==================== score_select
### config.mk
export PLATFORM = sky130hd
export DESIGN_NAME = score_select
export DESIGN_NICKNAME = d
export VERILOG_FILES = /design/src/rtl/score_select.sv
export SDC_FILE = /design/constraint.sdc
export NUM_CORES = 1
export LEC_CHECK = 0
export CAP_MARGIN = 20
export CORE_MARGIN = 1
export CORE_UTILIZATION = 48
export CTS_BUF_LIST = sky130_fd_sc_hd__clkbuf_4
export CTS_CLUSTER_DIAMETER = 50
export CTS_CLUSTER_SIZE = 8
export DETAILED_ROUTE_END_ITERATION = 7
export GPL_ROUTABILITY_DRIVEN = 0
export PLACE_DENSITY = 0.82
export RECOVER_POWER = 25
export SETUP_SLACK_MARGIN = 0.5
export SLEW_MARGIN = 30
export SYNTH_ARGS = -nofsm -noshare
export SYNTH_HDL_FRONTEND = slang
export SYNTH_SLANG_ARGS = --single-unit
### constraint.sdc
create_clock -name clk -period 3.25 [get_ports clk]
set_input_delay 0.4875 -clock clk [delete_from_list [all_inputs] [get_ports clk]]
set_output_delay 0.4875 -clock clk [all_outputs]
set_load 0.02 [all_outputs]
### src/rtl/score_select.sv
// Collects one round of fp32 task scores and holds the highest-scoring task on a
// valid/ready output until the scheduler takes it. NaN loses to any number; ties keep the first arrival.
module score_select #(
   parameter  int SCORE_BITWIDTH = 32,
   parameter  int NUM_TASKS      = 8,
   localparam int ID_WIDTH       = $clog2(NUM_TASKS)
) (
   input  logic                      clk,
   input  logic                      reset,
   input  logic                      start,
   input  logic [ID_WIDTH:0]         num_cand,
   input  logic                      score_vld,
   input  logic [SCORE_BITWIDTH-1:0] score_dat,
   input  logic [ID_WIDTH-1:0]       score_id,
   output logic                      score_rdy,
   output logic                      sel_vld,
   output logic [ID_WIDTH-1:0]       sel_id,
   output logic [SCORE_BITWIDTH-1:0] sel_score,
   output logic                      sel_nan,
   input  logic                      sel_rdy,
   output logic                      busy,
   output logic                      err
);

   // state     | meaning
   // S_IDLE    | waiting for a legal start
   // S_COLLECT | accepting score beats, tracking the best so far
   // S_OUTPUT  | winner presented, waiting for sel_rdy
   typedef enum logic [1:0] {S_IDLE, S_COLLECT, S_OUTPUT} state_t;

   localparam logic [ID_WIDTH:0] C_MAX_CAND = (ID_WIDTH+1)'(NUM_TASKS);

   state_t                    r_state;
   state_t                    w_next;
   logic [ID_WIDTH:0]         r_count;
   logic [ID_WIDTH:0]         r_num;
   logic [SCORE_BITWIDTH-1:0] r_best_score;
   logic [ID_WIDTH-1:0]       r_best_id;
   logic                      r_loaded;
   logic                      r_err;

   logic                      w_id_ok;
   logic                      w_start_ok;
   logic                      w_last;
   logic                      w_beat_nan;
   logic                      w_best_nan;
   logic                      w_replace;
   logic [ID_WIDTH:0]         w_count_inc;

   function automatic logic f_is_nan(input logic [SCORE_BITWIDTH-1:0] x);
      return (x[30:23] == 8'hFF) && (x[22:0] != 23'd0);
   endfunction

   // Order-preserving unsigned key; -0 folds onto +0 so the two tie.
   function automatic logic [SCORE_BITWIDTH-1:0] f_key(input logic [SCORE_BITWIDTH-1:0] x);
      logic [SCORE_BITWIDTH-1:0] c;
      c = (x == {1'b1, {(SCORE_BITWIDTH-1){1'b0}}}) ? '0 : x;
      return c[SCORE_BITWIDTH-1] ? ~c : (c ^ {1'b1, {(SCORE_BITWIDTH-1){1'b0}}});
   endfunction

   generate
      if (NUM_TASKS == (1 << ID_WIDTH)) begin : g_id_full
         assign w_id_ok = 1'b1;
      end else begin : g_id_check
         assign w_id_ok = ({1'b0, score_id} < C_MAX_CAND);
      end
   endgenerate

   assign w_start_ok  = start && (num_cand != '0) && (num_cand <= C_MAX_CAND);
   assign w_count_inc = r_count + 1'b1;
   assign w_last      = (w_count_inc == r_num);
   assign w_beat_nan  = f_is_nan(score_dat);
   assign w_best_nan  = f_is_nan(r_best_score);
   assign w_replace   = !r_loaded
                     || (w_best_nan && !w_beat_nan)
                     || (!w_best_nan && !w_beat_nan && (f_key(score_dat) > f_key(r_best_score)));

   always_ff @(posedge clk) begin
      if (!reset) begin
         r_state      <= S_IDLE;
         r_count      <= '0;
         r_num        <= '0;
         r_best_score <= '0;
         r_best_id    <= '0;
         r_loaded     <= 1'b0;
         r_err        <= 1'b0;
      end else begin
         r_state <= w_next;
         r_err   <= 1'b0;
         case (r_state)
            S_IDLE: begin
               if (w_start_ok) begin
                  r_num    <= num_cand;
                  r_count  <= '0;
                  r_loaded <= 1'b0;
               end else if (start) begin
                  r_err <= 1'b1;
               end
            end
            S_COLLECT: begin
               if (score_vld) begin
                  r_count <= w_count_inc;
                  if (!w_id_ok) begin
                     r_err <= 1'b1;
                  end else if (w_replace) begin
                     r_best_score <= score_dat;
                     r_best_id    <= score_id;
                     r_loaded     <= 1'b1;
                  end
               end
            end
            default: ;
         endcase
      end
   end

   always_comb begin
      w_next = r_state;
      case (r_state)
         S_IDLE:    if (w_start_ok) w_next = S_COLLECT;
         S_COLLECT: if (score_vld && w_last) w_next = S_OUTPUT;
         S_OUTPUT:  if (sel_rdy) w_next = S_IDLE;
         default:   w_next = S_IDLE;
      endcase
   end

   always_comb begin
      score_rdy = (r_state == S_COLLECT);
      busy      = (r_state != S_IDLE);
      err       = r_err;
      sel_vld   = 1'b0;
      sel_id    = '0;
      sel_score = '0;
      sel_nan   = 1'b0;
      if (r_state == S_OUTPUT) begin
         sel_vld   = 1'b1;
         sel_id    = r_best_id;
         sel_score = r_best_score;
         sel_nan   = w_best_nan;
      end
   end

endmodule
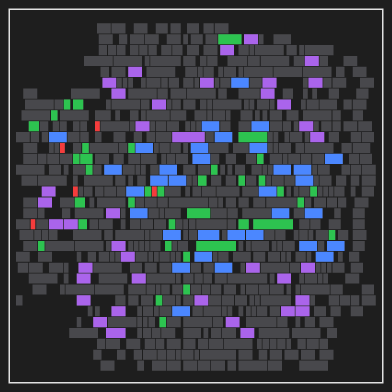
*Gate families picked out, score_select*
Drawn at 4 px/µm.
legend:
  blue:
    family: fa/ha/maj cells
    cells: 33
    most_used: ha_1
  red:
    family: inv cells
    cells: 5
    most_used: inv_1
    where: middle left
  purple:
    family: mux cells
    cells: 39
    most_used: mux2i_1
    where: all over the die
  green:
    family: aoi and oai cells
    cells: 36
    most_used: a21oi_1
most frequent logic cell in the layout: nand2_1
final std cells w/o fill: 764

==> impl_metrics.yaml <==
# flow metrics
run_status:
  status: "finished, violations left"
  violations: "negative setup slack"
timing:
  drv_slew: 0
  setup_violations: 35
  layout_setup_ws_ns: -0.427
min_path:
  hold_depth: 3
  min_from: "score_dat[2]"
logic_synthesis:
  synthXorXnorAreaFrac_pct: 14.8
  synth.avg_cell_area_um2: 7.79
  synthArstFlopShare_pct: 0
  ys_area_um2: 3970
  ys_top_cells_by_count: "109 x nand2_1, 47 x dfxtp_1, 39 x mux2i_1"
pwr:
  power_frac_clock_pct: 18.1
  power_mw: 1.60
clock_network:
  numCtsBuffers: 5
  htree_num_levels: 2
routing:
  drt_iter0_drc: 394
  wire_per_inst_um: 18.3
flow_run:
  warnings: 29
global_route:
  grt_start_max_net_pins: 83
critical_path:
  worstSetupStartpointType: "register"
  crit_required_ns: 3.56
placed_design:
  place_area_um2: 5340
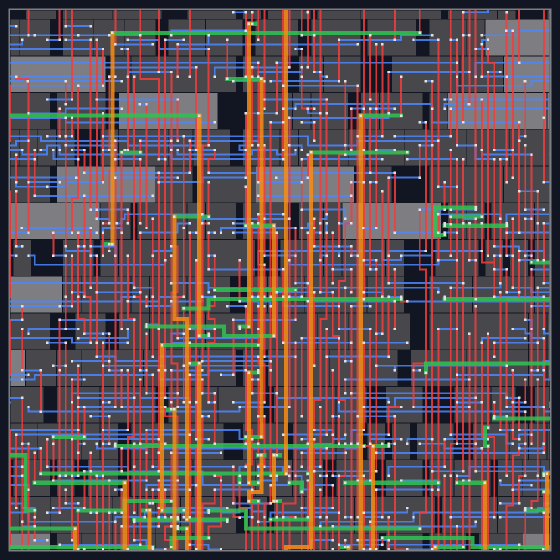
*A small window of the routed layout, score_select*
Window x 26 to 66, y 45 to 85 µm. Cells in grey, sequential cells in the stronger grey; small squares are vias.
legend:
  green:
    layer: metal 3
  red:
    layer: metal 2
  orange:
    layer: metal 4
  blue:
    layer: metal 1
sequential cells in the window: 9
most frequent: nand2_1 (32), buf_4 (19), ha_1 (13)
netlist names of flops here include: r_best_score (9)
cells with their middle in the window: 163

-- cell type report --
type                            instances  area, µm²
Sequential cell                        47        943
Clock buffer                            5       37.5
Tap cell                              102        128
Inverter                                5       18.8
Multi-Input combinational cell        427       3060
Timing Repair Buffer                  175       1580
Fill cell                             559       2060
Clock inverter                          3       15.0
-- worst min-delay path: stages --
cell and delay (ns):
clkbuf_2 0.13, nand2_1 0.07, mux2i_1 0.06
-- registers in the layout (all words and copies together), names as in the netlist --
name          cells
r_state           2
r_count           4
r_best_id         3
r_best_score     32
r_num             4
err               1
r_loaded          1

==================== output_compare_channel
### A small window of the routed layout, output_compare_channel

Window x 16 to 56, y 40 to 80 µm. Cells in grey, sequential cells in the stronger grey; small squares are vias.
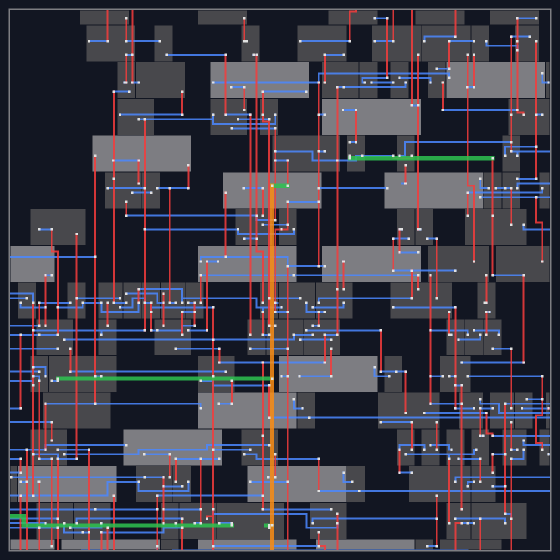
### Gate families picked out, output_compare_channel

Drawn at 6 px/µm.
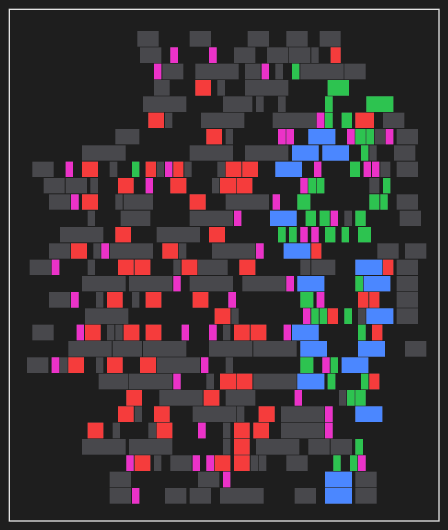
### I/O nets highlighted, output_compare_channel

Drawn at 6 px/µm.
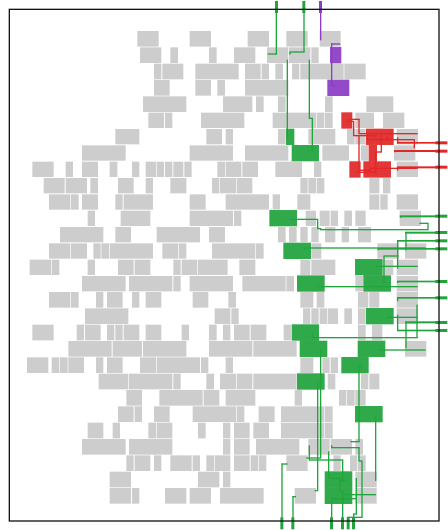
===== src/rtl/output_compare_channel.sv =====
// Output compare channel of a general-purpose timer: compare register with preload,
// OCREF mode logic, polarity/enable pin stage and match flag. Optional OC_CLEAR_EN adds oc_clr_i.
module output_compare_channel #(
    parameter int CNT_W = 16
) (
    input  logic             clk_i,
    input  logic             rst_i,
    input  logic [CNT_W-1:0] cnt_i,
    input  logic             dir_i,
    input  logic             uev_i,
    input  logic [CNT_W-1:0] ccr_i,
    input  logic             ccr_wr_i,
    input  logic             ocpe_i,
    input  logic [2:0]       ocm_i,
    input  logic             ccp_i,
    input  logic             cce_i,
`ifdef OC_CLEAR_EN
    input  logic             oc_clr_i,
`endif
    output logic             ocref_o,
    output logic             oc_o,
    output logic             ccif_o
);

    typedef enum logic [2:0] {
        OCM_FROZEN     = 3'b000,
        OCM_ACT_MATCH  = 3'b001,
        OCM_INACT_MTCH = 3'b010,
        OCM_TOGGLE     = 3'b011,
        OCM_FORCE_LO   = 3'b100,
        OCM_FORCE_HI   = 3'b101,
        OCM_PWM1       = 3'b110,
        OCM_PWM2       = 3'b111
    } ocm_e;

    logic [CNT_W-1:0] ccr_shadow;
    logic [CNT_W-1:0] ccr_active;
    logic             match;
    logic             pwm1_level;
    logic             mode_ref;
    logic             ocref_next;
    logic             clear_now;

    // With preload on, an update event promotes the shadow value as it was before
    // any same-cycle write, so the write lands for the following period.
    always_ff @(posedge clk_i) begin
        if (rst_i) begin
            ccr_shadow <= '0;
            ccr_active <= '0;
        end else if (ocpe_i) begin
            if (uev_i) begin
                ccr_active <= ccr_shadow;
            end
            if (ccr_wr_i) begin
                ccr_shadow <= ccr_i;
            end
        end else if (ccr_wr_i) begin
            ccr_shadow <= ccr_i;
            ccr_active <= ccr_i;
        end
    end

`ifdef OC_CLEAR_EN
    logic clr_latch;

    // The latch releases on the first update event without a clear request, and
    // mode-based output resumes on that same edge.
    always_ff @(posedge clk_i) begin
        if (rst_i) begin
            clr_latch <= 1'b0;
        end else if (oc_clr_i) begin
            clr_latch <= 1'b1;
        end else if (uev_i) begin
            clr_latch <= 1'b0;
        end
    end

    assign clear_now = oc_clr_i | (clr_latch & ~uev_i);
`else
    assign clear_now = 1'b0;
`endif

    always_comb begin
        match      = (cnt_i == ccr_active);
        pwm1_level = dir_i ? (cnt_i <= ccr_active) : (cnt_i < ccr_active);
        mode_ref   = ocref_o;
        case (ocm_e'(ocm_i))
            OCM_FROZEN:     mode_ref = ocref_o;
            OCM_ACT_MATCH:  mode_ref = match ? 1'b1 : ocref_o;
            OCM_INACT_MTCH: mode_ref = match ? 1'b0 : ocref_o;
            OCM_TOGGLE:     mode_ref = match ? ~ocref_o : ocref_o;
            OCM_FORCE_LO:   mode_ref = 1'b0;
            OCM_FORCE_HI:   mode_ref = 1'b1;
            OCM_PWM1:       mode_ref = pwm1_level;
            OCM_PWM2:       mode_ref = ~pwm1_level;
            default:        mode_ref = ocref_o;
        endcase
        ocref_next = clear_now ? 1'b0 : mode_ref;
    end

    // The pin stage uses ocref_next so oc_o and ocref_o change on the same edge.
    always_ff @(posedge clk_i) begin
        if (rst_i) begin
            ocref_o <= 1'b0;
            oc_o    <= 1'b0;
            ccif_o  <= 1'b0;
        end else begin
            ocref_o <= ocref_next;
            oc_o    <= cce_i & (ocref_next ^ ccp_i);
            ccif_o  <= match;
        end
    end

endmodule

===== config.mk =====
export PLATFORM = sky130hd
export DESIGN_NAME = output_compare_channel
export DESIGN_NICKNAME = d
export VERILOG_FILES = /design/src/rtl/output_compare_channel.sv
export SDC_FILE = /design/constraint.sdc
export NUM_CORES = 1
export LEC_CHECK = 0
export ABC_AREA = 1
export CAP_MARGIN = 20
export CORE_ASPECT_RATIO = 1.2
export CORE_MARGIN = 1.5
export CORE_UTILIZATION = 35
export DETAILED_ROUTE_END_ITERATION = 16
export GPL_TIMING_DRIVEN = 1
export PLACE_DENSITY = 0.61
export SYNTH_ARGS = -nofsm -noshare
export SYNTH_HDL_FRONTEND = slang
export SYNTH_SLANG_ARGS = --single-unit

===== constraint.sdc =====
create_clock -name clk_i -period 5.4 [get_ports clk_i]
set_input_delay 0.54 -clock clk_i [delete_from_list [all_inputs] [get_ports clk_i]]
set_output_delay 0.54 -clock clk_i [all_outputs]
set_load 0.02 [all_outputs]

==> impl_metrics.yaml <==
# flow metrics
clock_network:
  cts-resized-gates: 0
  hold_buffers: 0
  htree_num_levels: 2
  post_cts_buffers: 0
  clockBufferDepth: 2
  clk_pin_slew_ns: 0.06
  cts_tree: "built"
  clkSinkCount: 35
routing:
  drt-met1-wl_um: 1910
  wl_met3_um: 201
  top_layer: "met4"
layout:
  comb_share_pct: 39.6
  buffer_area_share_pct: 18.7
  n_clock_buffer: 8
  post-route-util_pct: 47.8
  n_all_inverters: 49
  nNetsFinal: 362
  multi_input_comb_cells: 162
global_route:
  grt_use_met2_pct: 21.0
  grt_use_total_pct: 13.9
critical_path:
  worstSetupStartpointType: "primary input"
  slowest_stage: "clkdlybuf4s50_1"
  path_depth: 14
  worstSetupStartpoint: "cnt_i[11]"
  crit_family: "simple AND/OR/NAND/NOR gates"
  criticalPathCategory: "in -> reg"
  endpoint: "oc_o$_SDFF_PP0_"
logic_synthesis:
  synth_top_area_share_pct: 35.7
  synth_nets: 322
  ys_area_um2: 1960
  synth_flops: 35
  synthCells: 261
  yosys.area.top_type: "dfxtp_1"
  ys_cells: 261
  ys_types: 21
  yosysMostFrequentCell: "a211oi_1"
run_status:
  status: "completed"
timing:
  fin_crit_sh_pct: 47.9
  setup_violations: 0
  fin_crit_ns: 2.59
  hold_viol: 0
pwr:
  switching_power_mw: 0.166
  p_comb_mw: 0.139
  powerDensity_nw_per_um2: 247
min_path:
  hold_depth: 2
  holdCritPathClass: "reg -> reg"
floorplan:
  dieArea_um2: 6070
  nWellTaps: 62
placed_design:
  place_inst: 355
Notes on 'A small window of the routed layout' of output_compare_channel above:
legend:
  red:
    layer: metal 2
  orange:
    layer: metal 4
  green:
    layer: metal 3
  blue:
    layer: metal 1
netlist names of flops here include: ccr_active (5), ccr_shadow (5)
sequential cells in the window: 13
most frequent: a211oi_1 (17), inv_1 (15), nor2_1 (15)
cells with their middle in the window: 100

Notes on 'Gate families picked out' of output_compare_channel above:
legend:
  red:
    family: aoi and oai cells
    cells: 58
    most_used: a211oi_1
  blue:
    family: fa/ha/maj cells
    cells: 18
    most_used: ha_1
  green:
    family: nand cells
    cells: 40
    most_used: nand2_1
  magenta:
    family: inv cells
    cells: 49
    most_used: inv_1
    where: all over the die
most frequent logic cell in the layout: a211oi_1
final std cells w/o fill: 364

Notes on 'I/O nets highlighted' of output_compare_channel above:
legend:
  purple:
    port: ccp_i
    direction: input
    edge: top
    end_cells: 2
    buffers: 1
    wire: 13.6 µm
  green:
    port: cnt_i
    direction: input
    edge: 8 right, 6 bottom, 2 top
    end_cells: 16
    buffers: 16
    wire: 371 µm
  red:
    port: ocm_i
    direction: input
    edge: right
    end_cells: 9
    buffers: 3
    wire: 78.6 µm
I/O Buffers: 45
I/O Pins: 46

[cell families (layout without fill, tap and decap cells)]
family	after synthesis	in the layout	share of synthesized area, %
and+or+nand+nor	86	86	18.9
DFF	35	35	35.7
buffers and inverters	64	105	12.9
adders and majority gates	18	18	11.5
AOI/OAI and AO/OA	58	58	21.0
[flip-flops by register name, summed over array words and instances, names as in the netlist]
register    cells
ccr_shadow     16
ccif_o          1
oc_o            1
ccr_active     16
ocref_o         1
[worst min-delay path, cell delays in order, from the launching register on]
cell,delay [ns]
dfxtp_1,0.30
inv_1,0.06
a211oi_1,0.06

==================== pcs_tx_am_lane_dist
File: src/rtl/pcs_pkg.sv
// Shared constants, alignment-marker tables and BIP helper for the multi-lane TX PCS.
package pcs_pkg;

  localparam int unsigned BLOCK_W   = 66;
  localparam int unsigned PAYLOAD_W = 64;
  localparam int unsigned BIP_W     = 8;
  localparam int unsigned AM_M_W    = 24;

  localparam logic [1:0] SYNC_CTRL = 2'b01;
  localparam logic [1:0] SYNC_DATA = 2'b10;

  localparam logic [PAYLOAD_W-1:0] IDLE_BLOCK = {56'h0, 8'h1E};

  // Self-synchronous scrambler x^58 + x^39 + 1
  localparam int unsigned SCR_W      = 58;
  localparam int unsigned SCR_TAP_LO = 39;
  localparam int unsigned SCR_TAP_HI = 58;
  localparam logic [SCR_W-1:0] SCR_SEED = 58'h3FF_FFFF_FFFF_FFFF;

  typedef enum logic {
    S_AM   = 1'b0,
    S_XFER = 1'b1
  } tx_state_e;

  // Alignment marker block as it sits on a lane, MSB first
  typedef struct packed {
    logic [7:0] bip7;
    logic [7:0] m2_n;
    logic [7:0] m1_n;
    logic [7:0] m0_n;
    logic [7:0] bip3;
    logic [7:0] m2;
    logic [7:0] m1;
    logic [7:0] m0;
    logic [1:0] sync;
  } am_block_t;

  // Returns {M2,M1,M0} for a lane: 100GBASE-R table for 20 lanes, 40GBASE-R otherwise
  function automatic logic [AM_M_W-1:0] am_m012(input int unsigned lane,
                                                 input int unsigned num_lanes);
    logic [AM_M_W-1:0] m;
    m = '0;
    if (num_lanes == 20) begin
      case (lane)
        0:  m = 24'h21_68_C1;
        1:  m = 24'h8E_71_9D;
        2:  m = 24'hE8_4B_59;
        3:  m = 24'h7B_95_4D;
        4:  m = 24'h09_07_F5;
        5:  m = 24'hC2_14_DD;
        6:  m = 24'h26_4A_9A;
        7:  m = 24'h66_45_7B;
        8:  m = 24'h76_24_A0;
        9:  m = 24'hFB_C9_68;
        10: m = 24'h99_6C_FD;
        11: m = 24'h55_91_B9;
        12: m = 24'hB2_B9_5C;
        13: m = 24'hBD_F8_1A;
        14: m = 24'hCA_C7_83;
        15: m = 24'hCD_36_35;
        16: m = 24'h4C_31_C4;
        17: m = 24'hB7_D6_AD;
        18: m = 24'h2A_66_5F;
        19: m = 24'hE5_F0_C0;
        default: m = '0;
      endcase
    end else begin
      case (lane)
        0: m = 24'h47_76_90;
        1: m = 24'hE6_C4_F0;
        2: m = 24'h9B_65_C5;
        3: m = 24'h3D_79_A2;
        default: m = '0;
      endcase
    end
    return m;
  endfunction

  // BIP3 contribution of one 66b block: bit k covers k+2, k+10, ..., k+58; sync bits fold into 3 and 4
  function automatic logic [BIP_W-1:0] bip_contrib(input logic [BLOCK_W-1:0] blk);
    logic [BIP_W-1:0] p;
    p = '0;
    for (int k = 0; k < 8; k++) begin
      for (int m = 0; m < 8; m++) begin
        p[k] = p[k] ^ blk[k + 2 + 8*m];
      end
    end
    p[3] = p[3] ^ blk[0];
    p[4] = p[4] ^ blk[1];
    return p;
  endfunction

endpackage

File: src/rtl/pcs_bip_accum.sv
// Per-lane BIP3 accumulator; reloads with the marker's own contribution when an AM is sent.
module pcs_bip_accum
  import pcs_pkg::*;
(
  input  logic               core_clk,
  input  logic               core_reset,
  input  logic               accum_en,
  input  logic               load,
  input  logic [BLOCK_W-1:0] blk,
  output logic [BIP_W-1:0]   bip
);

  always_ff @(posedge core_clk or posedge core_reset) begin
    if (core_reset) begin
      bip <= '0;
    end else if (load) begin
      bip <= bip_contrib(blk);
    end else if (accum_en) begin
      bip <= bip ^ bip_contrib(blk);
    end
  end

endmodule

File: src/rtl/pcs_tx_am_lane_dist.sv
// Multi-lane TX PCS back end: scrambles 66b columns, inserts per-lane alignment markers
// with BIP3/BIP7 every AM_INTERVAL+1 cycles and fills idle columns when upstream is empty.
module pcs_tx_am_lane_dist
  import pcs_pkg::*;
#(
  parameter int unsigned NUM_LANES   = 4,
  parameter int unsigned AM_INTERVAL = 16383,
  parameter bit          SCRAMBLE_EN = 1'b1
) (
  input  logic                           core_clk,
  input  logic                           core_reset,
  input  logic                           in_valid,
  output logic                           in_ready,
  input  logic [NUM_LANES*BLOCK_W-1:0]   in_data,
  output logic                           out_valid,
  output logic                           out_am,
  output logic [NUM_LANES*BLOCK_W-1:0]   out_lane
);

  localparam int unsigned COL_W = NUM_LANES * BLOCK_W;
  localparam int unsigned PL_W  = NUM_LANES * PAYLOAD_W;
  localparam int unsigned EXT_W = PL_W + SCR_W;
  localparam int unsigned CNT_W = $clog2(AM_INTERVAL + 1);

  if (!(NUM_LANES == 4 || NUM_LANES == 20)) begin : g_bad_num_lanes
    $error("pcs_tx_am_lane_dist: NUM_LANES must be 4 or 20");
  end
  if (AM_INTERVAL < 1) begin : g_bad_am_interval
    $error("pcs_tx_am_lane_dist: AM_INTERVAL must be >= 1");
  end

  tx_state_e                    state, state_nxt;
  logic [CNT_W-1:0]             am_cnt, am_cnt_nxt;
  logic [SCR_W-1:0]             scr_state, scr_nxt;
  logic                         scr_upd;
  logic [PL_W-1:0]              pl_raw, pl_scr;
  logic [EXT_W-1:0]             ext;
  logic [COL_W-1:0]             am_col, col;
  logic                         col_am;
  logic [NUM_LANES-1:0][BIP_W-1:0] bip_acc;

  // Alignment marker column built from the lane table and the running BIP
  for (genvar i = 0; i < NUM_LANES; i++) begin : g_lane
    localparam logic [AM_M_W-1:0] M012 = am_m012(i, NUM_LANES);

    assign am_col[i*BLOCK_W +: BLOCK_W] = am_block_t'{
      bip7: ~bip_acc[i],
      m2_n: ~M012[23:16],
      m1_n: ~M012[15:8],
      m0_n: ~M012[7:0],
      bip3: bip_acc[i],
      m2:   M012[23:16],
      m1:   M012[15:8],
      m0:   M012[7:0],
      sync: SYNC_CTRL
    };

    pcs_bip_accum u_bip (
      .core_clk   (core_clk),
      .core_reset (core_reset),
      .accum_en   (state == S_XFER),
      .load       (state == S_AM),
      .blk        (col[i*BLOCK_W +: BLOCK_W]),
      .bip        (bip_acc[i])
    );
  end

  // Scrambler unrolled over the column; ext holds the 58 prior output bits followed by this column
  always_comb begin
    pl_raw  = '0;
    ext     = '0;
    scr_nxt = '0;
    for (int i = 0; i < NUM_LANES; i++) begin
      pl_raw[i*PAYLOAD_W +: PAYLOAD_W] = in_valid ? in_data[i*BLOCK_W + 2 +: PAYLOAD_W] : IDLE_BLOCK;
    end
    for (int k = 0; k < SCR_W; k++) begin
      ext[SCR_W - 1 - k] = scr_state[k];
    end
    for (int j = 0; j < PL_W; j++) begin
      ext[SCR_W + j] = pl_raw[j] ^ ext[j + SCR_TAP_HI - SCR_TAP_LO] ^ ext[j];
    end
    for (int k = 0; k < SCR_W; k++) begin
      scr_nxt[k] = ext[EXT_W - 1 - k];
    end
    pl_scr = SCRAMBLE_EN ? ext[EXT_W-1:SCR_W] : pl_raw;
  end

  // Next-state and column select
  always_comb begin
    state_nxt  = state;
    am_cnt_nxt = am_cnt;
    col        = am_col;
    col_am     = 1'b0;
    scr_upd    = 1'b0;
    case (state)
      S_AM: begin
        col        = am_col;
        col_am     = 1'b1;
        am_cnt_nxt = '0;
        state_nxt  = S_XFER;
      end
      S_XFER: begin
        for (int i = 0; i < NUM_LANES; i++) begin
          col[i*BLOCK_W +: BLOCK_W] = {pl_scr[i*PAYLOAD_W +: PAYLOAD_W],
                                       in_valid ? in_data[i*BLOCK_W +: 2] : SYNC_CTRL};
        end
        scr_upd    = 1'b1;
        am_cnt_nxt = am_cnt + CNT_W'(1);
        if (am_cnt == CNT_W'(AM_INTERVAL - 1)) begin
          state_nxt = S_AM;
        end
      end
      default: begin
        state_nxt = S_AM;
      end
    endcase
  end

  // State register
  always_ff @(posedge core_clk or posedge core_reset) begin
    if (core_reset) begin
      state  <= S_AM;
      am_cnt <= '0;
    end else begin
      state  <= state_nxt;
      am_cnt <= am_cnt_nxt;
    end
  end

  // Scrambler state and registered outputs
  always_ff @(posedge core_clk or posedge core_reset) begin
    if (core_reset) begin
      scr_state <= SCR_SEED;
      in_ready  <= 1'b0;
      out_valid <= 1'b0;
      out_am    <= 1'b0;
      out_lane  <= '0;
    end else begin
      if (scr_upd) begin
        scr_state <= scr_nxt;
      end
      in_ready  <= (state_nxt == S_XFER);
      out_valid <= 1'b1;
      out_am    <= col_am;
      out_lane  <= col;
    end
  end

endmodule
File: config.mk
export PLATFORM = sky130hd
export DESIGN_NAME = pcs_tx_am_lane_dist
export DESIGN_NICKNAME = d
export VERILOG_FILES = /design/src/rtl/pcs_pkg.sv /design/src/rtl/pcs_bip_accum.sv /design/src/rtl/pcs_tx_am_lane_dist.sv
export SDC_FILE = /design/constraint.sdc
export NUM_CORES = 1
export LEC_CHECK = 0
export CAP_MARGIN = 10
export CELL_PAD_IN_SITES_DETAIL_PLACEMENT = 0
export CELL_PAD_IN_SITES_GLOBAL_PLACEMENT = 1
export CORE_MARGIN = 3
export CORE_UTILIZATION = 43
export DETAILED_ROUTE_END_ITERATION = 7
export PLACE_DENSITY_LB_ADDON = 0.1
export SETUP_SLACK_MARGIN = 0.05
export SLEW_MARGIN = 20
export SYNTH_ARGS = -nofsm -noshare
export SYNTH_HDL_FRONTEND = slang
export SYNTH_SLANG_ARGS = --single-unit
export TNS_END_PERCENT = 5
File: constraint.sdc
create_clock -name core_clk -period 23.6 [get_ports core_clk]
set_input_delay 7.08 -clock core_clk [delete_from_list [all_inputs] [get_ports core_clk]]
set_output_delay 7.08 -clock core_clk [all_outputs]
set_load 0.02 [all_outputs]
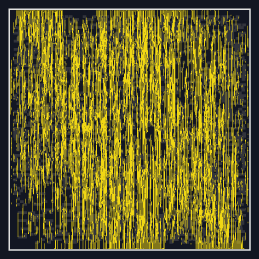
*Metal 2, pcs_tx_am_lane_dist*
Drawn at 1 px/µm. Cells faint in the background.
nets with wire on the layer: 2546
main direction: vertical
longest straight run: 136 µm
wire length on this layer: 46.7 mm
Total Wirelength: 99700 µm
Vias: 17700
met2 Use GR: 55.3%

==> impl_metrics.yaml <==
# flow metrics
critical_path:
  r2r_slack_ns: 18.89
  critical_path_arrival_ns: 12.01
  r2r_start: "scr_state[45]$_DFFE_PP1P_"
  cp_max_fo: 193
  crit_family: "XOR/XNOR gates"
  crit_chain: "clkbuf_8 > buf_12 > nand2_1 > xnor2_1 > xnor2_1 > xnor2_1 > xnor3_1 > nand2_1 > xor2_1 > xnor2_1 > xnor3_1"
logic_synthesis:
  ys_area_um2: 23400
  synth.cell_area_um2: 23400
  synthFlopType: "dfrtp_1"
  simple_gate_share_pct: 11.3
  synthCells: 2149
  topCellsByArea: "dfrtp_1 33%, xnor2_1 20%, xor2_1 10%"
  synthAoiAreaFrac_pct: 2.73
  synth_nets: 2418
  ys_top_cells_by_count: "530 x xnor2_1, 376 x nand2_1, 313 x dfrtp_1"
  ys_cells: 2149
  fa_ha_area_share_pct: 0.107
  mux_share_pct: 1.41
  yosysMostFrequentCell: "xnor2_1"
timing:
  fin_tns_setup_ns: 0
  whs_ns: 0.489
  rsz0062_at_grt: "false"
  worst_slew_pin_slew_ns: 1.10
  drv_slew: 0
  max_freq_mhz: 86.6
global_route:
  grt_util_met3_pct: 5.93
  grt-ovfl-total: 0
  grt_pass1_vias: 18300
  grt_start_max_net_pins: 194
  grt_use_met1_pct: 47.3
clock_network:
  cts_tree: "built"
  hold_buffers: 0
layout:
  flop_area_um2: 9360
  final-comb-area_um2: 13600
  drive_gt1_share_pct: 8.19
  lay_top_count: "clkdlybuf4s50_1"
  post-route-util_pct: 58.4
floorplan:
  io-pin-count: 534
  dieArea_um2: 57300
  fp_util_pct: 44.0
  rows: 84
  coreArea_um2: 53200
placed_design:
  place_congestion: 0.936
  place_area_um2: 29400
run_status:
  status: "completed"
routing:
  drcViolationCount: 0
  wire_per_inst_um: 29.4
  wl_met3_um: 7650
[flip-flops by register name (all words and copies together) (netlist names)]
name / count
am_cnt: 14
in_ready: 1
out_valid: 1
scr_state: 58
out_am: 1
out_lane: 264
g_lane.u_bip.bip: 32
[final cells by class]
class	instances	share of cell area, %
Antenna cell	2	0.0161
Clock buffer	57	3.96
Clock inverter	21	1.18
Inverter	20	0.274
Multi-Input combinational cell	1675	43.8
Sequential cell	371	30.2
Tap cell	688	2.77
Timing Repair Buffer	555	17.8

==================== obi_dual_port_arbiter
### Gate families picked out, obi_dual_port_arbiter

Drawn at 4 px/µm.
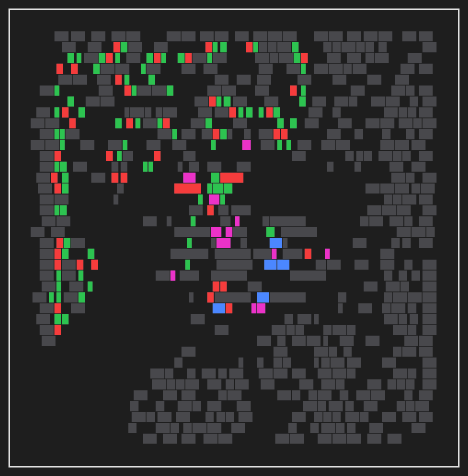
### Routing congestion, obi_dual_port_arbiter

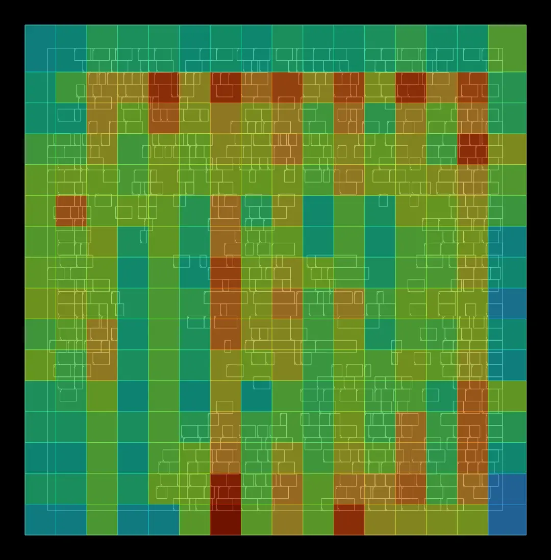
### I/O nets highlighted, obi_dual_port_arbiter

Drawn at 4 px/µm.
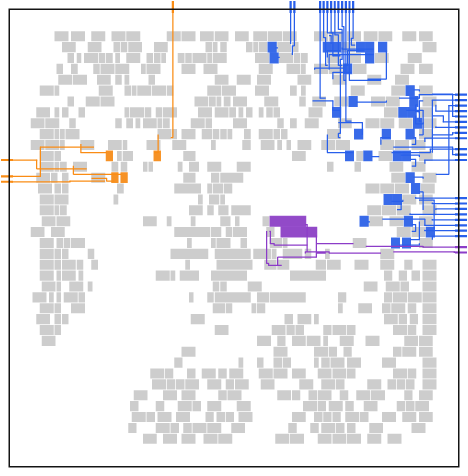
### config.mk
export PLATFORM = sky130hd
export DESIGN_NAME = obi_dual_port_arbiter
export DESIGN_NICKNAME = d
export VERILOG_FILES = /design/src/rtl/obi_dual_port_arbiter.sv
export SDC_FILE = /design/constraint.sdc
export NUM_CORES = 1
export LEC_CHECK = 0
export CAP_MARGIN = 20
export CORE_AREA = 5 5 107 109
export DETAILED_ROUTE_END_ITERATION = 8
export DIE_AREA = 0 0 112 114
export GPL_TIMING_DRIVEN = 0
export SYNTH_ARGS = -nofsm -noshare
export SYNTH_HDL_FRONTEND = slang
export SYNTH_SLANG_ARGS = --single-unit
### constraint.sdc
create_clock -name clk_i -period 3.6 [get_ports clk_i]
set_input_delay 0.54 -clock clk_i [delete_from_list [all_inputs] [get_ports clk_i]]
set_output_delay 0.54 -clock clk_i [all_outputs]
set_load 0.02 [all_outputs]
### src/rtl/obi_dual_port_arbiter.sv
// Round-robin arbiter sharing one OBI memory port between the instruction
// (M0) and data (M1) interfaces, with in-order response routing via an ID FIFO.
module obi_dual_port_arbiter #(
  parameter int unsigned MAX_OUTSTANDING = 2,
  parameter int unsigned ADDR_WIDTH      = 32,
  localparam int unsigned CNT_W          = $clog2(MAX_OUTSTANDING + 1)
) (
  input  logic                  clk_i,
  input  logic                  rst_ni,
  // instruction requester
  input  logic                  m0_req_i,
  input  logic [ADDR_WIDTH-1:0] m0_addr_i,
  output logic                  m0_gnt_o,
  output logic                  m0_rvalid_o,
  output logic [31:0]           m0_rdata_o,
  // data requester
  input  logic                  m1_req_i,
  input  logic [ADDR_WIDTH-1:0] m1_addr_i,
  input  logic                  m1_we_i,
  input  logic [3:0]            m1_be_i,
  input  logic [31:0]           m1_wdata_i,
  output logic                  m1_gnt_o,
  output logic                  m1_rvalid_o,
  output logic [31:0]           m1_rdata_o,
  // shared memory port
  output logic                  s_req_o,
  output logic [ADDR_WIDTH-1:0] s_addr_o,
  output logic                  s_we_o,
  output logic [3:0]            s_be_o,
  output logic [31:0]           s_wdata_o,
  input  logic                  s_gnt_i,
  input  logic                  s_rvalid_i,
  input  logic [31:0]           s_rdata_i,
  // status
  output logic [CNT_W-1:0]      outstanding_o,
  output logic                  err_o
);

  localparam int unsigned PTR_W = (MAX_OUTSTANDING > 1) ? $clog2(MAX_OUTSTANDING) : 1;

  localparam logic SEL_M0 = 1'b0;
  localparam logic SEL_M1 = 1'b1;

  typedef enum logic {
    ST_IDLE   = 1'b0,
    ST_LOCKED = 1'b1
  } state_e;

  state_e state_q, state_d;

  logic                       lock_sel_q;
  logic                       rr_last_q;
  logic [MAX_OUTSTANDING-1:0] id_fifo_q;
  logic [PTR_W-1:0]           wr_ptr_q;
  logic [PTR_W-1:0]           rd_ptr_q;
  logic [CNT_W-1:0]           cnt_q;
  logic                       err_q;

  logic sel_c;
  logic req_sel_c;
  logic full_c;
  logic gnt_in_c;
  logic xfer_c;
  logic lock_c;
  logic pop_c;
  logic head_c;

  // Pointer advance with wrap at the FIFO depth (depth need not be a power of two)
  function automatic logic [PTR_W-1:0] ptr_inc(input logic [PTR_W-1:0] p);
    return (p == PTR_W'(MAX_OUTSTANDING - 1)) ? '0 : p + PTR_W'(1);
  endfunction

  assign full_c        = (cnt_q == CNT_W'(MAX_OUTSTANDING));
  assign outstanding_o = cnt_q;
  assign err_o         = err_q;

  // FSM state register
  always_ff @(posedge clk_i or negedge rst_ni) begin
    if (!rst_ni) begin
      state_q <= ST_IDLE;
    end else begin
      state_q <= state_d;
    end
  end

  // Next state: lock on an ungranted request, release on grant
  always_comb begin
    state_d = state_q;
    case (state_q)
      ST_IDLE:   if (lock_c)   state_d = ST_LOCKED;
      ST_LOCKED: if (gnt_in_c) state_d = ST_IDLE;
      default:   state_d = ST_IDLE;
    endcase
  end

  // Outputs: selection, memory-side mux, grant pass-through, response routing
  always_comb begin
    sel_c       = SEL_M0;
    req_sel_c   = 1'b0;
    s_req_o     = 1'b0;
    s_addr_o    = '0;
    s_we_o      = 1'b0;
    s_be_o      = 4'h0;
    s_wdata_o   = 32'h0;
    gnt_in_c    = 1'b0;
    xfer_c      = 1'b0;
    lock_c      = 1'b0;
    m0_gnt_o    = 1'b0;
    m1_gnt_o    = 1'b0;
    pop_c       = 1'b0;
    head_c      = SEL_M0;
    m0_rvalid_o = 1'b0;
    m1_rvalid_o = 1'b0;
    m0_rdata_o  = 32'h0;
    m1_rdata_o  = 32'h0;

    if (state_q == ST_LOCKED) begin
      sel_c = lock_sel_q;
    end else if (m0_req_i && m1_req_i) begin
      sel_c = ~rr_last_q;
    end else if (m1_req_i) begin
      sel_c = SEL_M1;
    end

    req_sel_c = (sel_c == SEL_M1) ? m1_req_i : m0_req_i;
    // A held lock keeps its request visible even if the window fills
    s_req_o   = req_sel_c & (~full_c | (state_q == ST_LOCKED));

    if (s_req_o) begin
      if (sel_c == SEL_M1) begin
        s_addr_o  = m1_addr_i;
        s_we_o    = m1_we_i;
        s_be_o    = m1_be_i;
        s_wdata_o = m1_wdata_i;
      end else begin
        s_addr_o  = m0_addr_i;
        s_be_o    = 4'hF;
      end
    end

    gnt_in_c = s_gnt_i & ~full_c;
    xfer_c   = gnt_in_c & s_req_o;
    lock_c   = (state_q == ST_IDLE) & s_req_o & ~s_gnt_i;
    m0_gnt_o = xfer_c & (sel_c == SEL_M0);
    m1_gnt_o = xfer_c & (sel_c == SEL_M1);

    pop_c  = s_rvalid_i & (cnt_q != '0);
    head_c = id_fifo_q[rd_ptr_q];
    m0_rvalid_o = pop_c & (head_c == SEL_M0);
    m1_rvalid_o = pop_c & (head_c == SEL_M1);
    m0_rdata_o  = m0_rvalid_o ? s_rdata_i : 32'h0;
    m1_rdata_o  = m1_rvalid_o ? s_rdata_i : 32'h0;
  end

  // Lock selection, round-robin history, ID FIFO, outstanding count, sticky error
  always_ff @(posedge clk_i or negedge rst_ni) begin
    if (!rst_ni) begin
      lock_sel_q <= SEL_M0;
      rr_last_q  <= SEL_M1;
      id_fifo_q  <= '0;
      wr_ptr_q   <= '0;
      rd_ptr_q   <= '0;
      cnt_q      <= '0;
      err_q      <= 1'b0;
    end else begin
      if (lock_c) begin
        lock_sel_q <= sel_c;
      end
      if (xfer_c) begin
        id_fifo_q[wr_ptr_q] <= sel_c;
        wr_ptr_q            <= ptr_inc(wr_ptr_q);
        rr_last_q           <= sel_c;
      end
      if (pop_c) begin
        rd_ptr_q <= ptr_inc(rd_ptr_q);
      end
      if (xfer_c && !pop_c) begin
        cnt_q <= cnt_q + CNT_W'(1);
      end else if (!xfer_c && pop_c) begin
        cnt_q <= cnt_q - CNT_W'(1);
      end
      if (s_rvalid_i && (cnt_q == '0)) begin
        err_q <= 1'b1;
      end
    end
  end

endmodule
==> impl_metrics.yaml <==
# flow metrics
global_route:
  grt_pass1_vias: 2850
  grt-ovfl-total: 0
  grt_use_met1_pct: 17.5
  grt_first_pass_wirelength_um: 15700
  busiest_layer: "met2"
logic_synthesis:
  yosysWarnings: 0
  synth_flops: 10
  synthXorXnorAreaFrac_pct: 2.49
  ys_seq_share_pct: 14.3
critical_path:
  critPathMaxStageDelay_ns: 0.64
  crit_chain: "clkdlybuf4s50_1 > clkbuf_1 > clkbuf_1 > nand3_1 > a21oi_1 > clkdlybuf4s50_1"
  crit_required_ns: 3.06
  r2r_start: "outstanding_o[0]$_DFFE_PN0P_"
  critPathCaptureType: "primary output"
  path_buffers: 4
routing:
  first_pass_iters: 4
  wl_met2_um: 5790
  wl_met3_um: 728
  route.final.wire_length_um: 10800
timing:
  drv_slew: 0
  worst_slew_pin_slew_ns: 0.473
  whs_ns: 0.449
  relSlewSlack_pct: 68.4
  max_freq_mhz: 299
pwr:
  ir_drop_v: 0.000313
layout:
  area_growth_pct: 172
  sh_seq_area_pct: 5.27
  clk_share_pct: 0.944
  biggestCellCategory: "buffers"
  n_all_buffers: 304
  final-comb-area_um2: 1380
floorplan:
  dieArea_um2: 12800
  nWellTaps: 140
  die_w_um: 112
  die_h_um: 114
flow_run:
  cap_violations: 0
  warnings: 26
clock_network:
  numCtsBuffers: 3
  clock_latency_ns: 0.24
  cts_root_buffer: "clkbuf_8"
  clkSinkCount: 10
  cts-resized-gates: 0
min_path:
  min_from: "err_o$_DFFE_PN0P_"
  holdCritPathClass: "reg -> reg"
placed_design:
  place_ws_ns: 0.228
run_status:
  status: "completed"
Notes on 'Gate families picked out' of obi_dual_port_arbiter above:
legend:
  red:
    family: aoi and oai cells
    cells: 44
    most_used: a21oi_1
  magenta:
    family: nor cells
    cells: 12
    most_used: nor2_1
    where: centre
  blue:
    family: xor and xnor cells
    cells: 5
    most_used: xnor2_1
    where: centre
  green:
    family: nand cells
    cells: 79
    most_used: nand2_1
most frequent logic cell in the layout: clkdlybuf4s50_1
combinational share of cell area: 28.9%
final std cells w/o fill: 704

Notes on 'Routing congestion' of obi_dual_port_arbiter above:
fin util: 45.4%
M3 GR Usage: 3.24%
met2 Use GR: 28.9%

Notes on 'I/O nets highlighted' of obi_dual_port_arbiter above:
legend:
  orange:
    port: s_be_o
    direction: output
    edge: 3 left, 1 top
    end_cells: 4
    buffers: 4
    wire: 138 µm
  blue:
    port: s_wdata_o
    direction: output
    edge: 20 right, 12 top
    end_cells: 32
    buffers: 32
    wire: 625 µm
  purple:
    port: outstanding_o
    direction: output
    edge: right
    end_cells: 2
    buffers: 2
    wire: 119 µm
I/O Buffers: 279
I/O Pins: 280

where the power goes:
| group | switching (mW) | internal [mW] | leakage [nW] |
|---|---|---|---|
| logic | 1.59 | 1.42 | 1.69 |
| clock network | 0.0429 | 0.0774 | 0.0228 |
| registers | 0.0466 | 0.171 | 0.114 |
| total | 1.68 | 1.67 | 1.83 |
logic make-up (layout without fill, tap and decap cells):
group,Yosys count,after routing
AOI/OAI and AO/OA,49,49
DFF,10,10
xor gates and xnor gates,5,5
and+or+nand+nor,188,188
buffers and inverters,27,310
muxes,1,1
adders and majority gates,1,1

==================== regfile_mp
### Metal 2, regfile_mp

Drawn at 1 px/µm. Cells faint in the background.
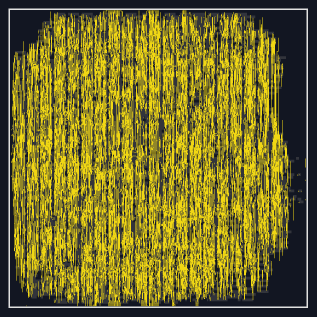
**src/rtl/rf_pkg.sv**
```systemverilog
// Shared constants and types for the multi-read-port register file.
package rf_pkg;

  localparam int unsigned XLEN_DEFAULT = 32;
  localparam int unsigned NREG_DEFAULT = 32;
  localparam int unsigned NRD_MAX      = 4;
  localparam int unsigned AW_DEFAULT   = $clog2(NREG_DEFAULT);

  typedef logic [AW_DEFAULT-1:0]   reg_idx_t;
  typedef logic [XLEN_DEFAULT-1:0] word_t;

  // x0 is hardwired to zero and never tracked as pending.
  localparam reg_idx_t ZERO_REG = '0;

endpackage

```
**src/rtl/rf_scoreboard.sv**
```systemverilog
// Per-register pending-write scoreboard feeding the hazard unit.
module rf_scoreboard
  import rf_pkg::*;
#(
  parameter  int unsigned NREG = NREG_DEFAULT,
  localparam int unsigned AW   = $clog2(NREG)
) (
  input  logic            clk,
  input  logic            reset,
  input  logic            flush,
  input  logic            clr_valid,
  input  logic [AW-1:0]   clr_idx,
  input  logic            set_valid,
  input  logic [AW-1:0]   set_idx,
  output logic [NREG-1:0] pending
);

  logic [NREG-1:0] pending_nxt;

  // Clear on writeback, then set on allocation so a newer producer wins.
  always_comb begin
    pending_nxt = pending;
    if (clr_valid && (clr_idx != AW'(ZERO_REG))) pending_nxt[clr_idx] = 1'b0;
    if (set_valid && (set_idx != AW'(ZERO_REG))) pending_nxt[set_idx] = 1'b1;
    pending_nxt[0] = 1'b0;
  end

  // Pending register: reset and flush both drop every outstanding producer.
  always_ff @(posedge clk) begin
    if (!reset)     pending <= '0;
    else if (flush) pending <= '0;
    else            pending <= pending_nxt;
  end

endmodule

```
**src/rtl/regfile_mp.sv**
```systemverilog
// Parametrised multi-read-port integer register file with pending-write
// scoreboard. Optional same-cycle write-to-read bypass: REGFILE_BYPASS_EN.
module regfile_mp
  import rf_pkg::*;
#(
  parameter  int unsigned XLEN = XLEN_DEFAULT,
  parameter  int unsigned NREG = NREG_DEFAULT,
  parameter  int unsigned NRD  = 2,
  localparam int unsigned AW   = $clog2(NREG)
) (
  input  logic                clk,
  input  logic                reset,
  input  logic                RegWrite,
  input  logic [AW-1:0]       WriteRegister,
  input  logic [XLEN-1:0]     WriterData,
  input  logic [NRD*AW-1:0]   ReadRegister,
  output logic [NRD*XLEN-1:0] ReadData,
  output logic [NRD-1:0]      ReadBusy,
  input  logic                AllocValid,
  input  logic [AW-1:0]       AllocRegister,
  input  logic                Flush
);

  logic [XLEN-1:0] mem [NREG];
  logic [NREG-1:0] pending;
  logic            wr_en;
  logic [AW-1:0]   idx;

  assign wr_en = RegWrite && (WriteRegister != AW'(ZERO_REG));

  rf_scoreboard #(.NREG(NREG)) u_scoreboard (
    .clk       (clk),
    .reset     (reset),
    .flush     (Flush),
    .clr_valid (RegWrite),
    .clr_idx   (WriteRegister),
    .set_valid (AllocValid),
    .set_idx   (AllocRegister),
    .pending   (pending)
  );

  // Register storage: cleared on reset, single write port from writeback.
  always_ff @(posedge clk) begin
    if (!reset) begin
      for (int unsigned i = 0; i < NREG; i++) mem[i] <= '0;
    end else if (wr_en) begin
      mem[WriteRegister] <= WriterData;
    end
  end

  // Combinational read ports with busy lookup; everything forced to 0 in reset.
  always_comb begin
    ReadData = '0;
    ReadBusy = '0;
    idx      = '0;
    for (int unsigned k = 0; k < NRD; k++) begin
      idx = ReadRegister[k*AW +: AW];
      if (idx != AW'(ZERO_REG)) begin
        ReadData[k*XLEN +: XLEN] = mem[idx];
        ReadBusy[k]              = pending[idx];
      end
`ifdef REGFILE_BYPASS_EN
      if (wr_en && (WriteRegister == idx)) begin
        ReadData[k*XLEN +: XLEN] = WriterData;
        ReadBusy[k]              = AllocValid && !Flush && (AllocRegister == idx);
      end
`endif
      if (!reset) begin
        ReadData[k*XLEN +: XLEN] = '0;
        ReadBusy[k]              = 1'b0;
      end
    end
  end

endmodule

```
**config.mk**
```make
export PLATFORM = sky130hd
export DESIGN_NAME = regfile_mp
export DESIGN_NICKNAME = d
export VERILOG_FILES = /design/src/rtl/rf_pkg.sv /design/src/rtl/rf_scoreboard.sv /design/src/rtl/regfile_mp.sv
export SDC_FILE = /design/constraint.sdc
export NUM_CORES = 2
export LEC_CHECK = 0
export ABC_AREA = 0
export CAP_MARGIN = 30
export CORE_MARGIN = 2
export CORE_UTILIZATION = 65
export CTS_BUF_LIST = sky130_fd_sc_hd__clkbuf_2 sky130_fd_sc_hd__clkbuf_4 sky130_fd_sc_hd__clkbuf_8
export CTS_CLUSTER_SIZE = 40
export DETAILED_ROUTE_END_ITERATION = 16
export PLACE_DENSITY = 0.83
export RECOVER_POWER = 50
export SETUP_SLACK_MARGIN = 0.15
export SLEW_MARGIN = 20
export SYNTH_ARGS = -nofsm -noshare
export SYNTH_HDL_FRONTEND = slang
export SYNTH_SLANG_ARGS = --single-unit
```
**constraint.sdc**
```tcl
create_clock -name clk -period 5.4 [get_ports clk]
set_clock_uncertainty 0.05 [all_clocks]
set_input_delay 1.08 -clock clk [delete_from_list [all_inputs] [get_ports clk]]
set_output_delay 1.08 -clock clk [all_outputs]
set_load 0.02 [all_outputs]
```
==> impl_metrics.yaml <==
# flow metrics
critical_path:
  worstSetupStartpointType: "primary input"
  r2r-end: "u_scoreboard.pending[26]$_SDFF_PP0_"
  ff2ff_path_depth: 2
  cp_max_fo: 17
  endpoint: "ReadData[53]"
  crit_required_ns: 4.27
  critical_path_arrival_ns: 4.13
  r2r_slack_ns: 4.56
  r2r_start: "u_scoreboard.pending[26]$_SDFF_PP0_"
min_path:
  hold_depth: 2
  holdCritPathClass: "reg -> reg"
logic_synthesis:
  synthAoiAreaFrac_pct: 4.70
  ys_cells: 3924
  synth_flops: 1055
  synth_top_area_share_pct: 55.3
  mux_share_pct: 20.7
  ys_types: 42
  ys_area_um2: 55600
  topCellsByArea: "edfxtp_1 55%, mux4_2 16%, and2_1 11%"
  simple_gate_share_pct: 15.0
  fa_ha_area_share_pct: 0
routing:
  drt_iter0_drc: 6487
  viasPerCell: 7.21
  wire_per_inst_um: 33.6
  wl_met3_um: 30400
  drcViolationCount: 0
run_status:
  status: "finished, violations left"
  violations: "max-capacitance violations, max-slew violations"
layout:
  clk_share_pct: 5.08
  n_clock_buffer: 239
  layout.cells.non_filler: 5325
  design_area_um2: 62200
  final-comb-area_um2: 22800
  final_cell_mix: "1024 x edfxtp_1, 897 x and2_1, 393 x mux4_2"
  biggestCellCategory: "registers"
  nFillCells: 5214
  largest_reg_flops: 1024
  antennaDiodeCount: 6
  drive_gt1_share_pct: 21.9
  multi_input_comb_cells: 2482
  regMostFlops: "mem"
  flop_area_um2: 31400
  top_regs: "mem x1024, u_scoreboard.pending x31"
  comb_share_pct: 36.7
pwr:
  pwr-share-seq_pct: 51.9
  combPwrFrac_pct: 12.4
  powerDensity_nw_per_um2: 300
  power_mw: 18.7
  ir_drop_v: 0.000207
  power_frac_clock_pct: 35.8
timing:
  fin_crit_sh_pct: 97.5
  rsz0062_at_grt: "false"
  fin_crit_ns: 5.26
  drv_slew: 351
flow_run:
  cap_violations: 13
  warnings: 27
clock_network:
  numCtsBuffers: 167
  clock_latency_ns: 0.82
  post_cts_buffers: 0
  cts_root_buffer: "clkbuf_8"
  clk_pin_slew_ns: 0.06
  cts-resized-gates: 0
global_route:
  grt_first_pass_wirelength_um: 256000
  grt_util_met3_pct: 16.5
  grt_start_max_net_pins: 57
placed_design:
  place_inst: 5010
  detailed_place_hpwl_um: 113000
  place_area_um2: 59100
floorplan:
  io-pin-count: 123
  coreArea_um2: 85000
## Picture notes: 'Metal 2' of regfile_mp
nets with wire on the layer: 3573
longest straight run: 115 µm
main direction: vertical
Vias: 38400
Total Wirelength: 179000 µm
met2 Use GR: 61.3%

[critical path, stage by stage]
cell and delay, ns:
clkdlybuf4s50_1 0.61, buf_4 0.32, and2_2 0.58, buf_4 0.33
a21oi_1 0.10, nand3_1 0.23, nand4_1 0.25, clkdlybuf4s50_1 0.63
[logic make-up after synthesis]
kind of cell | count (synthesis)
mux | 660
compound gates | 371
other cells | 1
buf+inv | 418
simple gates | 1419
flops | 1055

==================== matmul_seq_ctrl_flat
### Gate families picked out, matmul_seq_ctrl_flat

Drawn at 4 px/µm.
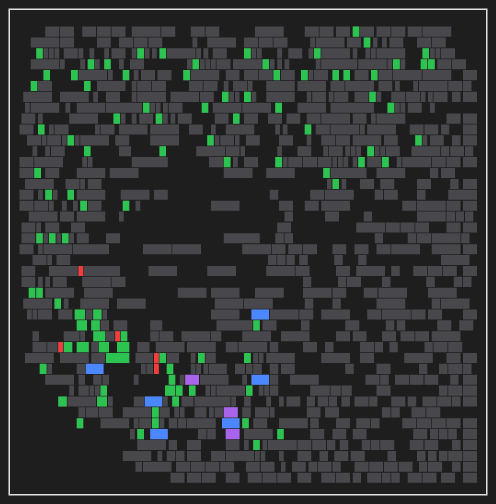
### Routing congestion, matmul_seq_ctrl_flat

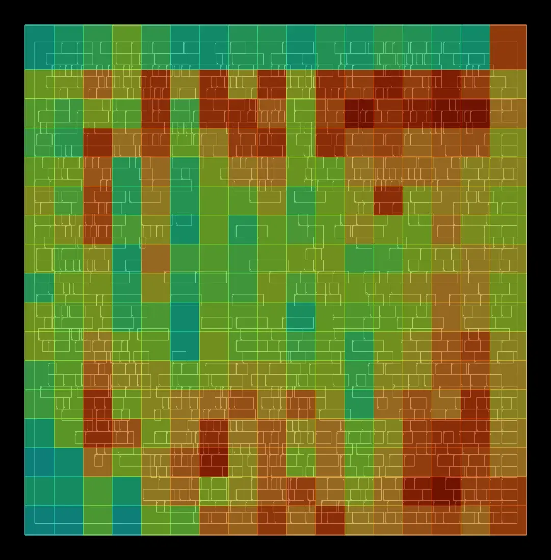
**config.mk**
```make
export PLATFORM = sky130hd
export DESIGN_NAME = matmul_seq_ctrl_flat
export DESIGN_NICKNAME = d
export VERILOG_FILES = /design/src/rtl/matmul_ctrl_pkg.sv /design/src/rtl/matmul_seq_ctrl_if.sv /design/src/rtl/matmul_beat_cnt.sv /design/src/rtl/matmul_seq_ctrl.sv /design/src/flat_wrapper.sv
export SDC_FILE = /design/constraint.sdc
export NUM_CORES = 1
export LEC_CHECK = 0
export CAP_MARGIN = 10
export CORE_AREA = 2 2 117 119
export DETAILED_ROUTE_END_ITERATION = 16
export DIE_AREA = 0 0 119 121
export MAX_ROUTING_LAYER = met4
export PLACE_DENSITY = 0.74
export SLEW_MARGIN = 25
export SYNTH_ARGS = -nofsm -noshare
export SYNTH_HDL_FRONTEND = slang
export SYNTH_SLANG_ARGS = --single-unit
export TNS_END_PERCENT = 20
```
**constraint.sdc**
```tcl
create_clock -name clk_i -period 3.2 [get_ports clk_i]
set_clock_uncertainty 0.05 [all_clocks]
set_input_delay 0.8 -clock clk_i [delete_from_list [all_inputs] [get_ports clk_i]]
set_output_delay 0.8 -clock clk_i [all_outputs]
set_load 0.03 [all_outputs]
```
**src/rtl/matmul_ctrl_pkg.sv**
```systemverilog
// -----------------------------------------------------------------------------
// matmul_ctrl_pkg
// Shared types and default constants for the matmul sequencer slice.
//   state_e   : sequencer FSM states
//   phase_e   : which buffer/datapath input a beat belongs to
//   tag_t     : per-beat control tag, registered once to line up with the
//               1-cycle-latency buffer read data
//   cnt_w()   : counter width helper (never returns 0)
// -----------------------------------------------------------------------------
package matmul_ctrl_pkg;

    localparam int DEF_K_LEN   = 4;
    localparam int DEF_N_SETS  = 8;
    localparam int DEF_GAP     = 2;
    localparam int DEF_L2_LEN  = 8;
    localparam int DEF_TIMEOUT = 255;
    localparam int DEF_AW1     = 5;
    localparam int DEF_AW2     = 3;

    typedef enum logic [2:0] {
        ST_IDLE  = 3'd0,
        ST_P1    = 3'd1,
        ST_GAP1  = 3'd2,
        ST_GAP2  = 3'd3,
        ST_P2    = 3'd4,
        ST_DRAIN = 3'd5,
        ST_WAIT  = 3'd6,
        ST_DONE  = 3'd7
    } state_e;

    typedef enum logic {
        PH1 = 1'b0,
        PH2 = 1'b1
    } phase_e;

    typedef struct packed {
        logic   en;        // beat carries data into the datapath
        logic   last;      // last beat of a phase-1 set
        logic   is_final;  // last beat of the last phase-1 set
        logic   valid2;    // GAP2 / phase-2 qualifier
        phase_e phase;     // selects which buffer feeds the datapath
    } tag_t;

    // Width of a counter that must hold values 0..n-1.
    function automatic int cnt_w(input int n);
        return (n > 1) ? $clog2(n) : 1;
    endfunction

    // Phase-2 qualifier seen by the datapath.
    function automatic logic tag_valid2(input tag_t t);
        return t.is_final | t.valid2;
    endfunction

endpackage

```
**src/rtl/matmul_seq_ctrl_if.sv**
```systemverilog
// -----------------------------------------------------------------------------
// matmul_seq_ctrl_if
// Buffer-read and datapath bus between the sequencer and its neighbours.
// Signal suffixes are from the sequencer's point of view.
//   master : sequencer side (drives addresses and datapath controls)
//   slave  : buffers + multiplier side (drives read data and result)
// Signals:
//   buf1_addr_o / buf1_x_i / buf1_w_i : phase-1 buffer address, x, weight row
//   buf2_addr_o / buf2_w_i            : phase-2 buffer address, weight
//   mm_en_o, mm_valid_o, mm_valid2_o  : datapath enable / set end / phase-2
//   mm_din1_o, mm_din2_o, mm_din3_o   : gated datapath inputs
//   mm_vld_i, mm_result_i             : datapath result handshake
// -----------------------------------------------------------------------------
interface matmul_seq_ctrl_if
    import matmul_ctrl_pkg::*;
#(
    parameter int AW1 = DEF_AW1,
    parameter int AW2 = DEF_AW2
);

    logic [AW1-1:0] buf1_addr_o;
    logic [7:0]     buf1_x_i;
    logic [63:0]    buf1_w_i;
    logic [AW2-1:0] buf2_addr_o;
    logic [7:0]     buf2_w_i;
    logic           mm_en_o;
    logic           mm_valid_o;
    logic           mm_valid2_o;
    logic [7:0]     mm_din1_o;
    logic [63:0]    mm_din2_o;
    logic [7:0]     mm_din3_o;
    logic           mm_vld_i;
    logic [63:0]    mm_result_i;

    modport master (
        output buf1_addr_o, buf2_addr_o,
        output mm_en_o, mm_valid_o, mm_valid2_o,
        output mm_din1_o, mm_din2_o, mm_din3_o,
        input  buf1_x_i, buf1_w_i, buf2_w_i,
        input  mm_vld_i, mm_result_i
    );

    modport slave (
        input  buf1_addr_o, buf2_addr_o,
        input  mm_en_o, mm_valid_o, mm_valid2_o,
        input  mm_din1_o, mm_din2_o, mm_din3_o,
        output buf1_x_i, buf1_w_i, buf2_w_i,
        output mm_vld_i, mm_result_i
    );

endinterface

```
**src/rtl/matmul_beat_cnt.sv**
```systemverilog
// -----------------------------------------------------------------------------
// matmul_beat_cnt
// Nested set/beat counter. beat counts 0..BEATS-1; when it wraps, set
// advances and itself wraps after SETS-1. A clear has priority over inc.
// Ports:
//   clk_i, rst_i   : clock, synchronous active-high reset
//   clr_i          : return both counters to 0
//   inc_i          : advance by one beat
//   beat_o, set_o  : current beat / set index
//   beat_last_o    : beat_o == BEATS-1
//   set_last_o     : set_o  == SETS-1
// -----------------------------------------------------------------------------
module matmul_beat_cnt
    import matmul_ctrl_pkg::*;
#(
    parameter int BEATS = DEF_K_LEN,
    parameter int SETS  = DEF_N_SETS,
    localparam int BW   = cnt_w(BEATS),
    localparam int SW   = cnt_w(SETS)
) (
    input  logic          clk_i,
    input  logic          rst_i,
    input  logic          clr_i,
    input  logic          inc_i,
    output logic [BW-1:0] beat_o,
    output logic [SW-1:0] set_o,
    output logic          beat_last_o,
    output logic          set_last_o
);

    logic [BW-1:0] beat_q, beat_d;
    logic [SW-1:0] set_q, set_d;

    assign beat_o      = beat_q;
    assign set_o       = set_q;
    assign beat_last_o = (beat_q == BW'(BEATS - 1));
    assign set_last_o  = (set_q == SW'(SETS - 1));

    // NOTE: every always_comb output gets a default first so no path can
    // leave it unassigned and infer a latch.
    always_comb begin
        beat_d = beat_q;
        set_d  = set_q;
        if (clr_i) begin
            beat_d = '0;
            set_d  = '0;
        end else if (inc_i) begin
            if (beat_last_o) begin
                beat_d = '0;
                set_d  = set_last_o ? '0 : set_q + SW'(1);
            end else begin
                beat_d = beat_q + BW'(1);
            end
        end
    end

    // NOTE: state registers use non-blocking assignments so every flop
    // samples the pre-edge values regardless of statement order.
    always_ff @(posedge clk_i) begin
        if (rst_i) begin
            beat_q <= '0;
            set_q  <= '0;
        end else begin
            beat_q <= beat_d;
            set_q  <= set_d;
        end
    end

endmodule

```
**src/rtl/matmul_seq_ctrl.sv**
```systemverilog
// -----------------------------------------------------------------------------
// matmul_seq_ctrl
// Sequencer for the two-stage matrix multiplier datapath. On start it walks
// N_SETS sets of K_LEN phase-1 beats (GAP idle cycles between sets), then GAP
// cycles of phase-2 lead-in, L2_LEN phase-2 beats, one drain cycle, and waits
// up to TIMEOUT cycles for the datapath result.
// Ports:
//   clk_i, rst_i : clock, synchronous active-high reset
//   start_i      : start pulse, only honoured in IDLE
//   busy_o       : high while not IDLE
//   done_o       : one-cycle pulse in DONE
//   err_o        : timeout flag, sticky until the next accepted start
//   res_o        : last captured datapath result
//   bus          : buffer read ports and datapath controls (master side)
// -----------------------------------------------------------------------------
module matmul_seq_ctrl
    import matmul_ctrl_pkg::*;
#(
    parameter int K_LEN   = DEF_K_LEN,
    parameter int N_SETS  = DEF_N_SETS,
    parameter int GAP     = DEF_GAP,
    parameter int L2_LEN  = DEF_L2_LEN,
    parameter int TIMEOUT = DEF_TIMEOUT,
    parameter int AW1     = DEF_AW1,
    parameter int AW2     = DEF_AW2
) (
    input  logic               clk_i,
    input  logic               rst_i,
    input  logic               start_i,
    output logic               busy_o,
    output logic               done_o,
    output logic               err_o,
    output logic [63:0]        res_o,
    matmul_seq_ctrl_if.master  bus
);

    localparam int BW1 = cnt_w(K_LEN);
    localparam int SW1 = cnt_w(N_SETS);
    localparam int BW2 = cnt_w(L2_LEN);
    localparam int GW  = cnt_w(GAP);
    localparam int TW  = cnt_w(TIMEOUT + 1);

    state_e        state_q, state_d;
    tag_t          tag_q, tag_d;
    logic          err_q, err_d;
    logic [63:0]   res_q, res_d;
    logic [GW-1:0] gap_q, gap_d;
    logic [TW-1:0] to_q, to_d;

    logic           cnt_clr;
    logic           p1_inc, p2_inc;
    logic [BW1-1:0] p1_beat;
    logic [SW1-1:0] p1_set;
    logic           p1_beat_last, p1_set_last;
    logic [BW2-1:0] p2_beat;
    logic [0:0]     p2_set;
    logic           p2_beat_last, p2_set_last;
    logic           gap_last;

    matmul_beat_cnt #(.BEATS(K_LEN), .SETS(N_SETS)) u_p1_cnt (
        .clk_i       (clk_i),
        .rst_i       (rst_i),
        .clr_i       (cnt_clr),
        .inc_i       (p1_inc),
        .beat_o      (p1_beat),
        .set_o       (p1_set),
        .beat_last_o (p1_beat_last),
        .set_last_o  (p1_set_last)
    );

    // Phase 2 is a single "set" of L2_LEN beats.
    matmul_beat_cnt #(.BEATS(L2_LEN), .SETS(1)) u_p2_cnt (
        .clk_i       (clk_i),
        .rst_i       (rst_i),
        .clr_i       (cnt_clr),
        .inc_i       (p2_inc),
        .beat_o      (p2_beat),
        .set_o       (p2_set),
        .beat_last_o (p2_beat_last),
        .set_last_o  (p2_set_last)
    );

    assign gap_last = (gap_q == GW'(GAP - 1));

    always_comb begin
        state_d = state_q;
        tag_d   = '0;
        err_d   = err_q;
        res_d   = res_q;
        gap_d   = gap_q;
        to_d    = to_q;
        cnt_clr = 1'b0;
        p1_inc  = 1'b0;
        p2_inc  = 1'b0;

        unique case (state_q)
            ST_IDLE: begin
                if (start_i) begin
                    state_d = ST_P1;
                    err_d   = 1'b0;
                    cnt_clr = 1'b1;
                end
            end

            ST_P1: begin
                p1_inc         = 1'b1;
                tag_d.en       = 1'b1;
                tag_d.last     = p1_beat_last;
                tag_d.is_final = p1_beat_last & p1_set_last;
                tag_d.phase    = PH1;
                if (p1_beat_last) begin
                    if (p1_set_last) begin
                        state_d = (GAP == 0) ? ST_P2 : ST_GAP2;
                    end else if (GAP != 0) begin
                        state_d = ST_GAP1;
                    end
                end
            end

            ST_GAP1: begin
                if (gap_last) begin
                    gap_d   = '0;
                    state_d = ST_P1;
                end else begin
                    gap_d = gap_q + GW'(1);
                end
            end

            ST_GAP2: begin
                tag_d.valid2 = 1'b1;
                tag_d.phase  = PH2;
                if (gap_last) begin
                    gap_d   = '0;
                    state_d = ST_P2;
                end else begin
                    gap_d = gap_q + GW'(1);
                end
            end

            ST_P2: begin
                p2_inc       = 1'b1;
                tag_d.en     = 1'b1;
                tag_d.valid2 = 1'b1;
                tag_d.phase  = PH2;
                if (p2_beat_last && p2_set_last) begin
                    state_d = ST_DRAIN;
                end
            end

            // Lets the last phase-2 tag leave the tag register before waiting.
            ST_DRAIN: begin
                to_d    = '0;
                state_d = ST_WAIT;
            end

            // A result arriving on the timeout cycle still counts as a capture.
            ST_WAIT: begin
                if (bus.mm_vld_i) begin
                    res_d   = bus.mm_result_i;
                    state_d = ST_DONE;
                end else if (to_q == TW'(TIMEOUT)) begin
                    err_d   = 1'b1;
                    state_d = ST_DONE;
                end else begin
                    to_d = to_q + TW'(1);
                end
            end

            ST_DONE: begin
                state_d = ST_IDLE;
            end

            default: begin
                state_d = ST_IDLE;
            end
        endcase
    end

    always_ff @(posedge clk_i) begin
        if (rst_i) begin
            state_q <= ST_IDLE;
            tag_q   <= '0;
            err_q   <= 1'b0;
            res_q   <= '0;
            gap_q   <= '0;
            to_q    <= '0;
        end else begin
            state_q <= state_d;
            tag_q   <= tag_d;
            err_q   <= err_d;
            res_q   <= res_d;
            gap_q   <= gap_d;
            to_q    <= to_d;
        end
    end

    // Addresses are issued combinationally from the counters so the read data
    // returns in the same cycle as the registered tag.
    assign bus.buf1_addr_o = (state_q == ST_P1)
                           ? AW1'(32'(p1_set) * 32'(K_LEN) + 32'(p1_beat)) : '0;
    assign bus.buf2_addr_o = (state_q == ST_P2)
                           ? AW2'(32'(p2_set) * 32'(L2_LEN) + 32'(p2_beat)) : '0;

    assign bus.mm_en_o     = tag_q.en;
    assign bus.mm_valid_o  = tag_q.last;
    assign bus.mm_valid2_o = tag_valid2(tag_q);

    assign bus.mm_din1_o = (tag_q.en && tag_q.phase == PH1) ? bus.buf1_x_i : '0;
    assign bus.mm_din2_o = (tag_q.en && tag_q.phase == PH1) ? bus.buf1_w_i : '0;
    assign bus.mm_din3_o = (tag_q.en && tag_q.phase == PH2) ? bus.buf2_w_i : '0;

    assign busy_o = (state_q != ST_IDLE);
    assign done_o = (state_q == ST_DONE);
    assign err_o  = err_q;
    assign res_o  = res_q;

endmodule

```
**src/flat_wrapper.sv**
```systemverilog
// flat-port wrapper written by rule: the top's interface ports become plain ports
module matmul_seq_ctrl_flat import matmul_ctrl_pkg::*;
#(
    parameter int K_LEN   = DEF_K_LEN,
    parameter int N_SETS  = DEF_N_SETS,
    parameter int GAP     = DEF_GAP,
    parameter int L2_LEN  = DEF_L2_LEN,
    parameter int TIMEOUT = DEF_TIMEOUT,
    parameter int AW1     = DEF_AW1,
    parameter int AW2     = DEF_AW2
)
  (clk_i, rst_i, start_i, busy_o, done_o, err_o, res_o, bus_buf1_addr_o, bus_buf2_addr_o, bus_mm_en_o, bus_mm_valid_o, bus_mm_valid2_o, bus_mm_din1_o, bus_mm_din2_o, bus_mm_din3_o, bus_buf1_x_i, bus_buf1_w_i, bus_buf2_w_i, bus_mm_vld_i, bus_mm_result_i);
  matmul_seq_ctrl_if #(.AW1(AW1), .AW2(AW2)) bus_i ();
  input  logic clk_i;
  input  logic rst_i;
  input  logic start_i;
  output logic busy_o;
  output logic done_o;
  output logic err_o;
  output logic [63:0] res_o;
  output wire logic [$bits(bus_i.buf1_addr_o)-1:0] bus_buf1_addr_o;
  output wire logic [$bits(bus_i.buf2_addr_o)-1:0] bus_buf2_addr_o;
  output wire logic [$bits(bus_i.mm_en_o)-1:0] bus_mm_en_o;
  output wire logic [$bits(bus_i.mm_valid_o)-1:0] bus_mm_valid_o;
  output wire logic [$bits(bus_i.mm_valid2_o)-1:0] bus_mm_valid2_o;
  output wire logic [$bits(bus_i.mm_din1_o)-1:0] bus_mm_din1_o;
  output wire logic [$bits(bus_i.mm_din2_o)-1:0] bus_mm_din2_o;
  output wire logic [$bits(bus_i.mm_din3_o)-1:0] bus_mm_din3_o;
  input wire logic [$bits(bus_i.buf1_x_i)-1:0] bus_buf1_x_i;
  input wire logic [$bits(bus_i.buf1_w_i)-1:0] bus_buf1_w_i;
  input wire logic [$bits(bus_i.buf2_w_i)-1:0] bus_buf2_w_i;
  input wire logic [$bits(bus_i.mm_vld_i)-1:0] bus_mm_vld_i;
  input wire logic [$bits(bus_i.mm_result_i)-1:0] bus_mm_result_i;
  assign bus_buf1_addr_o = bus_i.buf1_addr_o;
  assign bus_buf2_addr_o = bus_i.buf2_addr_o;
  assign bus_mm_en_o = bus_i.mm_en_o;
  assign bus_mm_valid_o = bus_i.mm_valid_o;
  assign bus_mm_valid2_o = bus_i.mm_valid2_o;
  assign bus_mm_din1_o = bus_i.mm_din1_o;
  assign bus_mm_din2_o = bus_i.mm_din2_o;
  assign bus_mm_din3_o = bus_i.mm_din3_o;
  assign bus_i.buf1_x_i = bus_buf1_x_i;
  assign bus_i.buf1_w_i = bus_buf1_w_i;
  assign bus_i.buf2_w_i = bus_buf2_w_i;
  assign bus_i.mm_vld_i = bus_mm_vld_i;
  assign bus_i.mm_result_i = bus_mm_result_i;
  matmul_seq_ctrl #(.K_LEN(K_LEN), .N_SETS(N_SETS), .GAP(GAP), .L2_LEN(L2_LEN), .TIMEOUT(TIMEOUT), .AW1(AW1), .AW2(AW2)) u_core (.clk_i(clk_i), .rst_i(rst_i), .start_i(start_i), .busy_o(busy_o), .done_o(done_o), .err_o(err_o), .res_o(res_o), .bus(bus_i));
endmodule
```
==> impl_metrics.yaml <==
# flow metrics
pwr:
  internal_power_mw: 2.20
  powerDensity_nw_per_um2: 397
  power_frac_clock_pct: 34.9
  power_mw: 3.11
routing:
  wl_met2_um: 9650
timing:
  drv_slew: 0
logic_synthesis:
  synth.cell_area_um2: 4000
  simple_gate_share_pct: 34.8
  synth_nets: 673
  ys_types: 44
  fa_ha_area_share_pct: 1.88
  synthCells: 519
  synthFlopType: "dfxtp_1"
  synth.avg_cell_area_um2: 7.71
  synth_top_area_share_pct: 44.5
layout:
  final_cell_mix: "272 x clkdlybuf4s50_1, 146 x nand2_1, 89 x dfxtp_1"
  largest_reg_flops: 64
  clk_share_pct: 3.89
  final-comb-area_um2: 2050
  drive_gt1_share_pct: 8.23
critical_path:
  r2r_start: "u_core.to_q[1]$_SDFFE_PP0P_"
  slowest_stage: "clkdlybuf4s50_1"
  crit_family: "buffers and inverters"
  path_buffers: 2
  crit_chain: "clkdlybuf4s50_1 > and3_1 > clkdlybuf4s50_1"
  critPathMaxStageDelay_ns: 0.68
  crit_top_cell: "clkdlybuf4s50_1"
  critPathCaptureType: "primary output"
floorplan:
  dieArea_um2: 14400
  nWellTaps: 176
  die_h_um: 121
  fp_util_pct: 30.6
run_status:
  status: "completed"
min_path:
  holdCritPathClass: "reg -> reg"
global_route:
  antenna_found_initial: 1
  grt_pass1_vias: 4615
  grt_first_pass_wirelength_um: 27300
placed_design:
  detailed_place_hpwl_um: 14900
  portBuffers: 305
  place_ws_ns: 0.147
clock_network:
  post_cts_buffers: 0
About 'Gate families picked out' of matmul_seq_ctrl_flat:
legend:
  red:
    family: inv cells
    cells: 5
    most_used: inv_1
  green:
    family: aoi and oai cells
    cells: 94
    most_used: a21oi_1
    where: all over the die
  blue:
    family: fa/ha/maj cells
    cells: 6
    most_used: ha_1
  purple:
    family: mux cells
    cells: 3
    most_used: mux2i_1
final std cells w/o fill: 991
most frequent logic cell in the layout: clkdlybuf4s50_1
combinational share of cell area: 26.2%

About 'Routing congestion' of matmul_seq_ctrl_flat:
fin util: 59.9%
met2 Use GR: 44.6%
gr busiest metal: met2
M1 GR Usage: 26.1%
M3 GR Usage: 8.79%

## how the worst max path moves through the flow
stage,startpoint,to,slack (ns),cells after the start
global placement,bus_buf2_w_i[2],bus_mm_din3_o[2],0.12,3
global route,u_core.tag_q[1]$_SDFF_PP0_,bus_mm_din2_o[34],0.07,4
CTS,bus_buf2_w_i[2],bus_mm_din3_o[2],0.13,3
finish,bus_buf2_w_i[2],bus_mm_din3_o[2],0.14,3
detailed placement,bus_buf2_w_i[2],bus_mm_din3_o[2],0.15,3
floorplan,u_core.bus.mm_en_o$_SDFF_PP0_,bus_mm_din1_o[0],0.86,4

==================== color_frame_latch
$ cat src/rtl/color_frame_latch_pkg.sv
// -----------------------------------------------------------------------------
// color_frame_latch_pkg
//   Shared constants for the colour-switch conditioning stage in front of the
//   VGA top: default debounce length, colour bit positions and a helper that
//   sizes the debounce counter.
// -----------------------------------------------------------------------------
package color_frame_latch_pkg;

    // Default debounce length in clk cycles (10 ms at 100 MHz).
    localparam int DB_CYCLES_DEF = 1_000_000;

    // Number of colour switches and their positions on sw_in / rgb_out.
    localparam int N_BITS_DEF = 3;
    localparam int R_IDX      = 2;
    localparam int G_IDX      = 1;
    localparam int B_IDX      = 0;

    // Counter width for a debouncer that must count 0 .. cycles-1.
    // Guarded so a degenerate parameter still yields a legal 1-bit counter.
    function automatic int cnt_width(input int cycles);
        return (cycles < 2) ? 1 : $clog2(cycles);
    endfunction

endpackage

$ cat src/rtl/color_frame_latch_debounce_bit.sv
// -----------------------------------------------------------------------------
// debounce_bit
//   One colour switch: 2-flop synchroniser followed by a counter debouncer.
//   The synchronised level must differ from the accepted level for DB_CYCLES
//   consecutive cycles before it is accepted; any return to the accepted
//   level restarts the count.
//
// Ports
//   clk   in  1  system clock
//   rst   in  1  asynchronous, active-low reset
//   sw    in  1  raw switch level, asynchronous to clk
//   db    out 1  debounced switch level
// -----------------------------------------------------------------------------
module debounce_bit
    import color_frame_latch_pkg::*;
#(
    parameter int DB_CYCLES = DB_CYCLES_DEF
) (
    input  logic clk,
    input  logic rst,
    input  logic sw,
    output logic db
);

    localparam int            CW      = cnt_width(DB_CYCLES);
    localparam logic [CW-1:0] CNT_MAX = CW'(DB_CYCLES - 1);

    logic          s1;
    logic          s2;
    logic [CW-1:0] cnt;

    // Synchroniser: sw is asynchronous, so only s2 is used downstream.
    always_ff @(posedge clk or negedge rst) begin
        if (!rst) begin
            s1 <= 1'b0;
            s2 <= 1'b0;
        end else begin
            s1 <= sw;
            s2 <= s1;
        end
    end

    // Counter stops at CNT_MAX, where it is cleared as the new level is
    // accepted, so it can never wrap.
    always_ff @(posedge clk or negedge rst) begin
        if (!rst) begin
            cnt <= '0;
            db  <= 1'b0;
        end else if (s2 == db) begin
            cnt <= '0;
        end else if (cnt == CNT_MAX) begin
            cnt <= '0;
            db  <= s2;
        end else begin
            cnt <= cnt + 1'b1;
        end
    end

endmodule

$ cat src/rtl/color_frame_latch.sv
// -----------------------------------------------------------------------------
// color_frame_latch
//   Conditions the raw colour switches for the VGA top. Each switch bit is
//   synchronised and debounced, and the debounced colour is transferred to
//   rgb_out only at the start of vertical sync so that a colour change never
//   tears part-way through a frame.
//
// Ports
//   clk        in   1       system clock (same clock as the sync generator)
//   rst        in   1       asynchronous, active-low reset
//   sw_in      in   N_BITS  raw switches; bit2=R, bit1=G, bit0=B
//   v_sync     in   1       vertical sync from the sync generator
//   rgb_out    out  N_BITS  frame-stable colour to red/green/blue of VGA top
//   db_state   out  N_BITS  debounced switch state, before the frame latch
//   upd_pulse  out  1       1-cycle pulse when rgb_out changed at a frame edge
// -----------------------------------------------------------------------------
module color_frame_latch
    import color_frame_latch_pkg::*;
#(
    parameter int N_BITS     = N_BITS_DEF,
    parameter int DB_CYCLES  = DB_CYCLES_DEF,
    parameter bit VS_ACT_LOW = 1'b1
) (
    input  logic              clk,
    input  logic              rst,
    input  logic [N_BITS-1:0] sw_in,
    input  logic              v_sync,
    output logic [N_BITS-1:0] rgb_out,
    output logic [N_BITS-1:0] db_state,
    output logic              upd_pulse
);

    logic vs_prev;
    logic fe;

    // One independent debouncer per colour switch.
    for (genvar i = 0; i < N_BITS; i++) begin : g_db
        debounce_bit #(
            .DB_CYCLES (DB_CYCLES)
        ) u_db (
            .clk (clk),
            .rst (rst),
            .sw  (sw_in[i]),
            .db  (db_state[i])
        );
    end

    always_ff @(posedge clk or negedge rst) begin
        if (!rst) begin
            vs_prev <= 1'b0;
        end else begin
            vs_prev <= v_sync;
        end
    end

    // Frame edge = transition into the asserted v_sync level. Holding v_sync
    // asserted yields only this single cycle.
    always_comb begin
        fe = 1'b0;
        if (VS_ACT_LOW) begin
            fe = vs_prev & ~v_sync;
        end else begin
            fe = ~vs_prev & v_sync;
        end
    end

    // db_state is the registered debouncer output, so a debouncer update in
    // the fe cycle is not seen here until the following frame edge.
    always_ff @(posedge clk or negedge rst) begin
        if (!rst) begin
            rgb_out   <= '0;
            upd_pulse <= 1'b0;
        end else if (fe) begin
            rgb_out   <= db_state;
            upd_pulse <= (db_state != rgb_out);
        end else begin
            upd_pulse <= 1'b0;
        end
    end

endmodule
$ cat config.mk
export PLATFORM = sky130hd
export DESIGN_NAME = color_frame_latch
export DESIGN_NICKNAME = d
export VERILOG_FILES = /design/src/rtl/color_frame_latch_pkg.sv /design/src/rtl/color_frame_latch_debounce_bit.sv /design/src/rtl/color_frame_latch.sv
export SDC_FILE = /design/constraint.sdc
export NUM_CORES = 1
export LEC_CHECK = 0
export ABC_CLOCK_PERIOD_IN_PS = 4450
export CAP_MARGIN = 5
export CORE_ASPECT_RATIO = 1.75
export CORE_MARGIN = 5
export CORE_UTILIZATION = 60
export DETAILED_ROUTE_END_ITERATION = 8
export PLACE_DENSITY = 0.8
export SLEW_MARGIN = 20
export SYNTH_ARGS = -nofsm -noshare
export SYNTH_HDL_FRONTEND = slang
export SYNTH_HIERARCHICAL = 1
export SYNTH_SLANG_ARGS = --single-unit
$ cat constraint.sdc
create_clock -name clk -period 4.45 [get_ports clk]
set_input_delay 0.445 -clock clk [delete_from_list [all_inputs] [get_ports clk]]
set_output_delay 0.445 -clock clk [all_outputs]
set_load 0.03 [all_outputs]
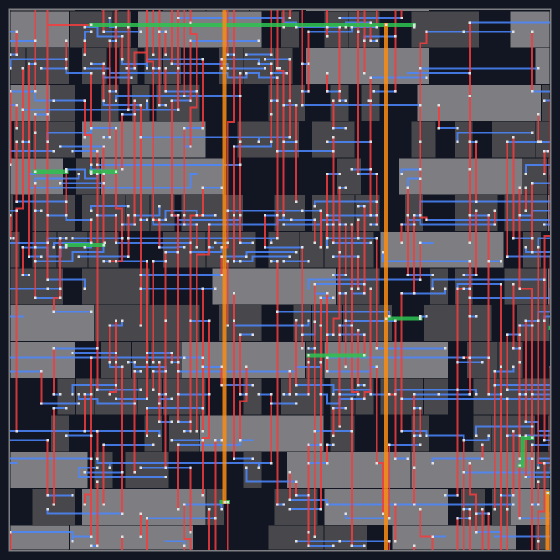
*A small window of the routed layout, color_frame_latch*
Window x 14 to 54, y 58 to 98 µm. Cells in grey, sequential cells in the stronger grey; small squares are vias.
legend:
  blue:
    layer: metal 1
  red:
    layer: metal 2
  orange:
    layer: metal 4
  green:
    layer: metal 3
cells with their middle in the window: 124
netlist names of flops here include: g_db.u_db/cnt (19), g_db.u_db/s2 (1)
sequential cells in the window: 20
most frequent: nor2_1 (22), dfrtp_1 (20), xnor2_1 (11)

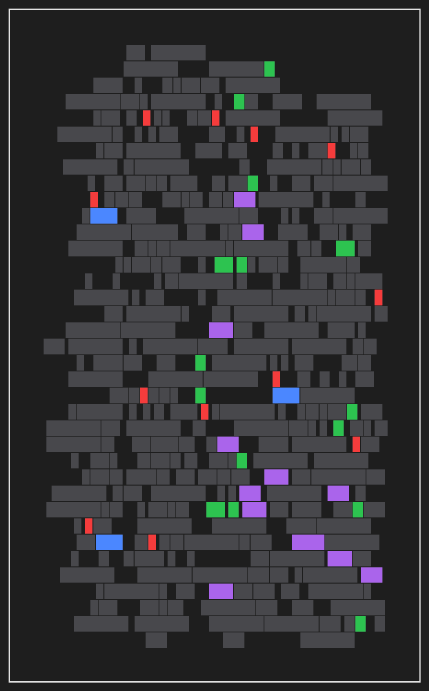
*Gate families picked out, color_frame_latch*
Drawn at 6 px/µm.
legend:
  blue:
    family: fa/ha/maj cells
    cells: 3
    most_used: ha_1
  green:
    family: aoi and oai cells
    cells: 15
  purple:
    family: mux cells
    cells: 12
    most_used: mux2i_1
  red:
    family: inv cells
    cells: 12
    most_used: inv_1
most frequent logic cell in the layout: dfrtp_1
final std cells w/o fill: 441
combinational share of cell area: 41.9%

## cells by family (layout without fill, tap and decap cells)
logic type / count (synthesis) / in the layout / synth area share [%]
AND-OR/OR-AND: 16 / 16 / 2.67
buffers and inverters: 15 / 41 / 1.69
adder cells (fa/ha/maj): 3 / 3 / 1.06
multiplexers: 12 / 12 / 3.69
AND/OR/NAND/NOR: 166 / 166 / 26.2
flip-flops: 74 / 74 / 52.1
XOR/XNOR: 51 / 51 / 12.6
## critical path, delay by kind of cell (launching register included)
kind	cells	cell delay, ns
adders and majority gates	1	0.23
DFF	1	0.41
AOI/OAI and AO/OA	1	0.64
and+or+nand+nor	3	0.53
==> impl_metrics.yaml <==
# flow metrics
pwr:
  ir_drop_v: 0.000189
  p_clk_mw: 0.443
layout:
  final_cell_mix: "74 x dfrtp_1, 57 x nor2_1, 33 x xnor2_1"
  biggestCellCategory: "registers"
  design_area_um2: 3930
  nFillCells: 482
  final-comb-area_um2: 1640
  regMostFlops: "g_db.u_db/cnt"
  antennaDiodeCount: 0
critical_path:
  worstSetupStartpoint: "g_db[1].u_db/cnt[0]$_DFF_PN0_"
  slowest_stage: "o21ai_2"
  critical_path_arrival_ns: 2.16
  cp_max_fo: 18
global_route:
  grt_start_max_net_pins: 41
  antenna_found_initial: 0
  grt_pass1_vias: 2664
logic_synthesis:
  synthFlopType: "dfrtp_1"
  synth.avg_cell_area_um2: 10.6
clock_network:
  cts-resized-gates: 0
  clk_pin_slew_ns: 0.07
routing:
  top_layer: "met4"
  first_pass_iters: 5
  wl_met2_um: 3830
run_status:
  status: "completed"
flow_run:
  cap_violations: 0
placed_design:
  place_congestion: 0.761
  place_ws_ns: 2.47
floorplan:
  die_h_um: 112
timing:
  layout_setup_ws_ns: 2.49

==================== ps2_host_transmitter
[config.mk]
export PLATFORM = sky130hd
export DESIGN_NAME = ps2_host_transmitter
export DESIGN_NICKNAME = d
export VERILOG_FILES = /design/src/rtl/ps2_host_transmitter.sv
export SDC_FILE = /design/constraint.sdc
export NUM_CORES = 1
export LEC_CHECK = 0
export ABC_AREA = 1
export CAP_MARGIN = 20
export CORE_MARGIN = 2
export CORE_UTILIZATION = 59
export CTS_CLUSTER_DIAMETER = 50
export CTS_CLUSTER_SIZE = 28
export DETAILED_ROUTE_END_ITERATION = 10
export PLACE_DENSITY = 0.8
export SETUP_SLACK_MARGIN = 0.15
export SLEW_MARGIN = 20
export SYNTH_ARGS = -nofsm -noshare
export SYNTH_HDL_FRONTEND = slang
export SYNTH_SLANG_ARGS = --single-unit
[constraint.sdc]
create_clock -name clk -period 2 [get_ports clk]
set_input_delay 0.4 -clock clk [delete_from_list [all_inputs] [get_ports clk]]
set_output_delay 0.4 -clock clk [all_outputs]
set_load 0.05 [all_outputs]
[src/rtl/ps2_host_transmitter.sv]
// PS/2 host-to-device transmitter: inhibit, request-to-send, 8 data bits + odd parity + stop
// clocked by the device, then ACK check. Drives the bus through open-drain pull-low enables.
module ps2_host_transmitter #(
  parameter int unsigned CLOCK_SPEED    = 8333333,
  parameter int unsigned INHIBIT_CYCLES = CLOCK_SPEED / 10000,
  parameter int unsigned TIMEOUT_CYCLES = CLOCK_SPEED / 50
) (
  input  logic       clk,
  input  logic       rst,
  input  logic       PS2_CLK,
  input  logic       PS2_DAT,
  input  logic [7:0] txData,
  input  logic       txStart,
  output logic       txBusy,
  output logic       txDone,
  output logic       txError,
  output logic       ps2ClkDriveLow,
  output logic       ps2DatDriveLow
);

  localparam int unsigned CNT_MAX = (INHIBIT_CYCLES > TIMEOUT_CYCLES) ? INHIBIT_CYCLES : TIMEOUT_CYCLES;
  localparam int unsigned CNT_W   = $clog2(CNT_MAX + 1);
  localparam logic [CNT_W-1:0] INH_LAST = CNT_W'(INHIBIT_CYCLES - 1);
  localparam logic [CNT_W-1:0] TMO_LAST = CNT_W'(TIMEOUT_CYCLES - 1);

  typedef enum logic [2:0] {
    IDLE,
    INHIBIT,
    RTS,
    ACK,
    WAIT_IDLE
  } state_t;

  state_t           state, state_n;
  logic             clk_s1, clk_s2, clk_prev;
  logic             dat_s1, dat_s2;
  logic [9:0]       shift, shift_n;
  logic [3:0]       bit_cnt, bit_cnt_n;
  logic [CNT_W-1:0] cnt, cnt_n, tmo_next;
  logic             out_bit, out_bit_n;
  logic             dev_fall, dev_edge, timed_out;

  always_ff @(posedge clk) begin
    if (rst) begin
      clk_s1   <= 1'b1;
      clk_s2   <= 1'b1;
      clk_prev <= 1'b1;
      dat_s1   <= 1'b1;
      dat_s2   <= 1'b1;
      state    <= IDLE;
      shift    <= '0;
      bit_cnt  <= '0;
      cnt      <= '0;
      out_bit  <= 1'b1;
    end else begin
      clk_s1   <= PS2_CLK;
      clk_s2   <= clk_s1;
      clk_prev <= clk_s2;
      dat_s1   <= PS2_DAT;
      dat_s2   <= dat_s1;
      state    <= state_n;
      shift    <= shift_n;
      bit_cnt  <= bit_cnt_n;
      cnt      <= cnt_n;
      out_bit  <= out_bit_n;
    end
  end

  assign dev_fall  = clk_prev & ~clk_s2;
  assign dev_edge  = clk_prev ^ clk_s2;
  // Timeout counter restarts on either device clock edge and holds at its last value.
  assign tmo_next  = dev_edge ? '0 : ((cnt == TMO_LAST) ? cnt : cnt + CNT_W'(1));
  assign timed_out = (cnt == TMO_LAST) && !dev_edge;
  assign txBusy    = (state != IDLE);

  always_comb begin
    state_n        = state;
    shift_n        = shift;
    bit_cnt_n      = bit_cnt;
    cnt_n          = cnt;
    out_bit_n      = out_bit;
    ps2ClkDriveLow = 1'b0;
    ps2DatDriveLow = 1'b0;
    txDone         = 1'b0;
    txError        = 1'b0;
    case (state)
      IDLE: begin
        if (txStart) begin
          state_n   = INHIBIT;
          shift_n   = {1'b1, ~^txData, txData};
          bit_cnt_n = '0;
          cnt_n     = '0;
          out_bit_n = 1'b0;
        end
      end
      INHIBIT: begin
        ps2ClkDriveLow = 1'b1;
        if (cnt == INH_LAST) begin
          ps2DatDriveLow = 1'b1;
          state_n        = RTS;
          cnt_n          = '0;
        end else begin
          cnt_n = cnt + CNT_W'(1);
        end
      end
      RTS: begin
        ps2DatDriveLow = ~out_bit;
        cnt_n          = tmo_next;
        if (timed_out) begin
          ps2DatDriveLow = 1'b0;
          txError        = 1'b1;
          state_n        = IDLE;
        end else if (dev_fall) begin
          out_bit_n = shift[0];
          shift_n   = {1'b0, shift[9:1]};
          bit_cnt_n = bit_cnt + 4'd1;
          if (bit_cnt == 4'd9) state_n = ACK;
        end
      end
      ACK: begin
        cnt_n = tmo_next;
        if (timed_out) begin
          txError = 1'b1;
          state_n = IDLE;
        end else if (dev_fall) begin
          if (dat_s2) begin
            txError = 1'b1;
            state_n = IDLE;
          end else begin
            state_n = WAIT_IDLE;
          end
        end
      end
      WAIT_IDLE: begin
        cnt_n = tmo_next;
        if (clk_s2 && dat_s2) begin
          txDone  = 1'b1;
          state_n = IDLE;
        end else if (timed_out) begin
          txError = 1'b1;
          state_n = IDLE;
        end
      end
      default: state_n = IDLE;
    endcase
    if (rst) begin
      txDone  = 1'b0;
      txError = 1'b0;
    end
  end

endmodule

==> impl_metrics.yaml <==
# flow metrics
layout:
  area_growth_pct: 35.5
  drive_gt1_share_pct: 31.5
floorplan:
  die_h_um: 71.6
  die_w_um: 71.6
critical_path:
  critPathCaptureType: "primary output"
  cp_max_fo: 2
  crit_required_ns: 1.60
logic_synthesis:
  yosysWarnings: 0
  synthCells: 423
  ys_cells: 423
  fa_ha_area_share_pct: 2.78
run_status:
  status: "finished, violations left"
  violations: "negative setup slack"
timing:
  fin_crit_sh_pct: 108
  setup_violations: 2
  layout_setup_ws_ns: -0.152
placed_design:
  place_ws_ns: 0.0858
routing:
  route.final.wire_length_um: 8140
clock_network:
  cts-resized-gates: 26
pwr:
  p_clk_mw: 0.606
[worst max-delay path, stage by stage (launching register included)]
cell	delay, ns
dfxtp_2	0.34
inv_2	0.05
ha_4	0.28
nand2_4	0.05
nor2_4	0.12
nand3_2	0.11
nor2_4	0.12
nand2_2	0.08
a21oi_4	0.16
buf_12	0.15
[per-stage QoR]
step	total power [mW]	TNS, ns
floorplan	2.64	-0.0328
global placement	3.02	0
detailed placement	3.06	0
CTS	3.96	-0.245
global route	4.98	-0.560
finish	4.72	-0.252
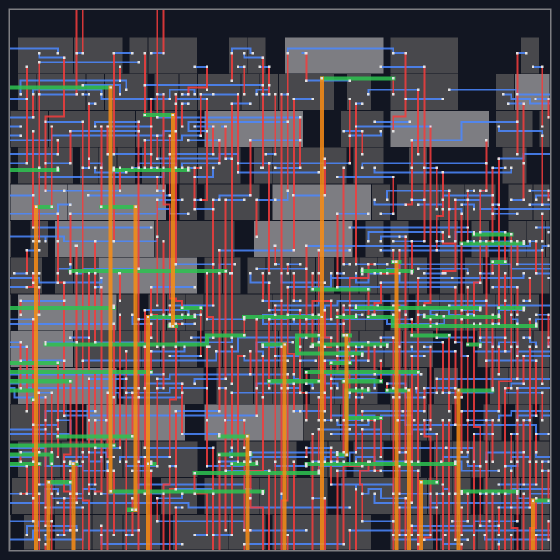
*A small window of the routed layout, ps2_host_transmitter*
Window x 16 to 56, y 30 to 70 µm. Cells in grey, sequential cells in the stronger grey; small squares are vias.
legend:
  green:
    layer: metal 3
  blue:
    layer: metal 1
  red:
    layer: metal 2
  orange:
    layer: metal 4
netlist names of flops here include: shift (7), cnt (5)
sequential cells in the window: 14
most frequent: nand2_1 (52), nor2_1 (22)
cells with their middle in the window: 189

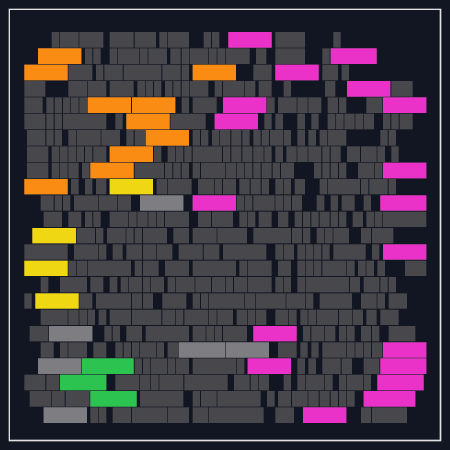
*Sequential cells grouped by signal name, ps2_host_transmitter*
Drawn at 6 px/µm. Other sequential cells in the stronger grey, the rest of the logic in the fainter grey.
legend:
  yellow:
    netlist_name: bit_cnt
    sequential_cells: 4
    where: middle left
  orange:
    netlist_name: shift
    sequential_cells: 10
  magenta:
    netlist_name: cnt
    sequential_cells: 18
  green:
    netlist_name: state
    sequential_cells: 3
fin util: 83.4%
Sequential Area: 837 µm²
sequential power: 1.19 mW
flop share of the area: 22.9%

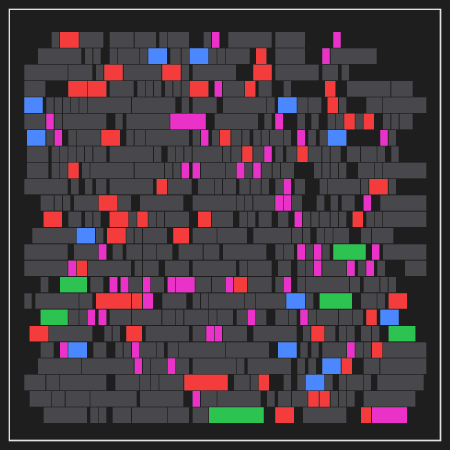
*Gate families picked out, ps2_host_transmitter*
Drawn at 6 px/µm.
legend:
  red:
    family: aoi and oai cells
    cells: 45
    most_used: a21oi_1
    where: all over the die
  blue:
    family: xor and xnor cells
    cells: 13
    most_used: xor2_1
    where: all over the die
  green:
    family: fa/ha/maj cells
    cells: 6
    most_used: ha_1
  magenta:
    family: inv cells
    cells: 50
    most_used: inv_1
combinational share of cell area: 51.7%
final std cells w/o fill: 522
most frequent logic cell in the layout: nand2_1


==================== imem_arb
File: src/rtl/imem_arb.sv
// Instruction-memory arbiter: a fetch port and a debug/loader port share one
// single-cycle read port. Define IMEM_ARB_STATS_EN to add per-requester grant counters.
module imem_arb #(
  parameter int ADDR_W     = 32,
  parameter int DATA_W     = 32,
  parameter int STARVE_MAX = 4
) (
  input  logic              clk_i,
  input  logic              rst_ni,
  input  logic              f_req_i,
  input  logic [ADDR_W-1:0] f_adr_i,
  output logic              f_gnt_o,
  output logic              f_valid_o,
  output logic [DATA_W-1:0] f_inst_o,
  input  logic              d_req_i,
  input  logic [ADDR_W-1:0] d_adr_i,
  output logic              d_gnt_o,
  output logic              d_valid_o,
  output logic [DATA_W-1:0] d_inst_o,
  output logic [ADDR_W-1:0] mem_adr_o,
  input  logic [DATA_W-1:0] mem_instruction_i,
  output logic              busy_o
`ifdef IMEM_ARB_STATS_EN
  ,
  output logic [15:0]       f_cnt_o,
  output logic [15:0]       d_cnt_o
`endif
);

  localparam int SW = (STARVE_MAX < 1) ? 1 : $clog2(STARVE_MAX + 1);
  localparam logic [SW-1:0] STARVE_LIM = SW'(STARVE_MAX);

  typedef enum logic [1:0] {
    IDLE = 2'd0,
    F_RD = 2'd1,
    D_RD = 2'd2
  } state_t;

  state_t            state_q, state_d;
  logic [SW-1:0]     starve_cnt_q, starve_cnt_d;
  logic [ADDR_W-1:0] mem_adr_q, mem_adr_d;
  logic              f_valid_q, d_valid_q;
  logic [DATA_W-1:0] f_inst_q, d_inst_q;
  logic              starving;

  // Every edge is an arbitration edge, so a grant can follow a grant directly.
  always_comb begin
    state_d      = IDLE;
    mem_adr_d    = mem_adr_q;
    starve_cnt_d = '0;
    starving     = d_req_i && (starve_cnt_q == STARVE_LIM);

    if (f_req_i && !starving) begin
      state_d   = F_RD;
      mem_adr_d = f_adr_i;
    end else if (d_req_i) begin
      state_d   = D_RD;
      mem_adr_d = d_adr_i;
    end

    if (d_req_i && state_d == F_RD && starve_cnt_q != STARVE_LIM) begin
      starve_cnt_d = starve_cnt_q + 1'b1;
    end
  end

  always_ff @(posedge clk_i or negedge rst_ni) begin
    if (!rst_ni) begin
      state_q      <= IDLE;
      starve_cnt_q <= '0;
      mem_adr_q    <= '0;
      f_valid_q    <= 1'b0;
      d_valid_q    <= 1'b0;
      f_inst_q     <= '0;
      d_inst_q     <= '0;
    end else begin
      state_q      <= state_d;
      starve_cnt_q <= starve_cnt_d;
      mem_adr_q    <= mem_adr_d;
      f_valid_q    <= (state_q == F_RD);
      d_valid_q    <= (state_q == D_RD);
      // The edge leaving a read state captures that access's data.
      if (state_q == F_RD) f_inst_q <= mem_instruction_i;
      if (state_q == D_RD) d_inst_q <= mem_instruction_i;
    end
  end

`ifdef IMEM_ARB_STATS_EN
  logic [15:0] f_cnt_q, d_cnt_q;

  always_ff @(posedge clk_i or negedge rst_ni) begin
    if (!rst_ni) begin
      f_cnt_q <= '0;
      d_cnt_q <= '0;
    end else begin
      if (state_d == F_RD && f_cnt_q != 16'hFFFF) f_cnt_q <= f_cnt_q + 16'd1;
      if (state_d == D_RD && d_cnt_q != 16'hFFFF) d_cnt_q <= d_cnt_q + 16'd1;
    end
  end

  assign f_cnt_o = f_cnt_q;
  assign d_cnt_o = d_cnt_q;
`endif

  assign f_gnt_o   = (state_q == F_RD);
  assign d_gnt_o   = (state_q == D_RD);
  assign busy_o    = (state_q != IDLE);
  assign f_valid_o = f_valid_q;
  assign d_valid_o = d_valid_q;
  assign f_inst_o  = f_inst_q;
  assign d_inst_o  = d_inst_q;
  assign mem_adr_o = mem_adr_q;

endmodule

File: config.mk
export PLATFORM = sky130hd
export DESIGN_NAME = imem_arb
export DESIGN_NICKNAME = d
export VERILOG_FILES = /design/src/rtl/imem_arb.sv
export SDC_FILE = /design/constraint.sdc
export NUM_CORES = 1
export LEC_CHECK = 0
export CORE_MARGIN = 3
export CORE_UTILIZATION = 44
export DETAILED_ROUTE_END_ITERATION = 12
export GPL_ROUTABILITY_DRIVEN = 0
export PLACE_DENSITY = 0.86
export SETUP_SLACK_MARGIN = 0.02
export SKIP_LAST_GASP = 1
export SYNTH_ARGS = -nofsm -noshare
export SYNTH_HDL_FRONTEND = slang
export SYNTH_SLANG_ARGS = --single-unit
File: constraint.sdc
create_clock -name clk_i -period 2.4 [get_ports clk_i]
set_input_delay 0.36 -clock clk_i [delete_from_list [all_inputs] [get_ports clk_i]]
set_output_delay 0.36 -clock clk_i [all_outputs]
set_load 0.1 [all_outputs]
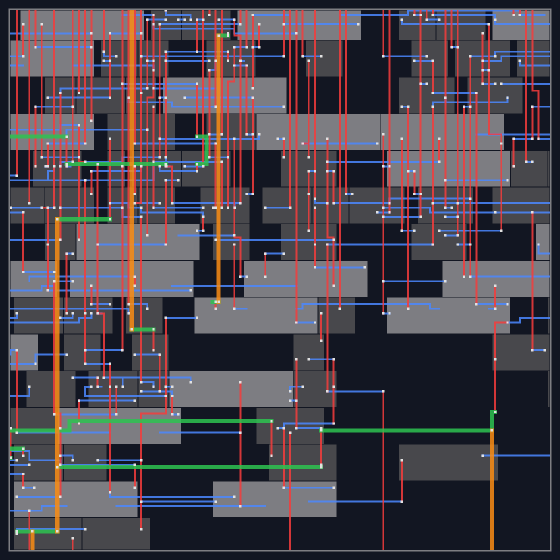
*A small window of the routed layout, imem_arb*
Window x 31 to 71, y 52 to 92 µm. Cells in grey, sequential cells in the stronger grey; small squares are vias.
legend:
  blue:
    layer: metal 1
  red:
    layer: metal 2
  green:
    layer: metal 3
  orange:
    layer: metal 4
most frequent: dfrtp_1 (18), buf_4 (13), clkdlybuf4s50_1 (10)
cells with their middle in the window: 76
netlist names of flops here include: mem_adr_o (9), d_inst_o (4), f_inst_o (2)
sequential cells in the window: 18

==> impl_metrics.yaml <==
# flow metrics
layout:
  nFillCells: 651
  n_all_buffers: 210
  n_all_inverters: 4
  drive_gt1_share_pct: 27.9
  antennaDiodeCount: 0
  flop-count: 103
  flop_area_um2: 2580
routing:
  antenna_left: 0
  first_pass_iters: 4
  wl_met2_um: 5180
  vias: 3028
  wire_per_inst_um: 17.6
critical_path:
  crit_required_ns: 2.04
  critPathCaptureType: "primary output"
  slowest_stage: "nand2b_2"
  crit_family: "simple AND/OR/NAND/NOR gates"
clock_network:
  cts_root_buffer: "clkbuf_8"
  clk_pin_slew_ns: 0.09
  clockBufferDepth: 2
  cts-resized-gates: 0
  clock_latency_ns: 0.35
placed_design:
  portBuffers: 200
  detailed_place_hpwl_um: 8040
logic_synthesis:
  synthFlopType: "dfrtp_1"
  edf_count: 0
  mux_share_pct: 17.8
  synth.avg_cell_area_um2: 15.3
  synthAoiAreaFrac_pct: 8.62
  topCellsByArea: "dfrtp_1 63%, mux2_1 18%, a221o_1 7.8%"
  yosysMostFrequentCell: "dfrtp_1"
  synth.cell_area_um2: 4100
  ys_types: 24
run_status:
  status: "completed"
timing:
  setup_violations: 0
  skew_ns: 0.0113
  drv_slew: 0
floorplan:
  dieArea_um2: 10500
  coreArea_um2: 8890
  die_h_um: 102
pwr:
  leakage_nw: 2.78
  powerDensity_nw_per_um2: 932
  power_frac_clock_pct: 17.4
  switching_power_mw: 2.72
min_path:
  holdCritPathClass: "reg -> reg"
global_route:
  grt_use_met2_pct: 33.3
## sequential cells by signal, summed over array words and instances, names as in the netlist
register      cells
d_inst_o         32
d_valid_o         1
f_inst_o         32
f_valid_o         1
mem_adr_o        32
starve_cnt_q      3
state_q           2
## stage by stage
| stage | total power, mW | worst slack (ns) | utilization, % |
|---|---|---|---|
| floorplan | 4.06 | 0.915 | - |
| global placement | 4.75 | 0.394 | 67.0 |
| detailed placement | 4.79 | 0.312 | 67.0 |
| CTS | 5.79 | 0.370 | 69.2 |
| global route | 5.94 | 0.299 | 69.2 |
| finish | 5.73 | 0.420 | 69.2 |

==================== rptr_empty_fwft
### I/O nets highlighted, rptr_empty_fwft

Drawn at 10 px/µm.
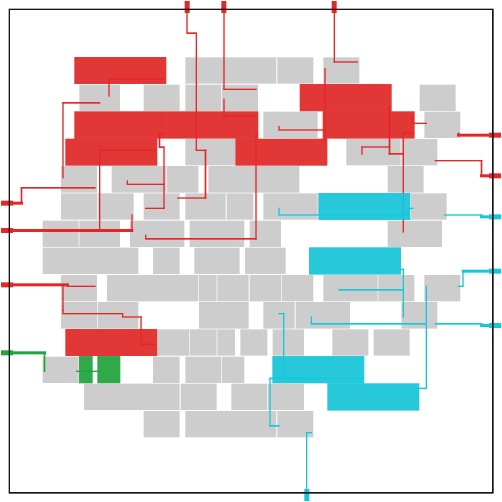
### Metal 2, rptr_empty_fwft

Drawn at 6 px/µm. Cells faint in the background.
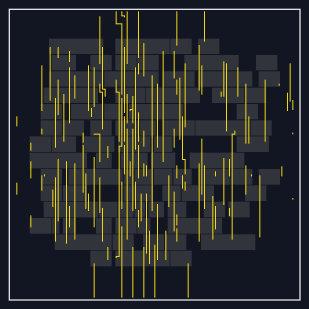
### Gate families picked out, rptr_empty_fwft

Drawn at 10 px/µm.
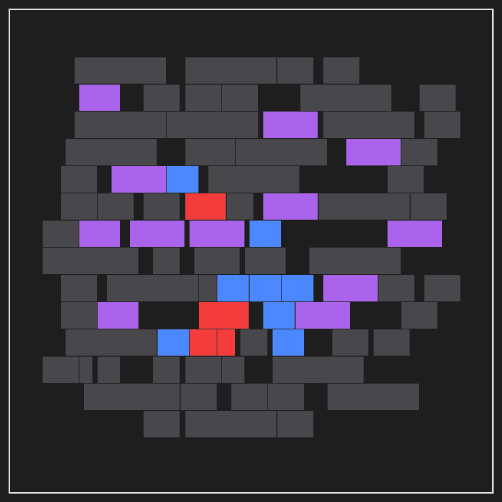
`config.mk`:
```
export PLATFORM = sky130hd
export DESIGN_NAME = rptr_empty_fwft
export DESIGN_NICKNAME = d
export VERILOG_FILES = /design/src/rtl/fifo_pkg.sv /design/src/rtl/rptr_empty_fwft_sync_set2.sv /design/src/rtl/rptr_empty_fwft.sv
export SDC_FILE = /design/constraint.sdc
export NUM_CORES = 1
export LEC_CHECK = 0
export CAP_MARGIN = 0
export CORE_MARGIN = 3
export CORE_UTILIZATION = 45
export DETAILED_ROUTE_END_ITERATION = 10
export PLACE_DENSITY = 0.81
export SETUP_SLACK_MARGIN = 0.2
export SLEW_MARGIN = 40
export SYNTH_ARGS = -nofsm -noshare
export SYNTH_HDL_FRONTEND = slang
export SYNTH_SLANG_ARGS = --single-unit
```
`constraint.sdc`:
```
create_clock -name rclk -period 2.6 [get_ports rclk]
set_input_delay 0.52 -clock rclk [delete_from_list [all_inputs] [get_ports rclk]]
set_output_delay 0.52 -clock rclk [all_outputs]
set_load 0.01 [all_outputs]
```
`src/rtl/fifo_pkg.sv`:
```
// fifo_pkg: shared async-FIFO constants and Gray-code helper.
package fifo_pkg;

    localparam int ADDRSIZE_DEF = 4;
    localparam int DSIZE_DEF    = 8;

    function automatic logic [31:0] bin2gray(input logic [31:0] b);
        return b ^ (b >> 1);
    endfunction

endpackage

```
`src/rtl/rptr_empty_fwft_sync_set2.sv`:
```
// sync_set2: two-flop synchroniser with asynchronous active-high set.
module sync_set2 (
    input  logic clk,
    input  logic set,
    input  logic d,
    output logic q
);

    logic s1_q, s1_d;
    logic s2_q, s2_d;

    always_comb begin
        s1_d = d;
        s2_d = s1_q;
    end

    always_ff @(posedge clk or posedge set) begin
        if (set) begin
            s1_q <= 1'b1;
            s2_q <= 1'b1;
        end else begin
            s1_q <= s1_d;
            s2_q <= s2_d;
        end
    end

    assign q = s2_q;

endmodule

```
`src/rtl/rptr_empty_fwft.sv`:
```
// rptr_empty_fwft: read pointer, synchronised empty flag and one-entry FWFT output register.
module rptr_empty_fwft
    import fifo_pkg::*;
#(
    parameter int ADDRSIZE = ADDRSIZE_DEF,
    parameter int DSIZE    = DSIZE_DEF
) (
    input  logic                rclk,
    input  logic                rrstn_n,
    input  logic                aempty_n,
    input  logic [DSIZE-1:0]    rdata_mem,
    input  logic                dout_ready,
    output logic [ADDRSIZE-1:0] raddr,
    output logic [ADDRSIZE-1:0] rptr,
    output logic                rempty,
    output logic [DSIZE-1:0]    dout,
    output logic                dout_valid
);

    logic [ADDRSIZE-1:0] rbin_q, rbin_d, rbnext;
    logic [ADDRSIZE-1:0] rptr_q, rptr_d;
    logic [DSIZE-1:0]    dout_q, dout_d;
    logic                dout_valid_q, dout_valid_d;
    logic                rempty_set, fetch;

    // Empty asserts the instant the comparator or reset says so; release is synchronised.
    assign rempty_set = !rrstn_n || !aempty_n;

    sync_set2 u_empty_sync (
        .clk (rclk),
        .set (rempty_set),
        .d   (~aempty_n),
        .q   (rempty)
    );

    assign fetch  = !rempty && (!dout_valid_q || dout_ready);
    assign rbnext = rbin_q + 1'b1;

    always_comb begin
        rbin_d       = fetch ? rbnext : rbin_q;
        rptr_d       = fetch ? ADDRSIZE'(bin2gray(32'(rbnext))) : rptr_q;
        dout_d       = fetch ? rdata_mem : dout_q;
        dout_valid_d = fetch || (dout_valid_q && !dout_ready);
    end

    always_ff @(posedge rclk or negedge rrstn_n) begin
        if (!rrstn_n) begin
            rbin_q       <= '0;
            rptr_q       <= '0;
            dout_q       <= '0;
            dout_valid_q <= 1'b0;
        end else begin
            rbin_q       <= rbin_d;
            rptr_q       <= rptr_d;
            dout_q       <= dout_d;
            dout_valid_q <= dout_valid_d;
        end
    end

    assign raddr      = rbin_q;
    assign rptr       = rptr_q;
    assign dout       = dout_q;
    assign dout_valid = dout_valid_q;

endmodule
```
==> impl_metrics.yaml <==
# flow metrics
clock_network:
  clkSinkCount: 18
  clockBufferDepth: 2
layout:
  post-route-util_pct: 71.4
  final-comb-area_um2: 318
  nFillCells: 111
  buffer_area_share_pct: 26.2
  n_all_inverters: 1
  n_all_buffers: 30
  nNetsFinal: 96
  clk_share_pct: 3.19
  flop-count: 18
  sh_seq_area_pct: 39.8
  biggestCellCategory: "registers"
timing:
  fin_crit_ns: 1.97
  max_freq_mhz: 508
  fin_tns_setup_ns: 0
  setup_violations: 0
  worst_slew_pin_slew_ns: 0.477
pwr:
  pwr-share-seq_pct: 38.1
  ir_drop_v: 0.000536
  powerDensity_nw_per_um2: 1020
  switching_power_mw: 0.348
  internal_power_mw: 0.808
  leakage_nw: 0.488
  power_mw: 1.16
run_status:
  status: "completed"
critical_path:
  crit_chain: "clkdlybuf4s50_1"
  r2r-end: "rptr[1]$_DFFE_PN0P_"
  endpoint: "rempty"
  critical_path_arrival_ns: 1.45
  critPathCaptureType: "primary output"
logic_synthesis:
  yosysMostFrequentCell: "dfrtp_1"
  topCellsByArea: "dfrtp_1 50%, mux2_4 17%, dfstp_2 6.6%"
  yosys.area.top_type: "dfrtp_1"
  synth.avg_cell_area_um2: 16.0
  ys_types: 18
  synthCells: 50
global_route:
  grt_pass1_vias: 567
  busiest_layer: "met2"
routing:
  top_layer: "met4"
  antenna_left: 0
  wl_met2_um: 755
  drt-met1-wl_um: 580
  wire_per_inst_um: 13.5
floorplan:
  rows: 14
  die_w_um: 48.2
## Picture notes: 'I/O nets highlighted' of rptr_empty_fwft
legend:
  cyan:
    port: rptr
    direction: output
    edge: 3 right, 1 bottom
    end_cells: 4
    buffers: 4
    wire: 92.0 µm
  red:
    port: dout
    direction: output
    edge: 3 left, 3 top, 2 right
    end_cells: 8
    buffers: 8
    wire: 205 µm
  green:
    port: aempty_n
    direction: input
    edge: left
    end_cells: 2
    buffers: 1
    wire: 7.20 µm
I/O Buffers: 29
I/O Pins: 30

## Picture notes: 'Metal 2' of rptr_empty_fwft
longest straight run: 22.4 µm
share of all routed wire: 53%
wire length on this layer: 756 µm
Total Wirelength: 1430 µm
Vias: 505
met2 Use GR: 27.6%

## Picture notes: 'Gate families picked out' of rptr_empty_fwft
legend:
  red:
    family: nor cells
    cells: 4
  purple:
    family: mux cells
    cells: 12
    most_used: mux2_4
  blue:
    family: xor and xnor cells
    cells: 8
    most_used: xnor2_1
    where: centre
final std cells w/o fill: 106
combinational share of cell area: 27.9%
most frequent logic cell in the layout: clkdlybuf4s50_1

==> flip-flops by register name (all words and copies together) (netlist names) <==
| register | flops |
|---|---|
| rptr | 4 |
| u_empty_sync.s1_q | 1 |
| dout_valid | 1 |
| u_empty_sync.q | 1 |
| raddr | 3 |
| dout | 8 |
==> kinds of logic after synthesis <==
group / synth area share (%)
flops: 56.5
mux: 21.1
xor+xnor: 8.74
simple gates: 6.86
buf+inv: 3.90
compound gates: 1.40
fa+ha+maj: 1.56

==================== muldiv_seq
### Metal 2, muldiv_seq

Drawn at 2 px/µm. Cells faint in the background.
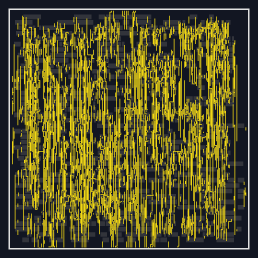
### Routing congestion, muldiv_seq

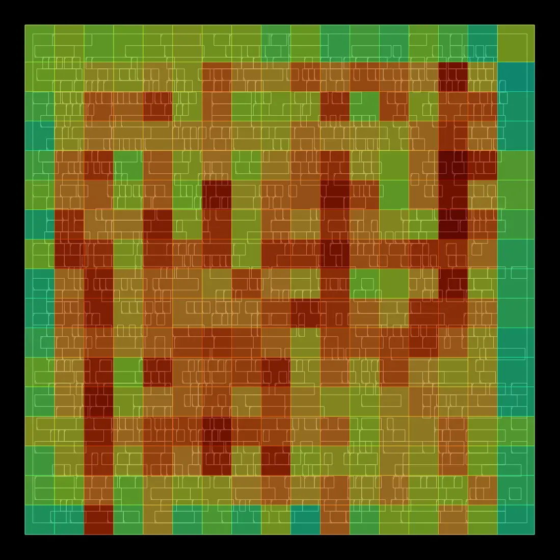
--- config.mk ---
export PLATFORM = sky130hd
export DESIGN_NAME = muldiv_seq
export DESIGN_NICKNAME = d
export VERILOG_FILES = /design/src/rtl/muldiv_seq_pkg.sv /design/src/rtl/muldiv_step.sv /design/src/rtl/muldiv_seq.sv
export SDC_FILE = /design/constraint.sdc
export NUM_CORES = 1
export LEC_CHECK = 0
export CORE_MARGIN = 1.5
export CORE_UTILIZATION = 50
export CTS_CLUSTER_SIZE = 8
export DETAILED_ROUTE_END_ITERATION = 10
export PLACE_DENSITY_LB_ADDON = 0.08
export SLEW_MARGIN = 30
export SYNTH_ARGS = -nofsm -noshare
export SYNTH_HDL_FRONTEND = slang
export SYNTH_SLANG_ARGS = --single-unit
--- constraint.sdc ---
create_clock -name clock -period 6.3 [get_ports clock]
set_input_delay 0.945 -clock clock [delete_from_list [all_inputs] [get_ports clock]]
set_output_delay 0.945 -clock clock [all_outputs]
set_load 0.01 [all_outputs]
--- src/rtl/muldiv_seq_pkg.sv ---
// muldiv_seq_pkg: shared ALU opcodes and muldiv sequencer state encoding
package muldiv_seq_pkg;
  localparam logic [7:0] ALU_ADD = 8'h01;
  localparam logic [7:0] ALU_SUB = 8'h02;
  localparam logic [7:0] ALU_MUL = 8'h03;
  localparam logic [7:0] ALU_DIV = 8'h04;
  localparam logic [7:0] ALU_MOD = 8'h05;
  localparam logic [7:0] ALU_AND = 8'h06;
  localparam logic [7:0] ALU_OR  = 8'h07;
  localparam logic [7:0] ALU_XOR = 8'h08;
  localparam logic [7:0] ALU_NOT = 8'h09;
  localparam logic [7:0] ALU_SHL = 8'h0A;
  localparam logic [7:0] ALU_SHR = 8'h0B;
  localparam logic [7:0] ALU_SAR = 8'h0C;
  localparam logic [7:0] ALU_ROL = 8'h0D;
  localparam logic [7:0] ALU_ROR = 8'h0E;
  localparam logic [7:0] ALU_CMP = 8'h0F;
  localparam logic [7:0] ALU_MOV = 8'h80;
  localparam logic [1:0] ST_IDLE    = 2'd0;
  localparam logic [1:0] ST_MUL_RUN = 2'd1;
  localparam logic [1:0] ST_DIV_RUN = 2'd2;
  localparam logic [1:0] ST_DONE    = 2'd3;
  typedef enum logic [1:0] {
    S_IDLE    = ST_IDLE,
    S_MUL_RUN = ST_MUL_RUN,
    S_DIV_RUN = ST_DIV_RUN,
    S_DONE    = ST_DONE
  } state_t;
endpackage

--- src/rtl/muldiv_step.sv ---
// muldiv_step: one shift-add or restoring-divide iteration on a shared WIDTH+1 adder
module muldiv_step #(
  parameter int WIDTH = 16
) (
  input  logic [WIDTH-1:0] acc,
  input  logic             shift_in,
  input  logic [WIDTH-1:0] operand,
  input  logic             div_mode,
  output logic [WIDTH-1:0] acc_nxt,
  output logic             bit_nxt
);
  logic [WIDTH:0] a, b, sum;
  always_comb begin
    a = div_mode ? {acc, shift_in} : {1'b0, acc};
    b = (div_mode || shift_in) ? {1'b0, operand} : '0;
    // subtraction reuses the adder as a + ~b + 1
    sum = a + (b ^ {(WIDTH+1){div_mode}}) + {{WIDTH{1'b0}}, div_mode};
    acc_nxt = div_mode ? (sum[WIDTH] ? a[WIDTH-1:0] : sum[WIDTH-1:0]) : sum[WIDTH:1];
    bit_nxt = div_mode ? ~sum[WIDTH] : sum[0];
  end
endmodule

--- src/rtl/muldiv_seq.sv ---
// muldiv_seq: multi-cycle unsigned MUL/DIV/MOD sequencer, one iteration per clock
module muldiv_seq
  import muldiv_seq_pkg::*;
#(
  parameter int WIDTH = 16,
  localparam int CNT_W = $clog2(WIDTH + 1)
) (
  input  logic             clock,
  input  logic             reset,
  input  logic             start,
  input  logic [7:0]       alu_op,
  input  logic [WIDTH-1:0] op_a,
  input  logic [WIDTH-1:0] op_b,
  output logic             busy,
  output logic             done,
  output logic [WIDTH-1:0] result,
  output logic [WIDTH-1:0] result_hi,
  output logic             div_zero,
  output logic             illegal_op
);
  state_t state_q, state_d;
  logic [CNT_W-1:0] cnt_q, cnt_d;
  logic [WIDTH-1:0] hi_q, hi_d, lo_q, lo_d, opr_q, opr_d, res_q, res_d, res_hi_q, res_hi_d;
  logic mod_q, mod_d, dz_q, dz_d, il_q, il_d;
  logic [WIDTH-1:0] acc_nxt;
  logic bit_nxt, div_mode, accept;
  assign div_mode = state_q == S_DIV_RUN;
  muldiv_step #(.WIDTH(WIDTH)) u_step (
    .acc(hi_q),
    .shift_in(div_mode ? lo_q[WIDTH-1] : lo_q[0]),
    .operand(opr_q),
    .div_mode(div_mode),
    .acc_nxt(acc_nxt),
    .bit_nxt(bit_nxt)
  );
  always_comb begin
    state_d = state_q;
    cnt_d = cnt_q;
    hi_d = hi_q;
    lo_d = lo_q;
    opr_d = opr_q;
    mod_d = mod_q;
    res_d = res_q;
    res_hi_d = res_hi_q;
    dz_d = dz_q;
    il_d = il_q;
    accept = start && (state_q == S_IDLE || state_q == S_DONE);
    if (accept) begin
      cnt_d = '0;
      dz_d = 1'b0;
      il_d = 1'b0;
      res_d = '0;
      res_hi_d = '0;
      hi_d = '0;
      mod_d = alu_op == ALU_MOD;
      if (alu_op == ALU_MUL) begin
        state_d = S_MUL_RUN;
        lo_d = op_b;
        opr_d = op_a;
      end else if (alu_op == ALU_DIV || alu_op == ALU_MOD) begin
        if (op_b == '0) begin
          state_d = S_DONE;
          dz_d = 1'b1;
          res_d = mod_d ? op_a : '1;
          res_hi_d = mod_d ? '1 : op_a;
        end else begin
          state_d = S_DIV_RUN;
          lo_d = op_a;
          opr_d = op_b;
        end
      end else begin
        state_d = S_DONE;
        il_d = 1'b1;
      end
    end else if (state_q == S_DONE) begin
      state_d = S_IDLE;
    end else if (state_q != S_IDLE) begin
      cnt_d = cnt_q + 1'b1;
      hi_d = acc_nxt;
      lo_d = div_mode ? {lo_q[WIDTH-2:0], bit_nxt} : {bit_nxt, lo_q[WIDTH-1:1]};
      if (cnt_q == CNT_W'(WIDTH - 1)) begin
        state_d = S_DONE;
        res_d = mod_q ? hi_d : lo_d;
        res_hi_d = mod_q ? lo_d : hi_d;
      end
    end
  end
  always_ff @(posedge clock or negedge reset) begin
    if (!reset) begin
      state_q <= S_IDLE;
      cnt_q <= '0;
      hi_q <= '0;
      lo_q <= '0;
      opr_q <= '0;
      mod_q <= 1'b0;
      res_q <= '0;
      res_hi_q <= '0;
      dz_q <= 1'b0;
      il_q <= 1'b0;
    end else begin
      state_q <= state_d;
      cnt_q <= cnt_d;
      hi_q <= hi_d;
      lo_q <= lo_d;
      opr_q <= opr_d;
      mod_q <= mod_d;
      res_q <= res_d;
      res_hi_q <= res_hi_d;
      dz_q <= dz_d;
      il_q <= il_d;
    end
  end
  assign busy = state_q == S_MUL_RUN || state_q == S_DIV_RUN;
  assign done = state_q == S_DONE;
  assign result = res_q;
  assign result_hi = res_hi_q;
  assign div_zero = dz_q;
  assign illegal_op = il_q;
endmodule

==> impl_metrics.yaml <==
# flow metrics
routing:
  antenna_left: 0
  viasPerCell: 6.60
global_route:
  grt_first_pass_wirelength_um: 37200
  antenna_found_initial: 0
  grt_pass1_vias: 6691
critical_path:
  ff2ff_path_depth: 14
  path_buffers: 2
  critPathCaptureType: "register"
  worstSetupStartpoint: "state_q[0]$_DFFE_PN0P_"
  path_depth: 14
  cp_max_fo: 22
  slowest_stage: "a211oi_1"
  r2r-end: "result_hi[13]$_DFFE_PN0P_"
  critical_path_arrival_ns: 5.54
  criticalPathCategory: "reg -> reg"
timing:
  fin_tns_setup_ns: 0
  drv_slew: 0
  skew_ns: 0.0124
  worst_slew_pin_slew_ns: 0.963
  fin_crit_ns: 5.33
placed_design:
  place_inst: 1089
  place_ws_ns: 1.14
  portBuffers: 78
pwr:
  leakage_nw: 3.25
  p_clk_mw: 0.607
  power_leader: "combinational logic"
  pwr-share-seq_pct: 21.7
layout:
  antennaDiodeCount: 0
  sh_seq_area_pct: 28.2
  lay_top_count: "nand2_1"
  drive_gt1_share_pct: 7.10
clock_network:
  cts_tree: "built"
  hold_buffers: 0
  cts-resized-gates: 0
  post_cts_buffers: 0
  clkSinkCount: 90
  cts_root_buffer: "clkbuf_16"
floorplan:
  fp_util_pct: 51.1
  io-pin-count: 79
  coreArea_um2: 13200
logic_synthesis:
  synth_flops: 90
  synthFlopType: "dfrtp_1"
  synth.cell_area_um2: 6730
  synth_nets: 944
  simple_gate_share_pct: 22.3
  edf_count: 0
  yosys.area.top_type: "dfrtp_1"
run_status:
  status: "completed"
min_path:
  hold_end: "illegal_op$_DFFE_PN0P_"
  hold_depth: 2
flow_run:
  warnings: 29
About 'Metal 2' of muldiv_seq:
share of all routed wire: 46%
main direction: vertical
nets with wire on the layer: 825
longest straight run: 59.8 µm
wire length on this layer: 11000 µm
Total Wirelength: 24200 µm
Vias: 7296

About 'Routing congestion' of muldiv_seq:
Total GRT Usage: 34.3%
M1 GR Usage: 46.4%
fin util: 60.5%

metal layers:
layer  part of all wire (%)  wire, µm  global-route usage, %
met2                     46     11000                   53.5
met1                     42     10200                   46.4
met3                    8.6      2100                   6.80
met5                      0         0                      0
met4                    3.7       904                   14.3
logic make-up after synthesis:
group / after synthesis
compound gates: 317
xor+xnor: 4
mux: 26
simple gates: 323
flops: 90
fa+ha+maj: 22
buf+inv: 97
state kept, by name, summed over array words and instances, names as in the netlist, 2 cells and up:
| register | count |
|---|---|
| opr_q | 16 |
| hi_q | 16 |
| state_q | 2 |
| result_hi | 16 |
| cnt_q | 5 |
| lo_q | 16 |
| result | 16 |


## Gallery

Gate families picked out.
Plate I
Drawn at 1.5 px/µm.
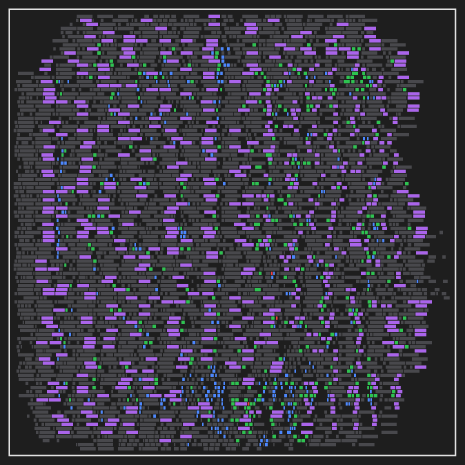
Plate II
Drawn at 2 px/µm.
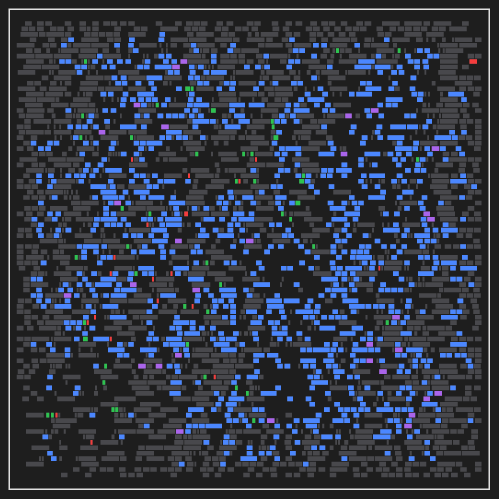
Plate III
Drawn at 4 px/µm.
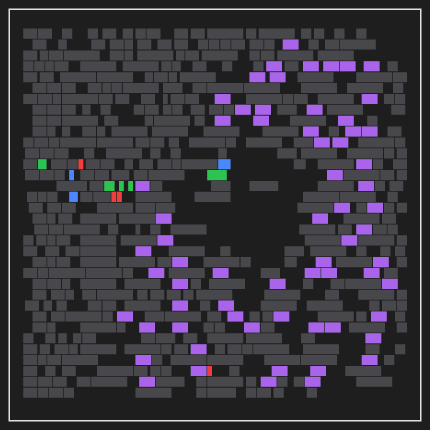
Plate IV
Drawn at 4 px/µm.
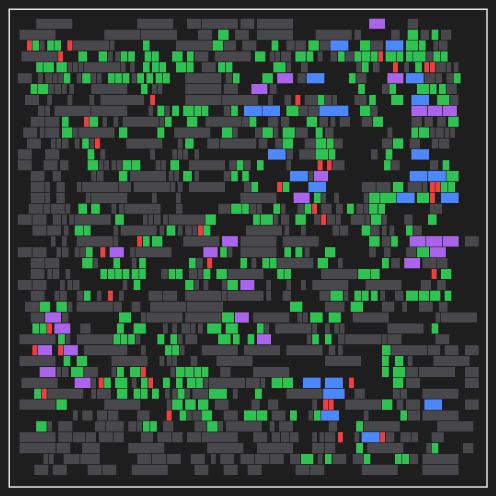
- largest die: Plate I
- smallest die: Plate III
pcs_tx_am_lane_dist is Plate II.
muldiv_seq is Plate IV.
imem_arb is Plate III.
regfile_mp is Plate I.


==> gallery <==
Sequential cells grouped by signal name.
shot_01.png
Drawn at 4 px/µm. Other sequential cells in the stronger grey, the rest of the logic in the fainter grey.
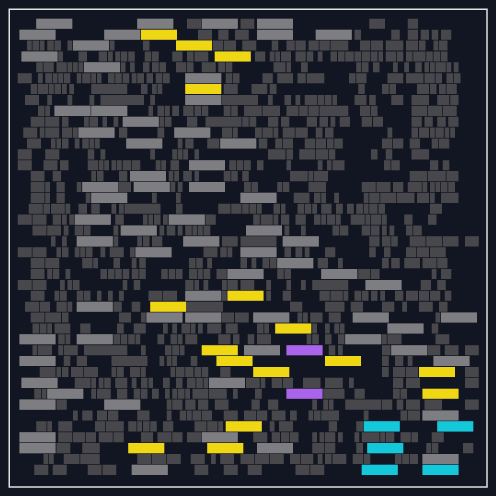
shot_02.png
Drawn at 1.5 px/µm. Other cells in grey.
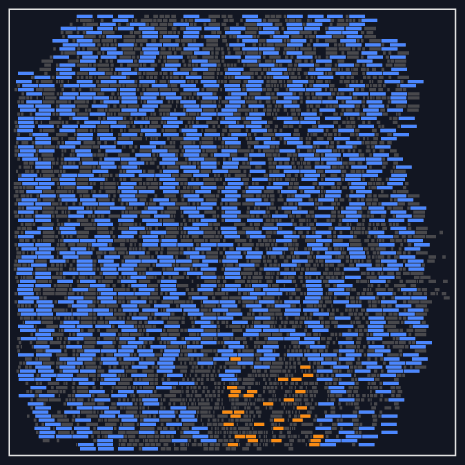
shot_03.png
Drawn at 4 px/µm. Other sequential cells in the stronger grey, the rest of the logic in the fainter grey.
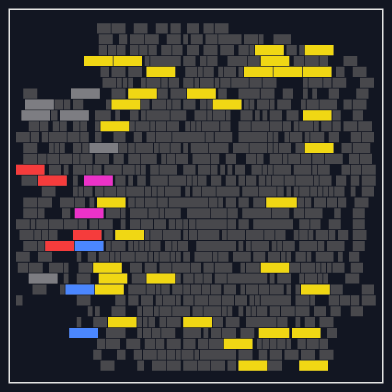
shot_04.png
Drawn at 4 px/µm. Other sequential cells in the stronger grey, the rest of the logic in the fainter grey.
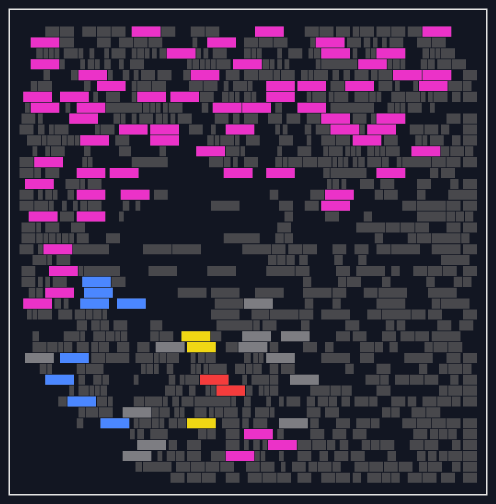
shot_05.png
Drawn at 4 px/µm. Other sequential cells in the stronger grey, the rest of the logic in the fainter grey.
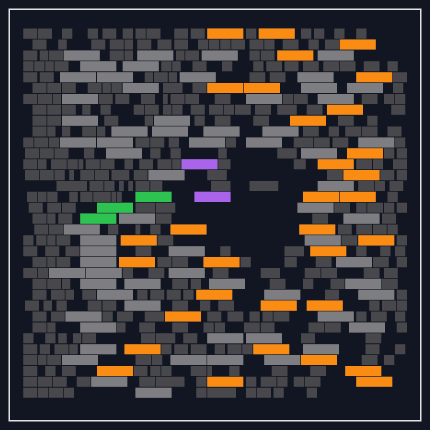
shot_06.png
Drawn at 2 px/µm. Other sequential cells in the stronger grey, the rest of the logic in the fainter grey.
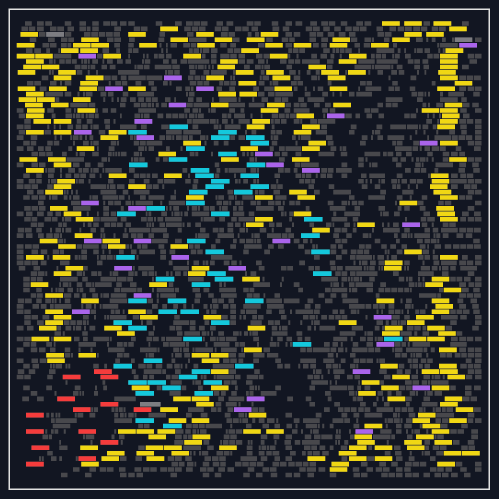
Of these, most sequential cells: shot_02.png
shot_02.png is regfile_mp.
shot_05.png is imem_arb.
shot_03.png is score_select.
shot_04.png is matmul_seq_ctrl_flat.
shot_06.png is pcs_tx_am_lane_dist.
shot_01.png is muldiv_seq.

Key to shot_04.png:
legend:
  magenta:
    netlist_name: u_core.res_o
    sequential_cells: 64
  blue:
    netlist_name: u_core.to_q
    sequential_cells: 8
  yellow:
    netlist_name: u_core.state_q
    sequential_cells: 3
  red:
    netlist_name: u_core.u_p1_cnt.beat_o
    sequential_cells: 2
not coloured: 12

Power and IR drop assume default switching activity.
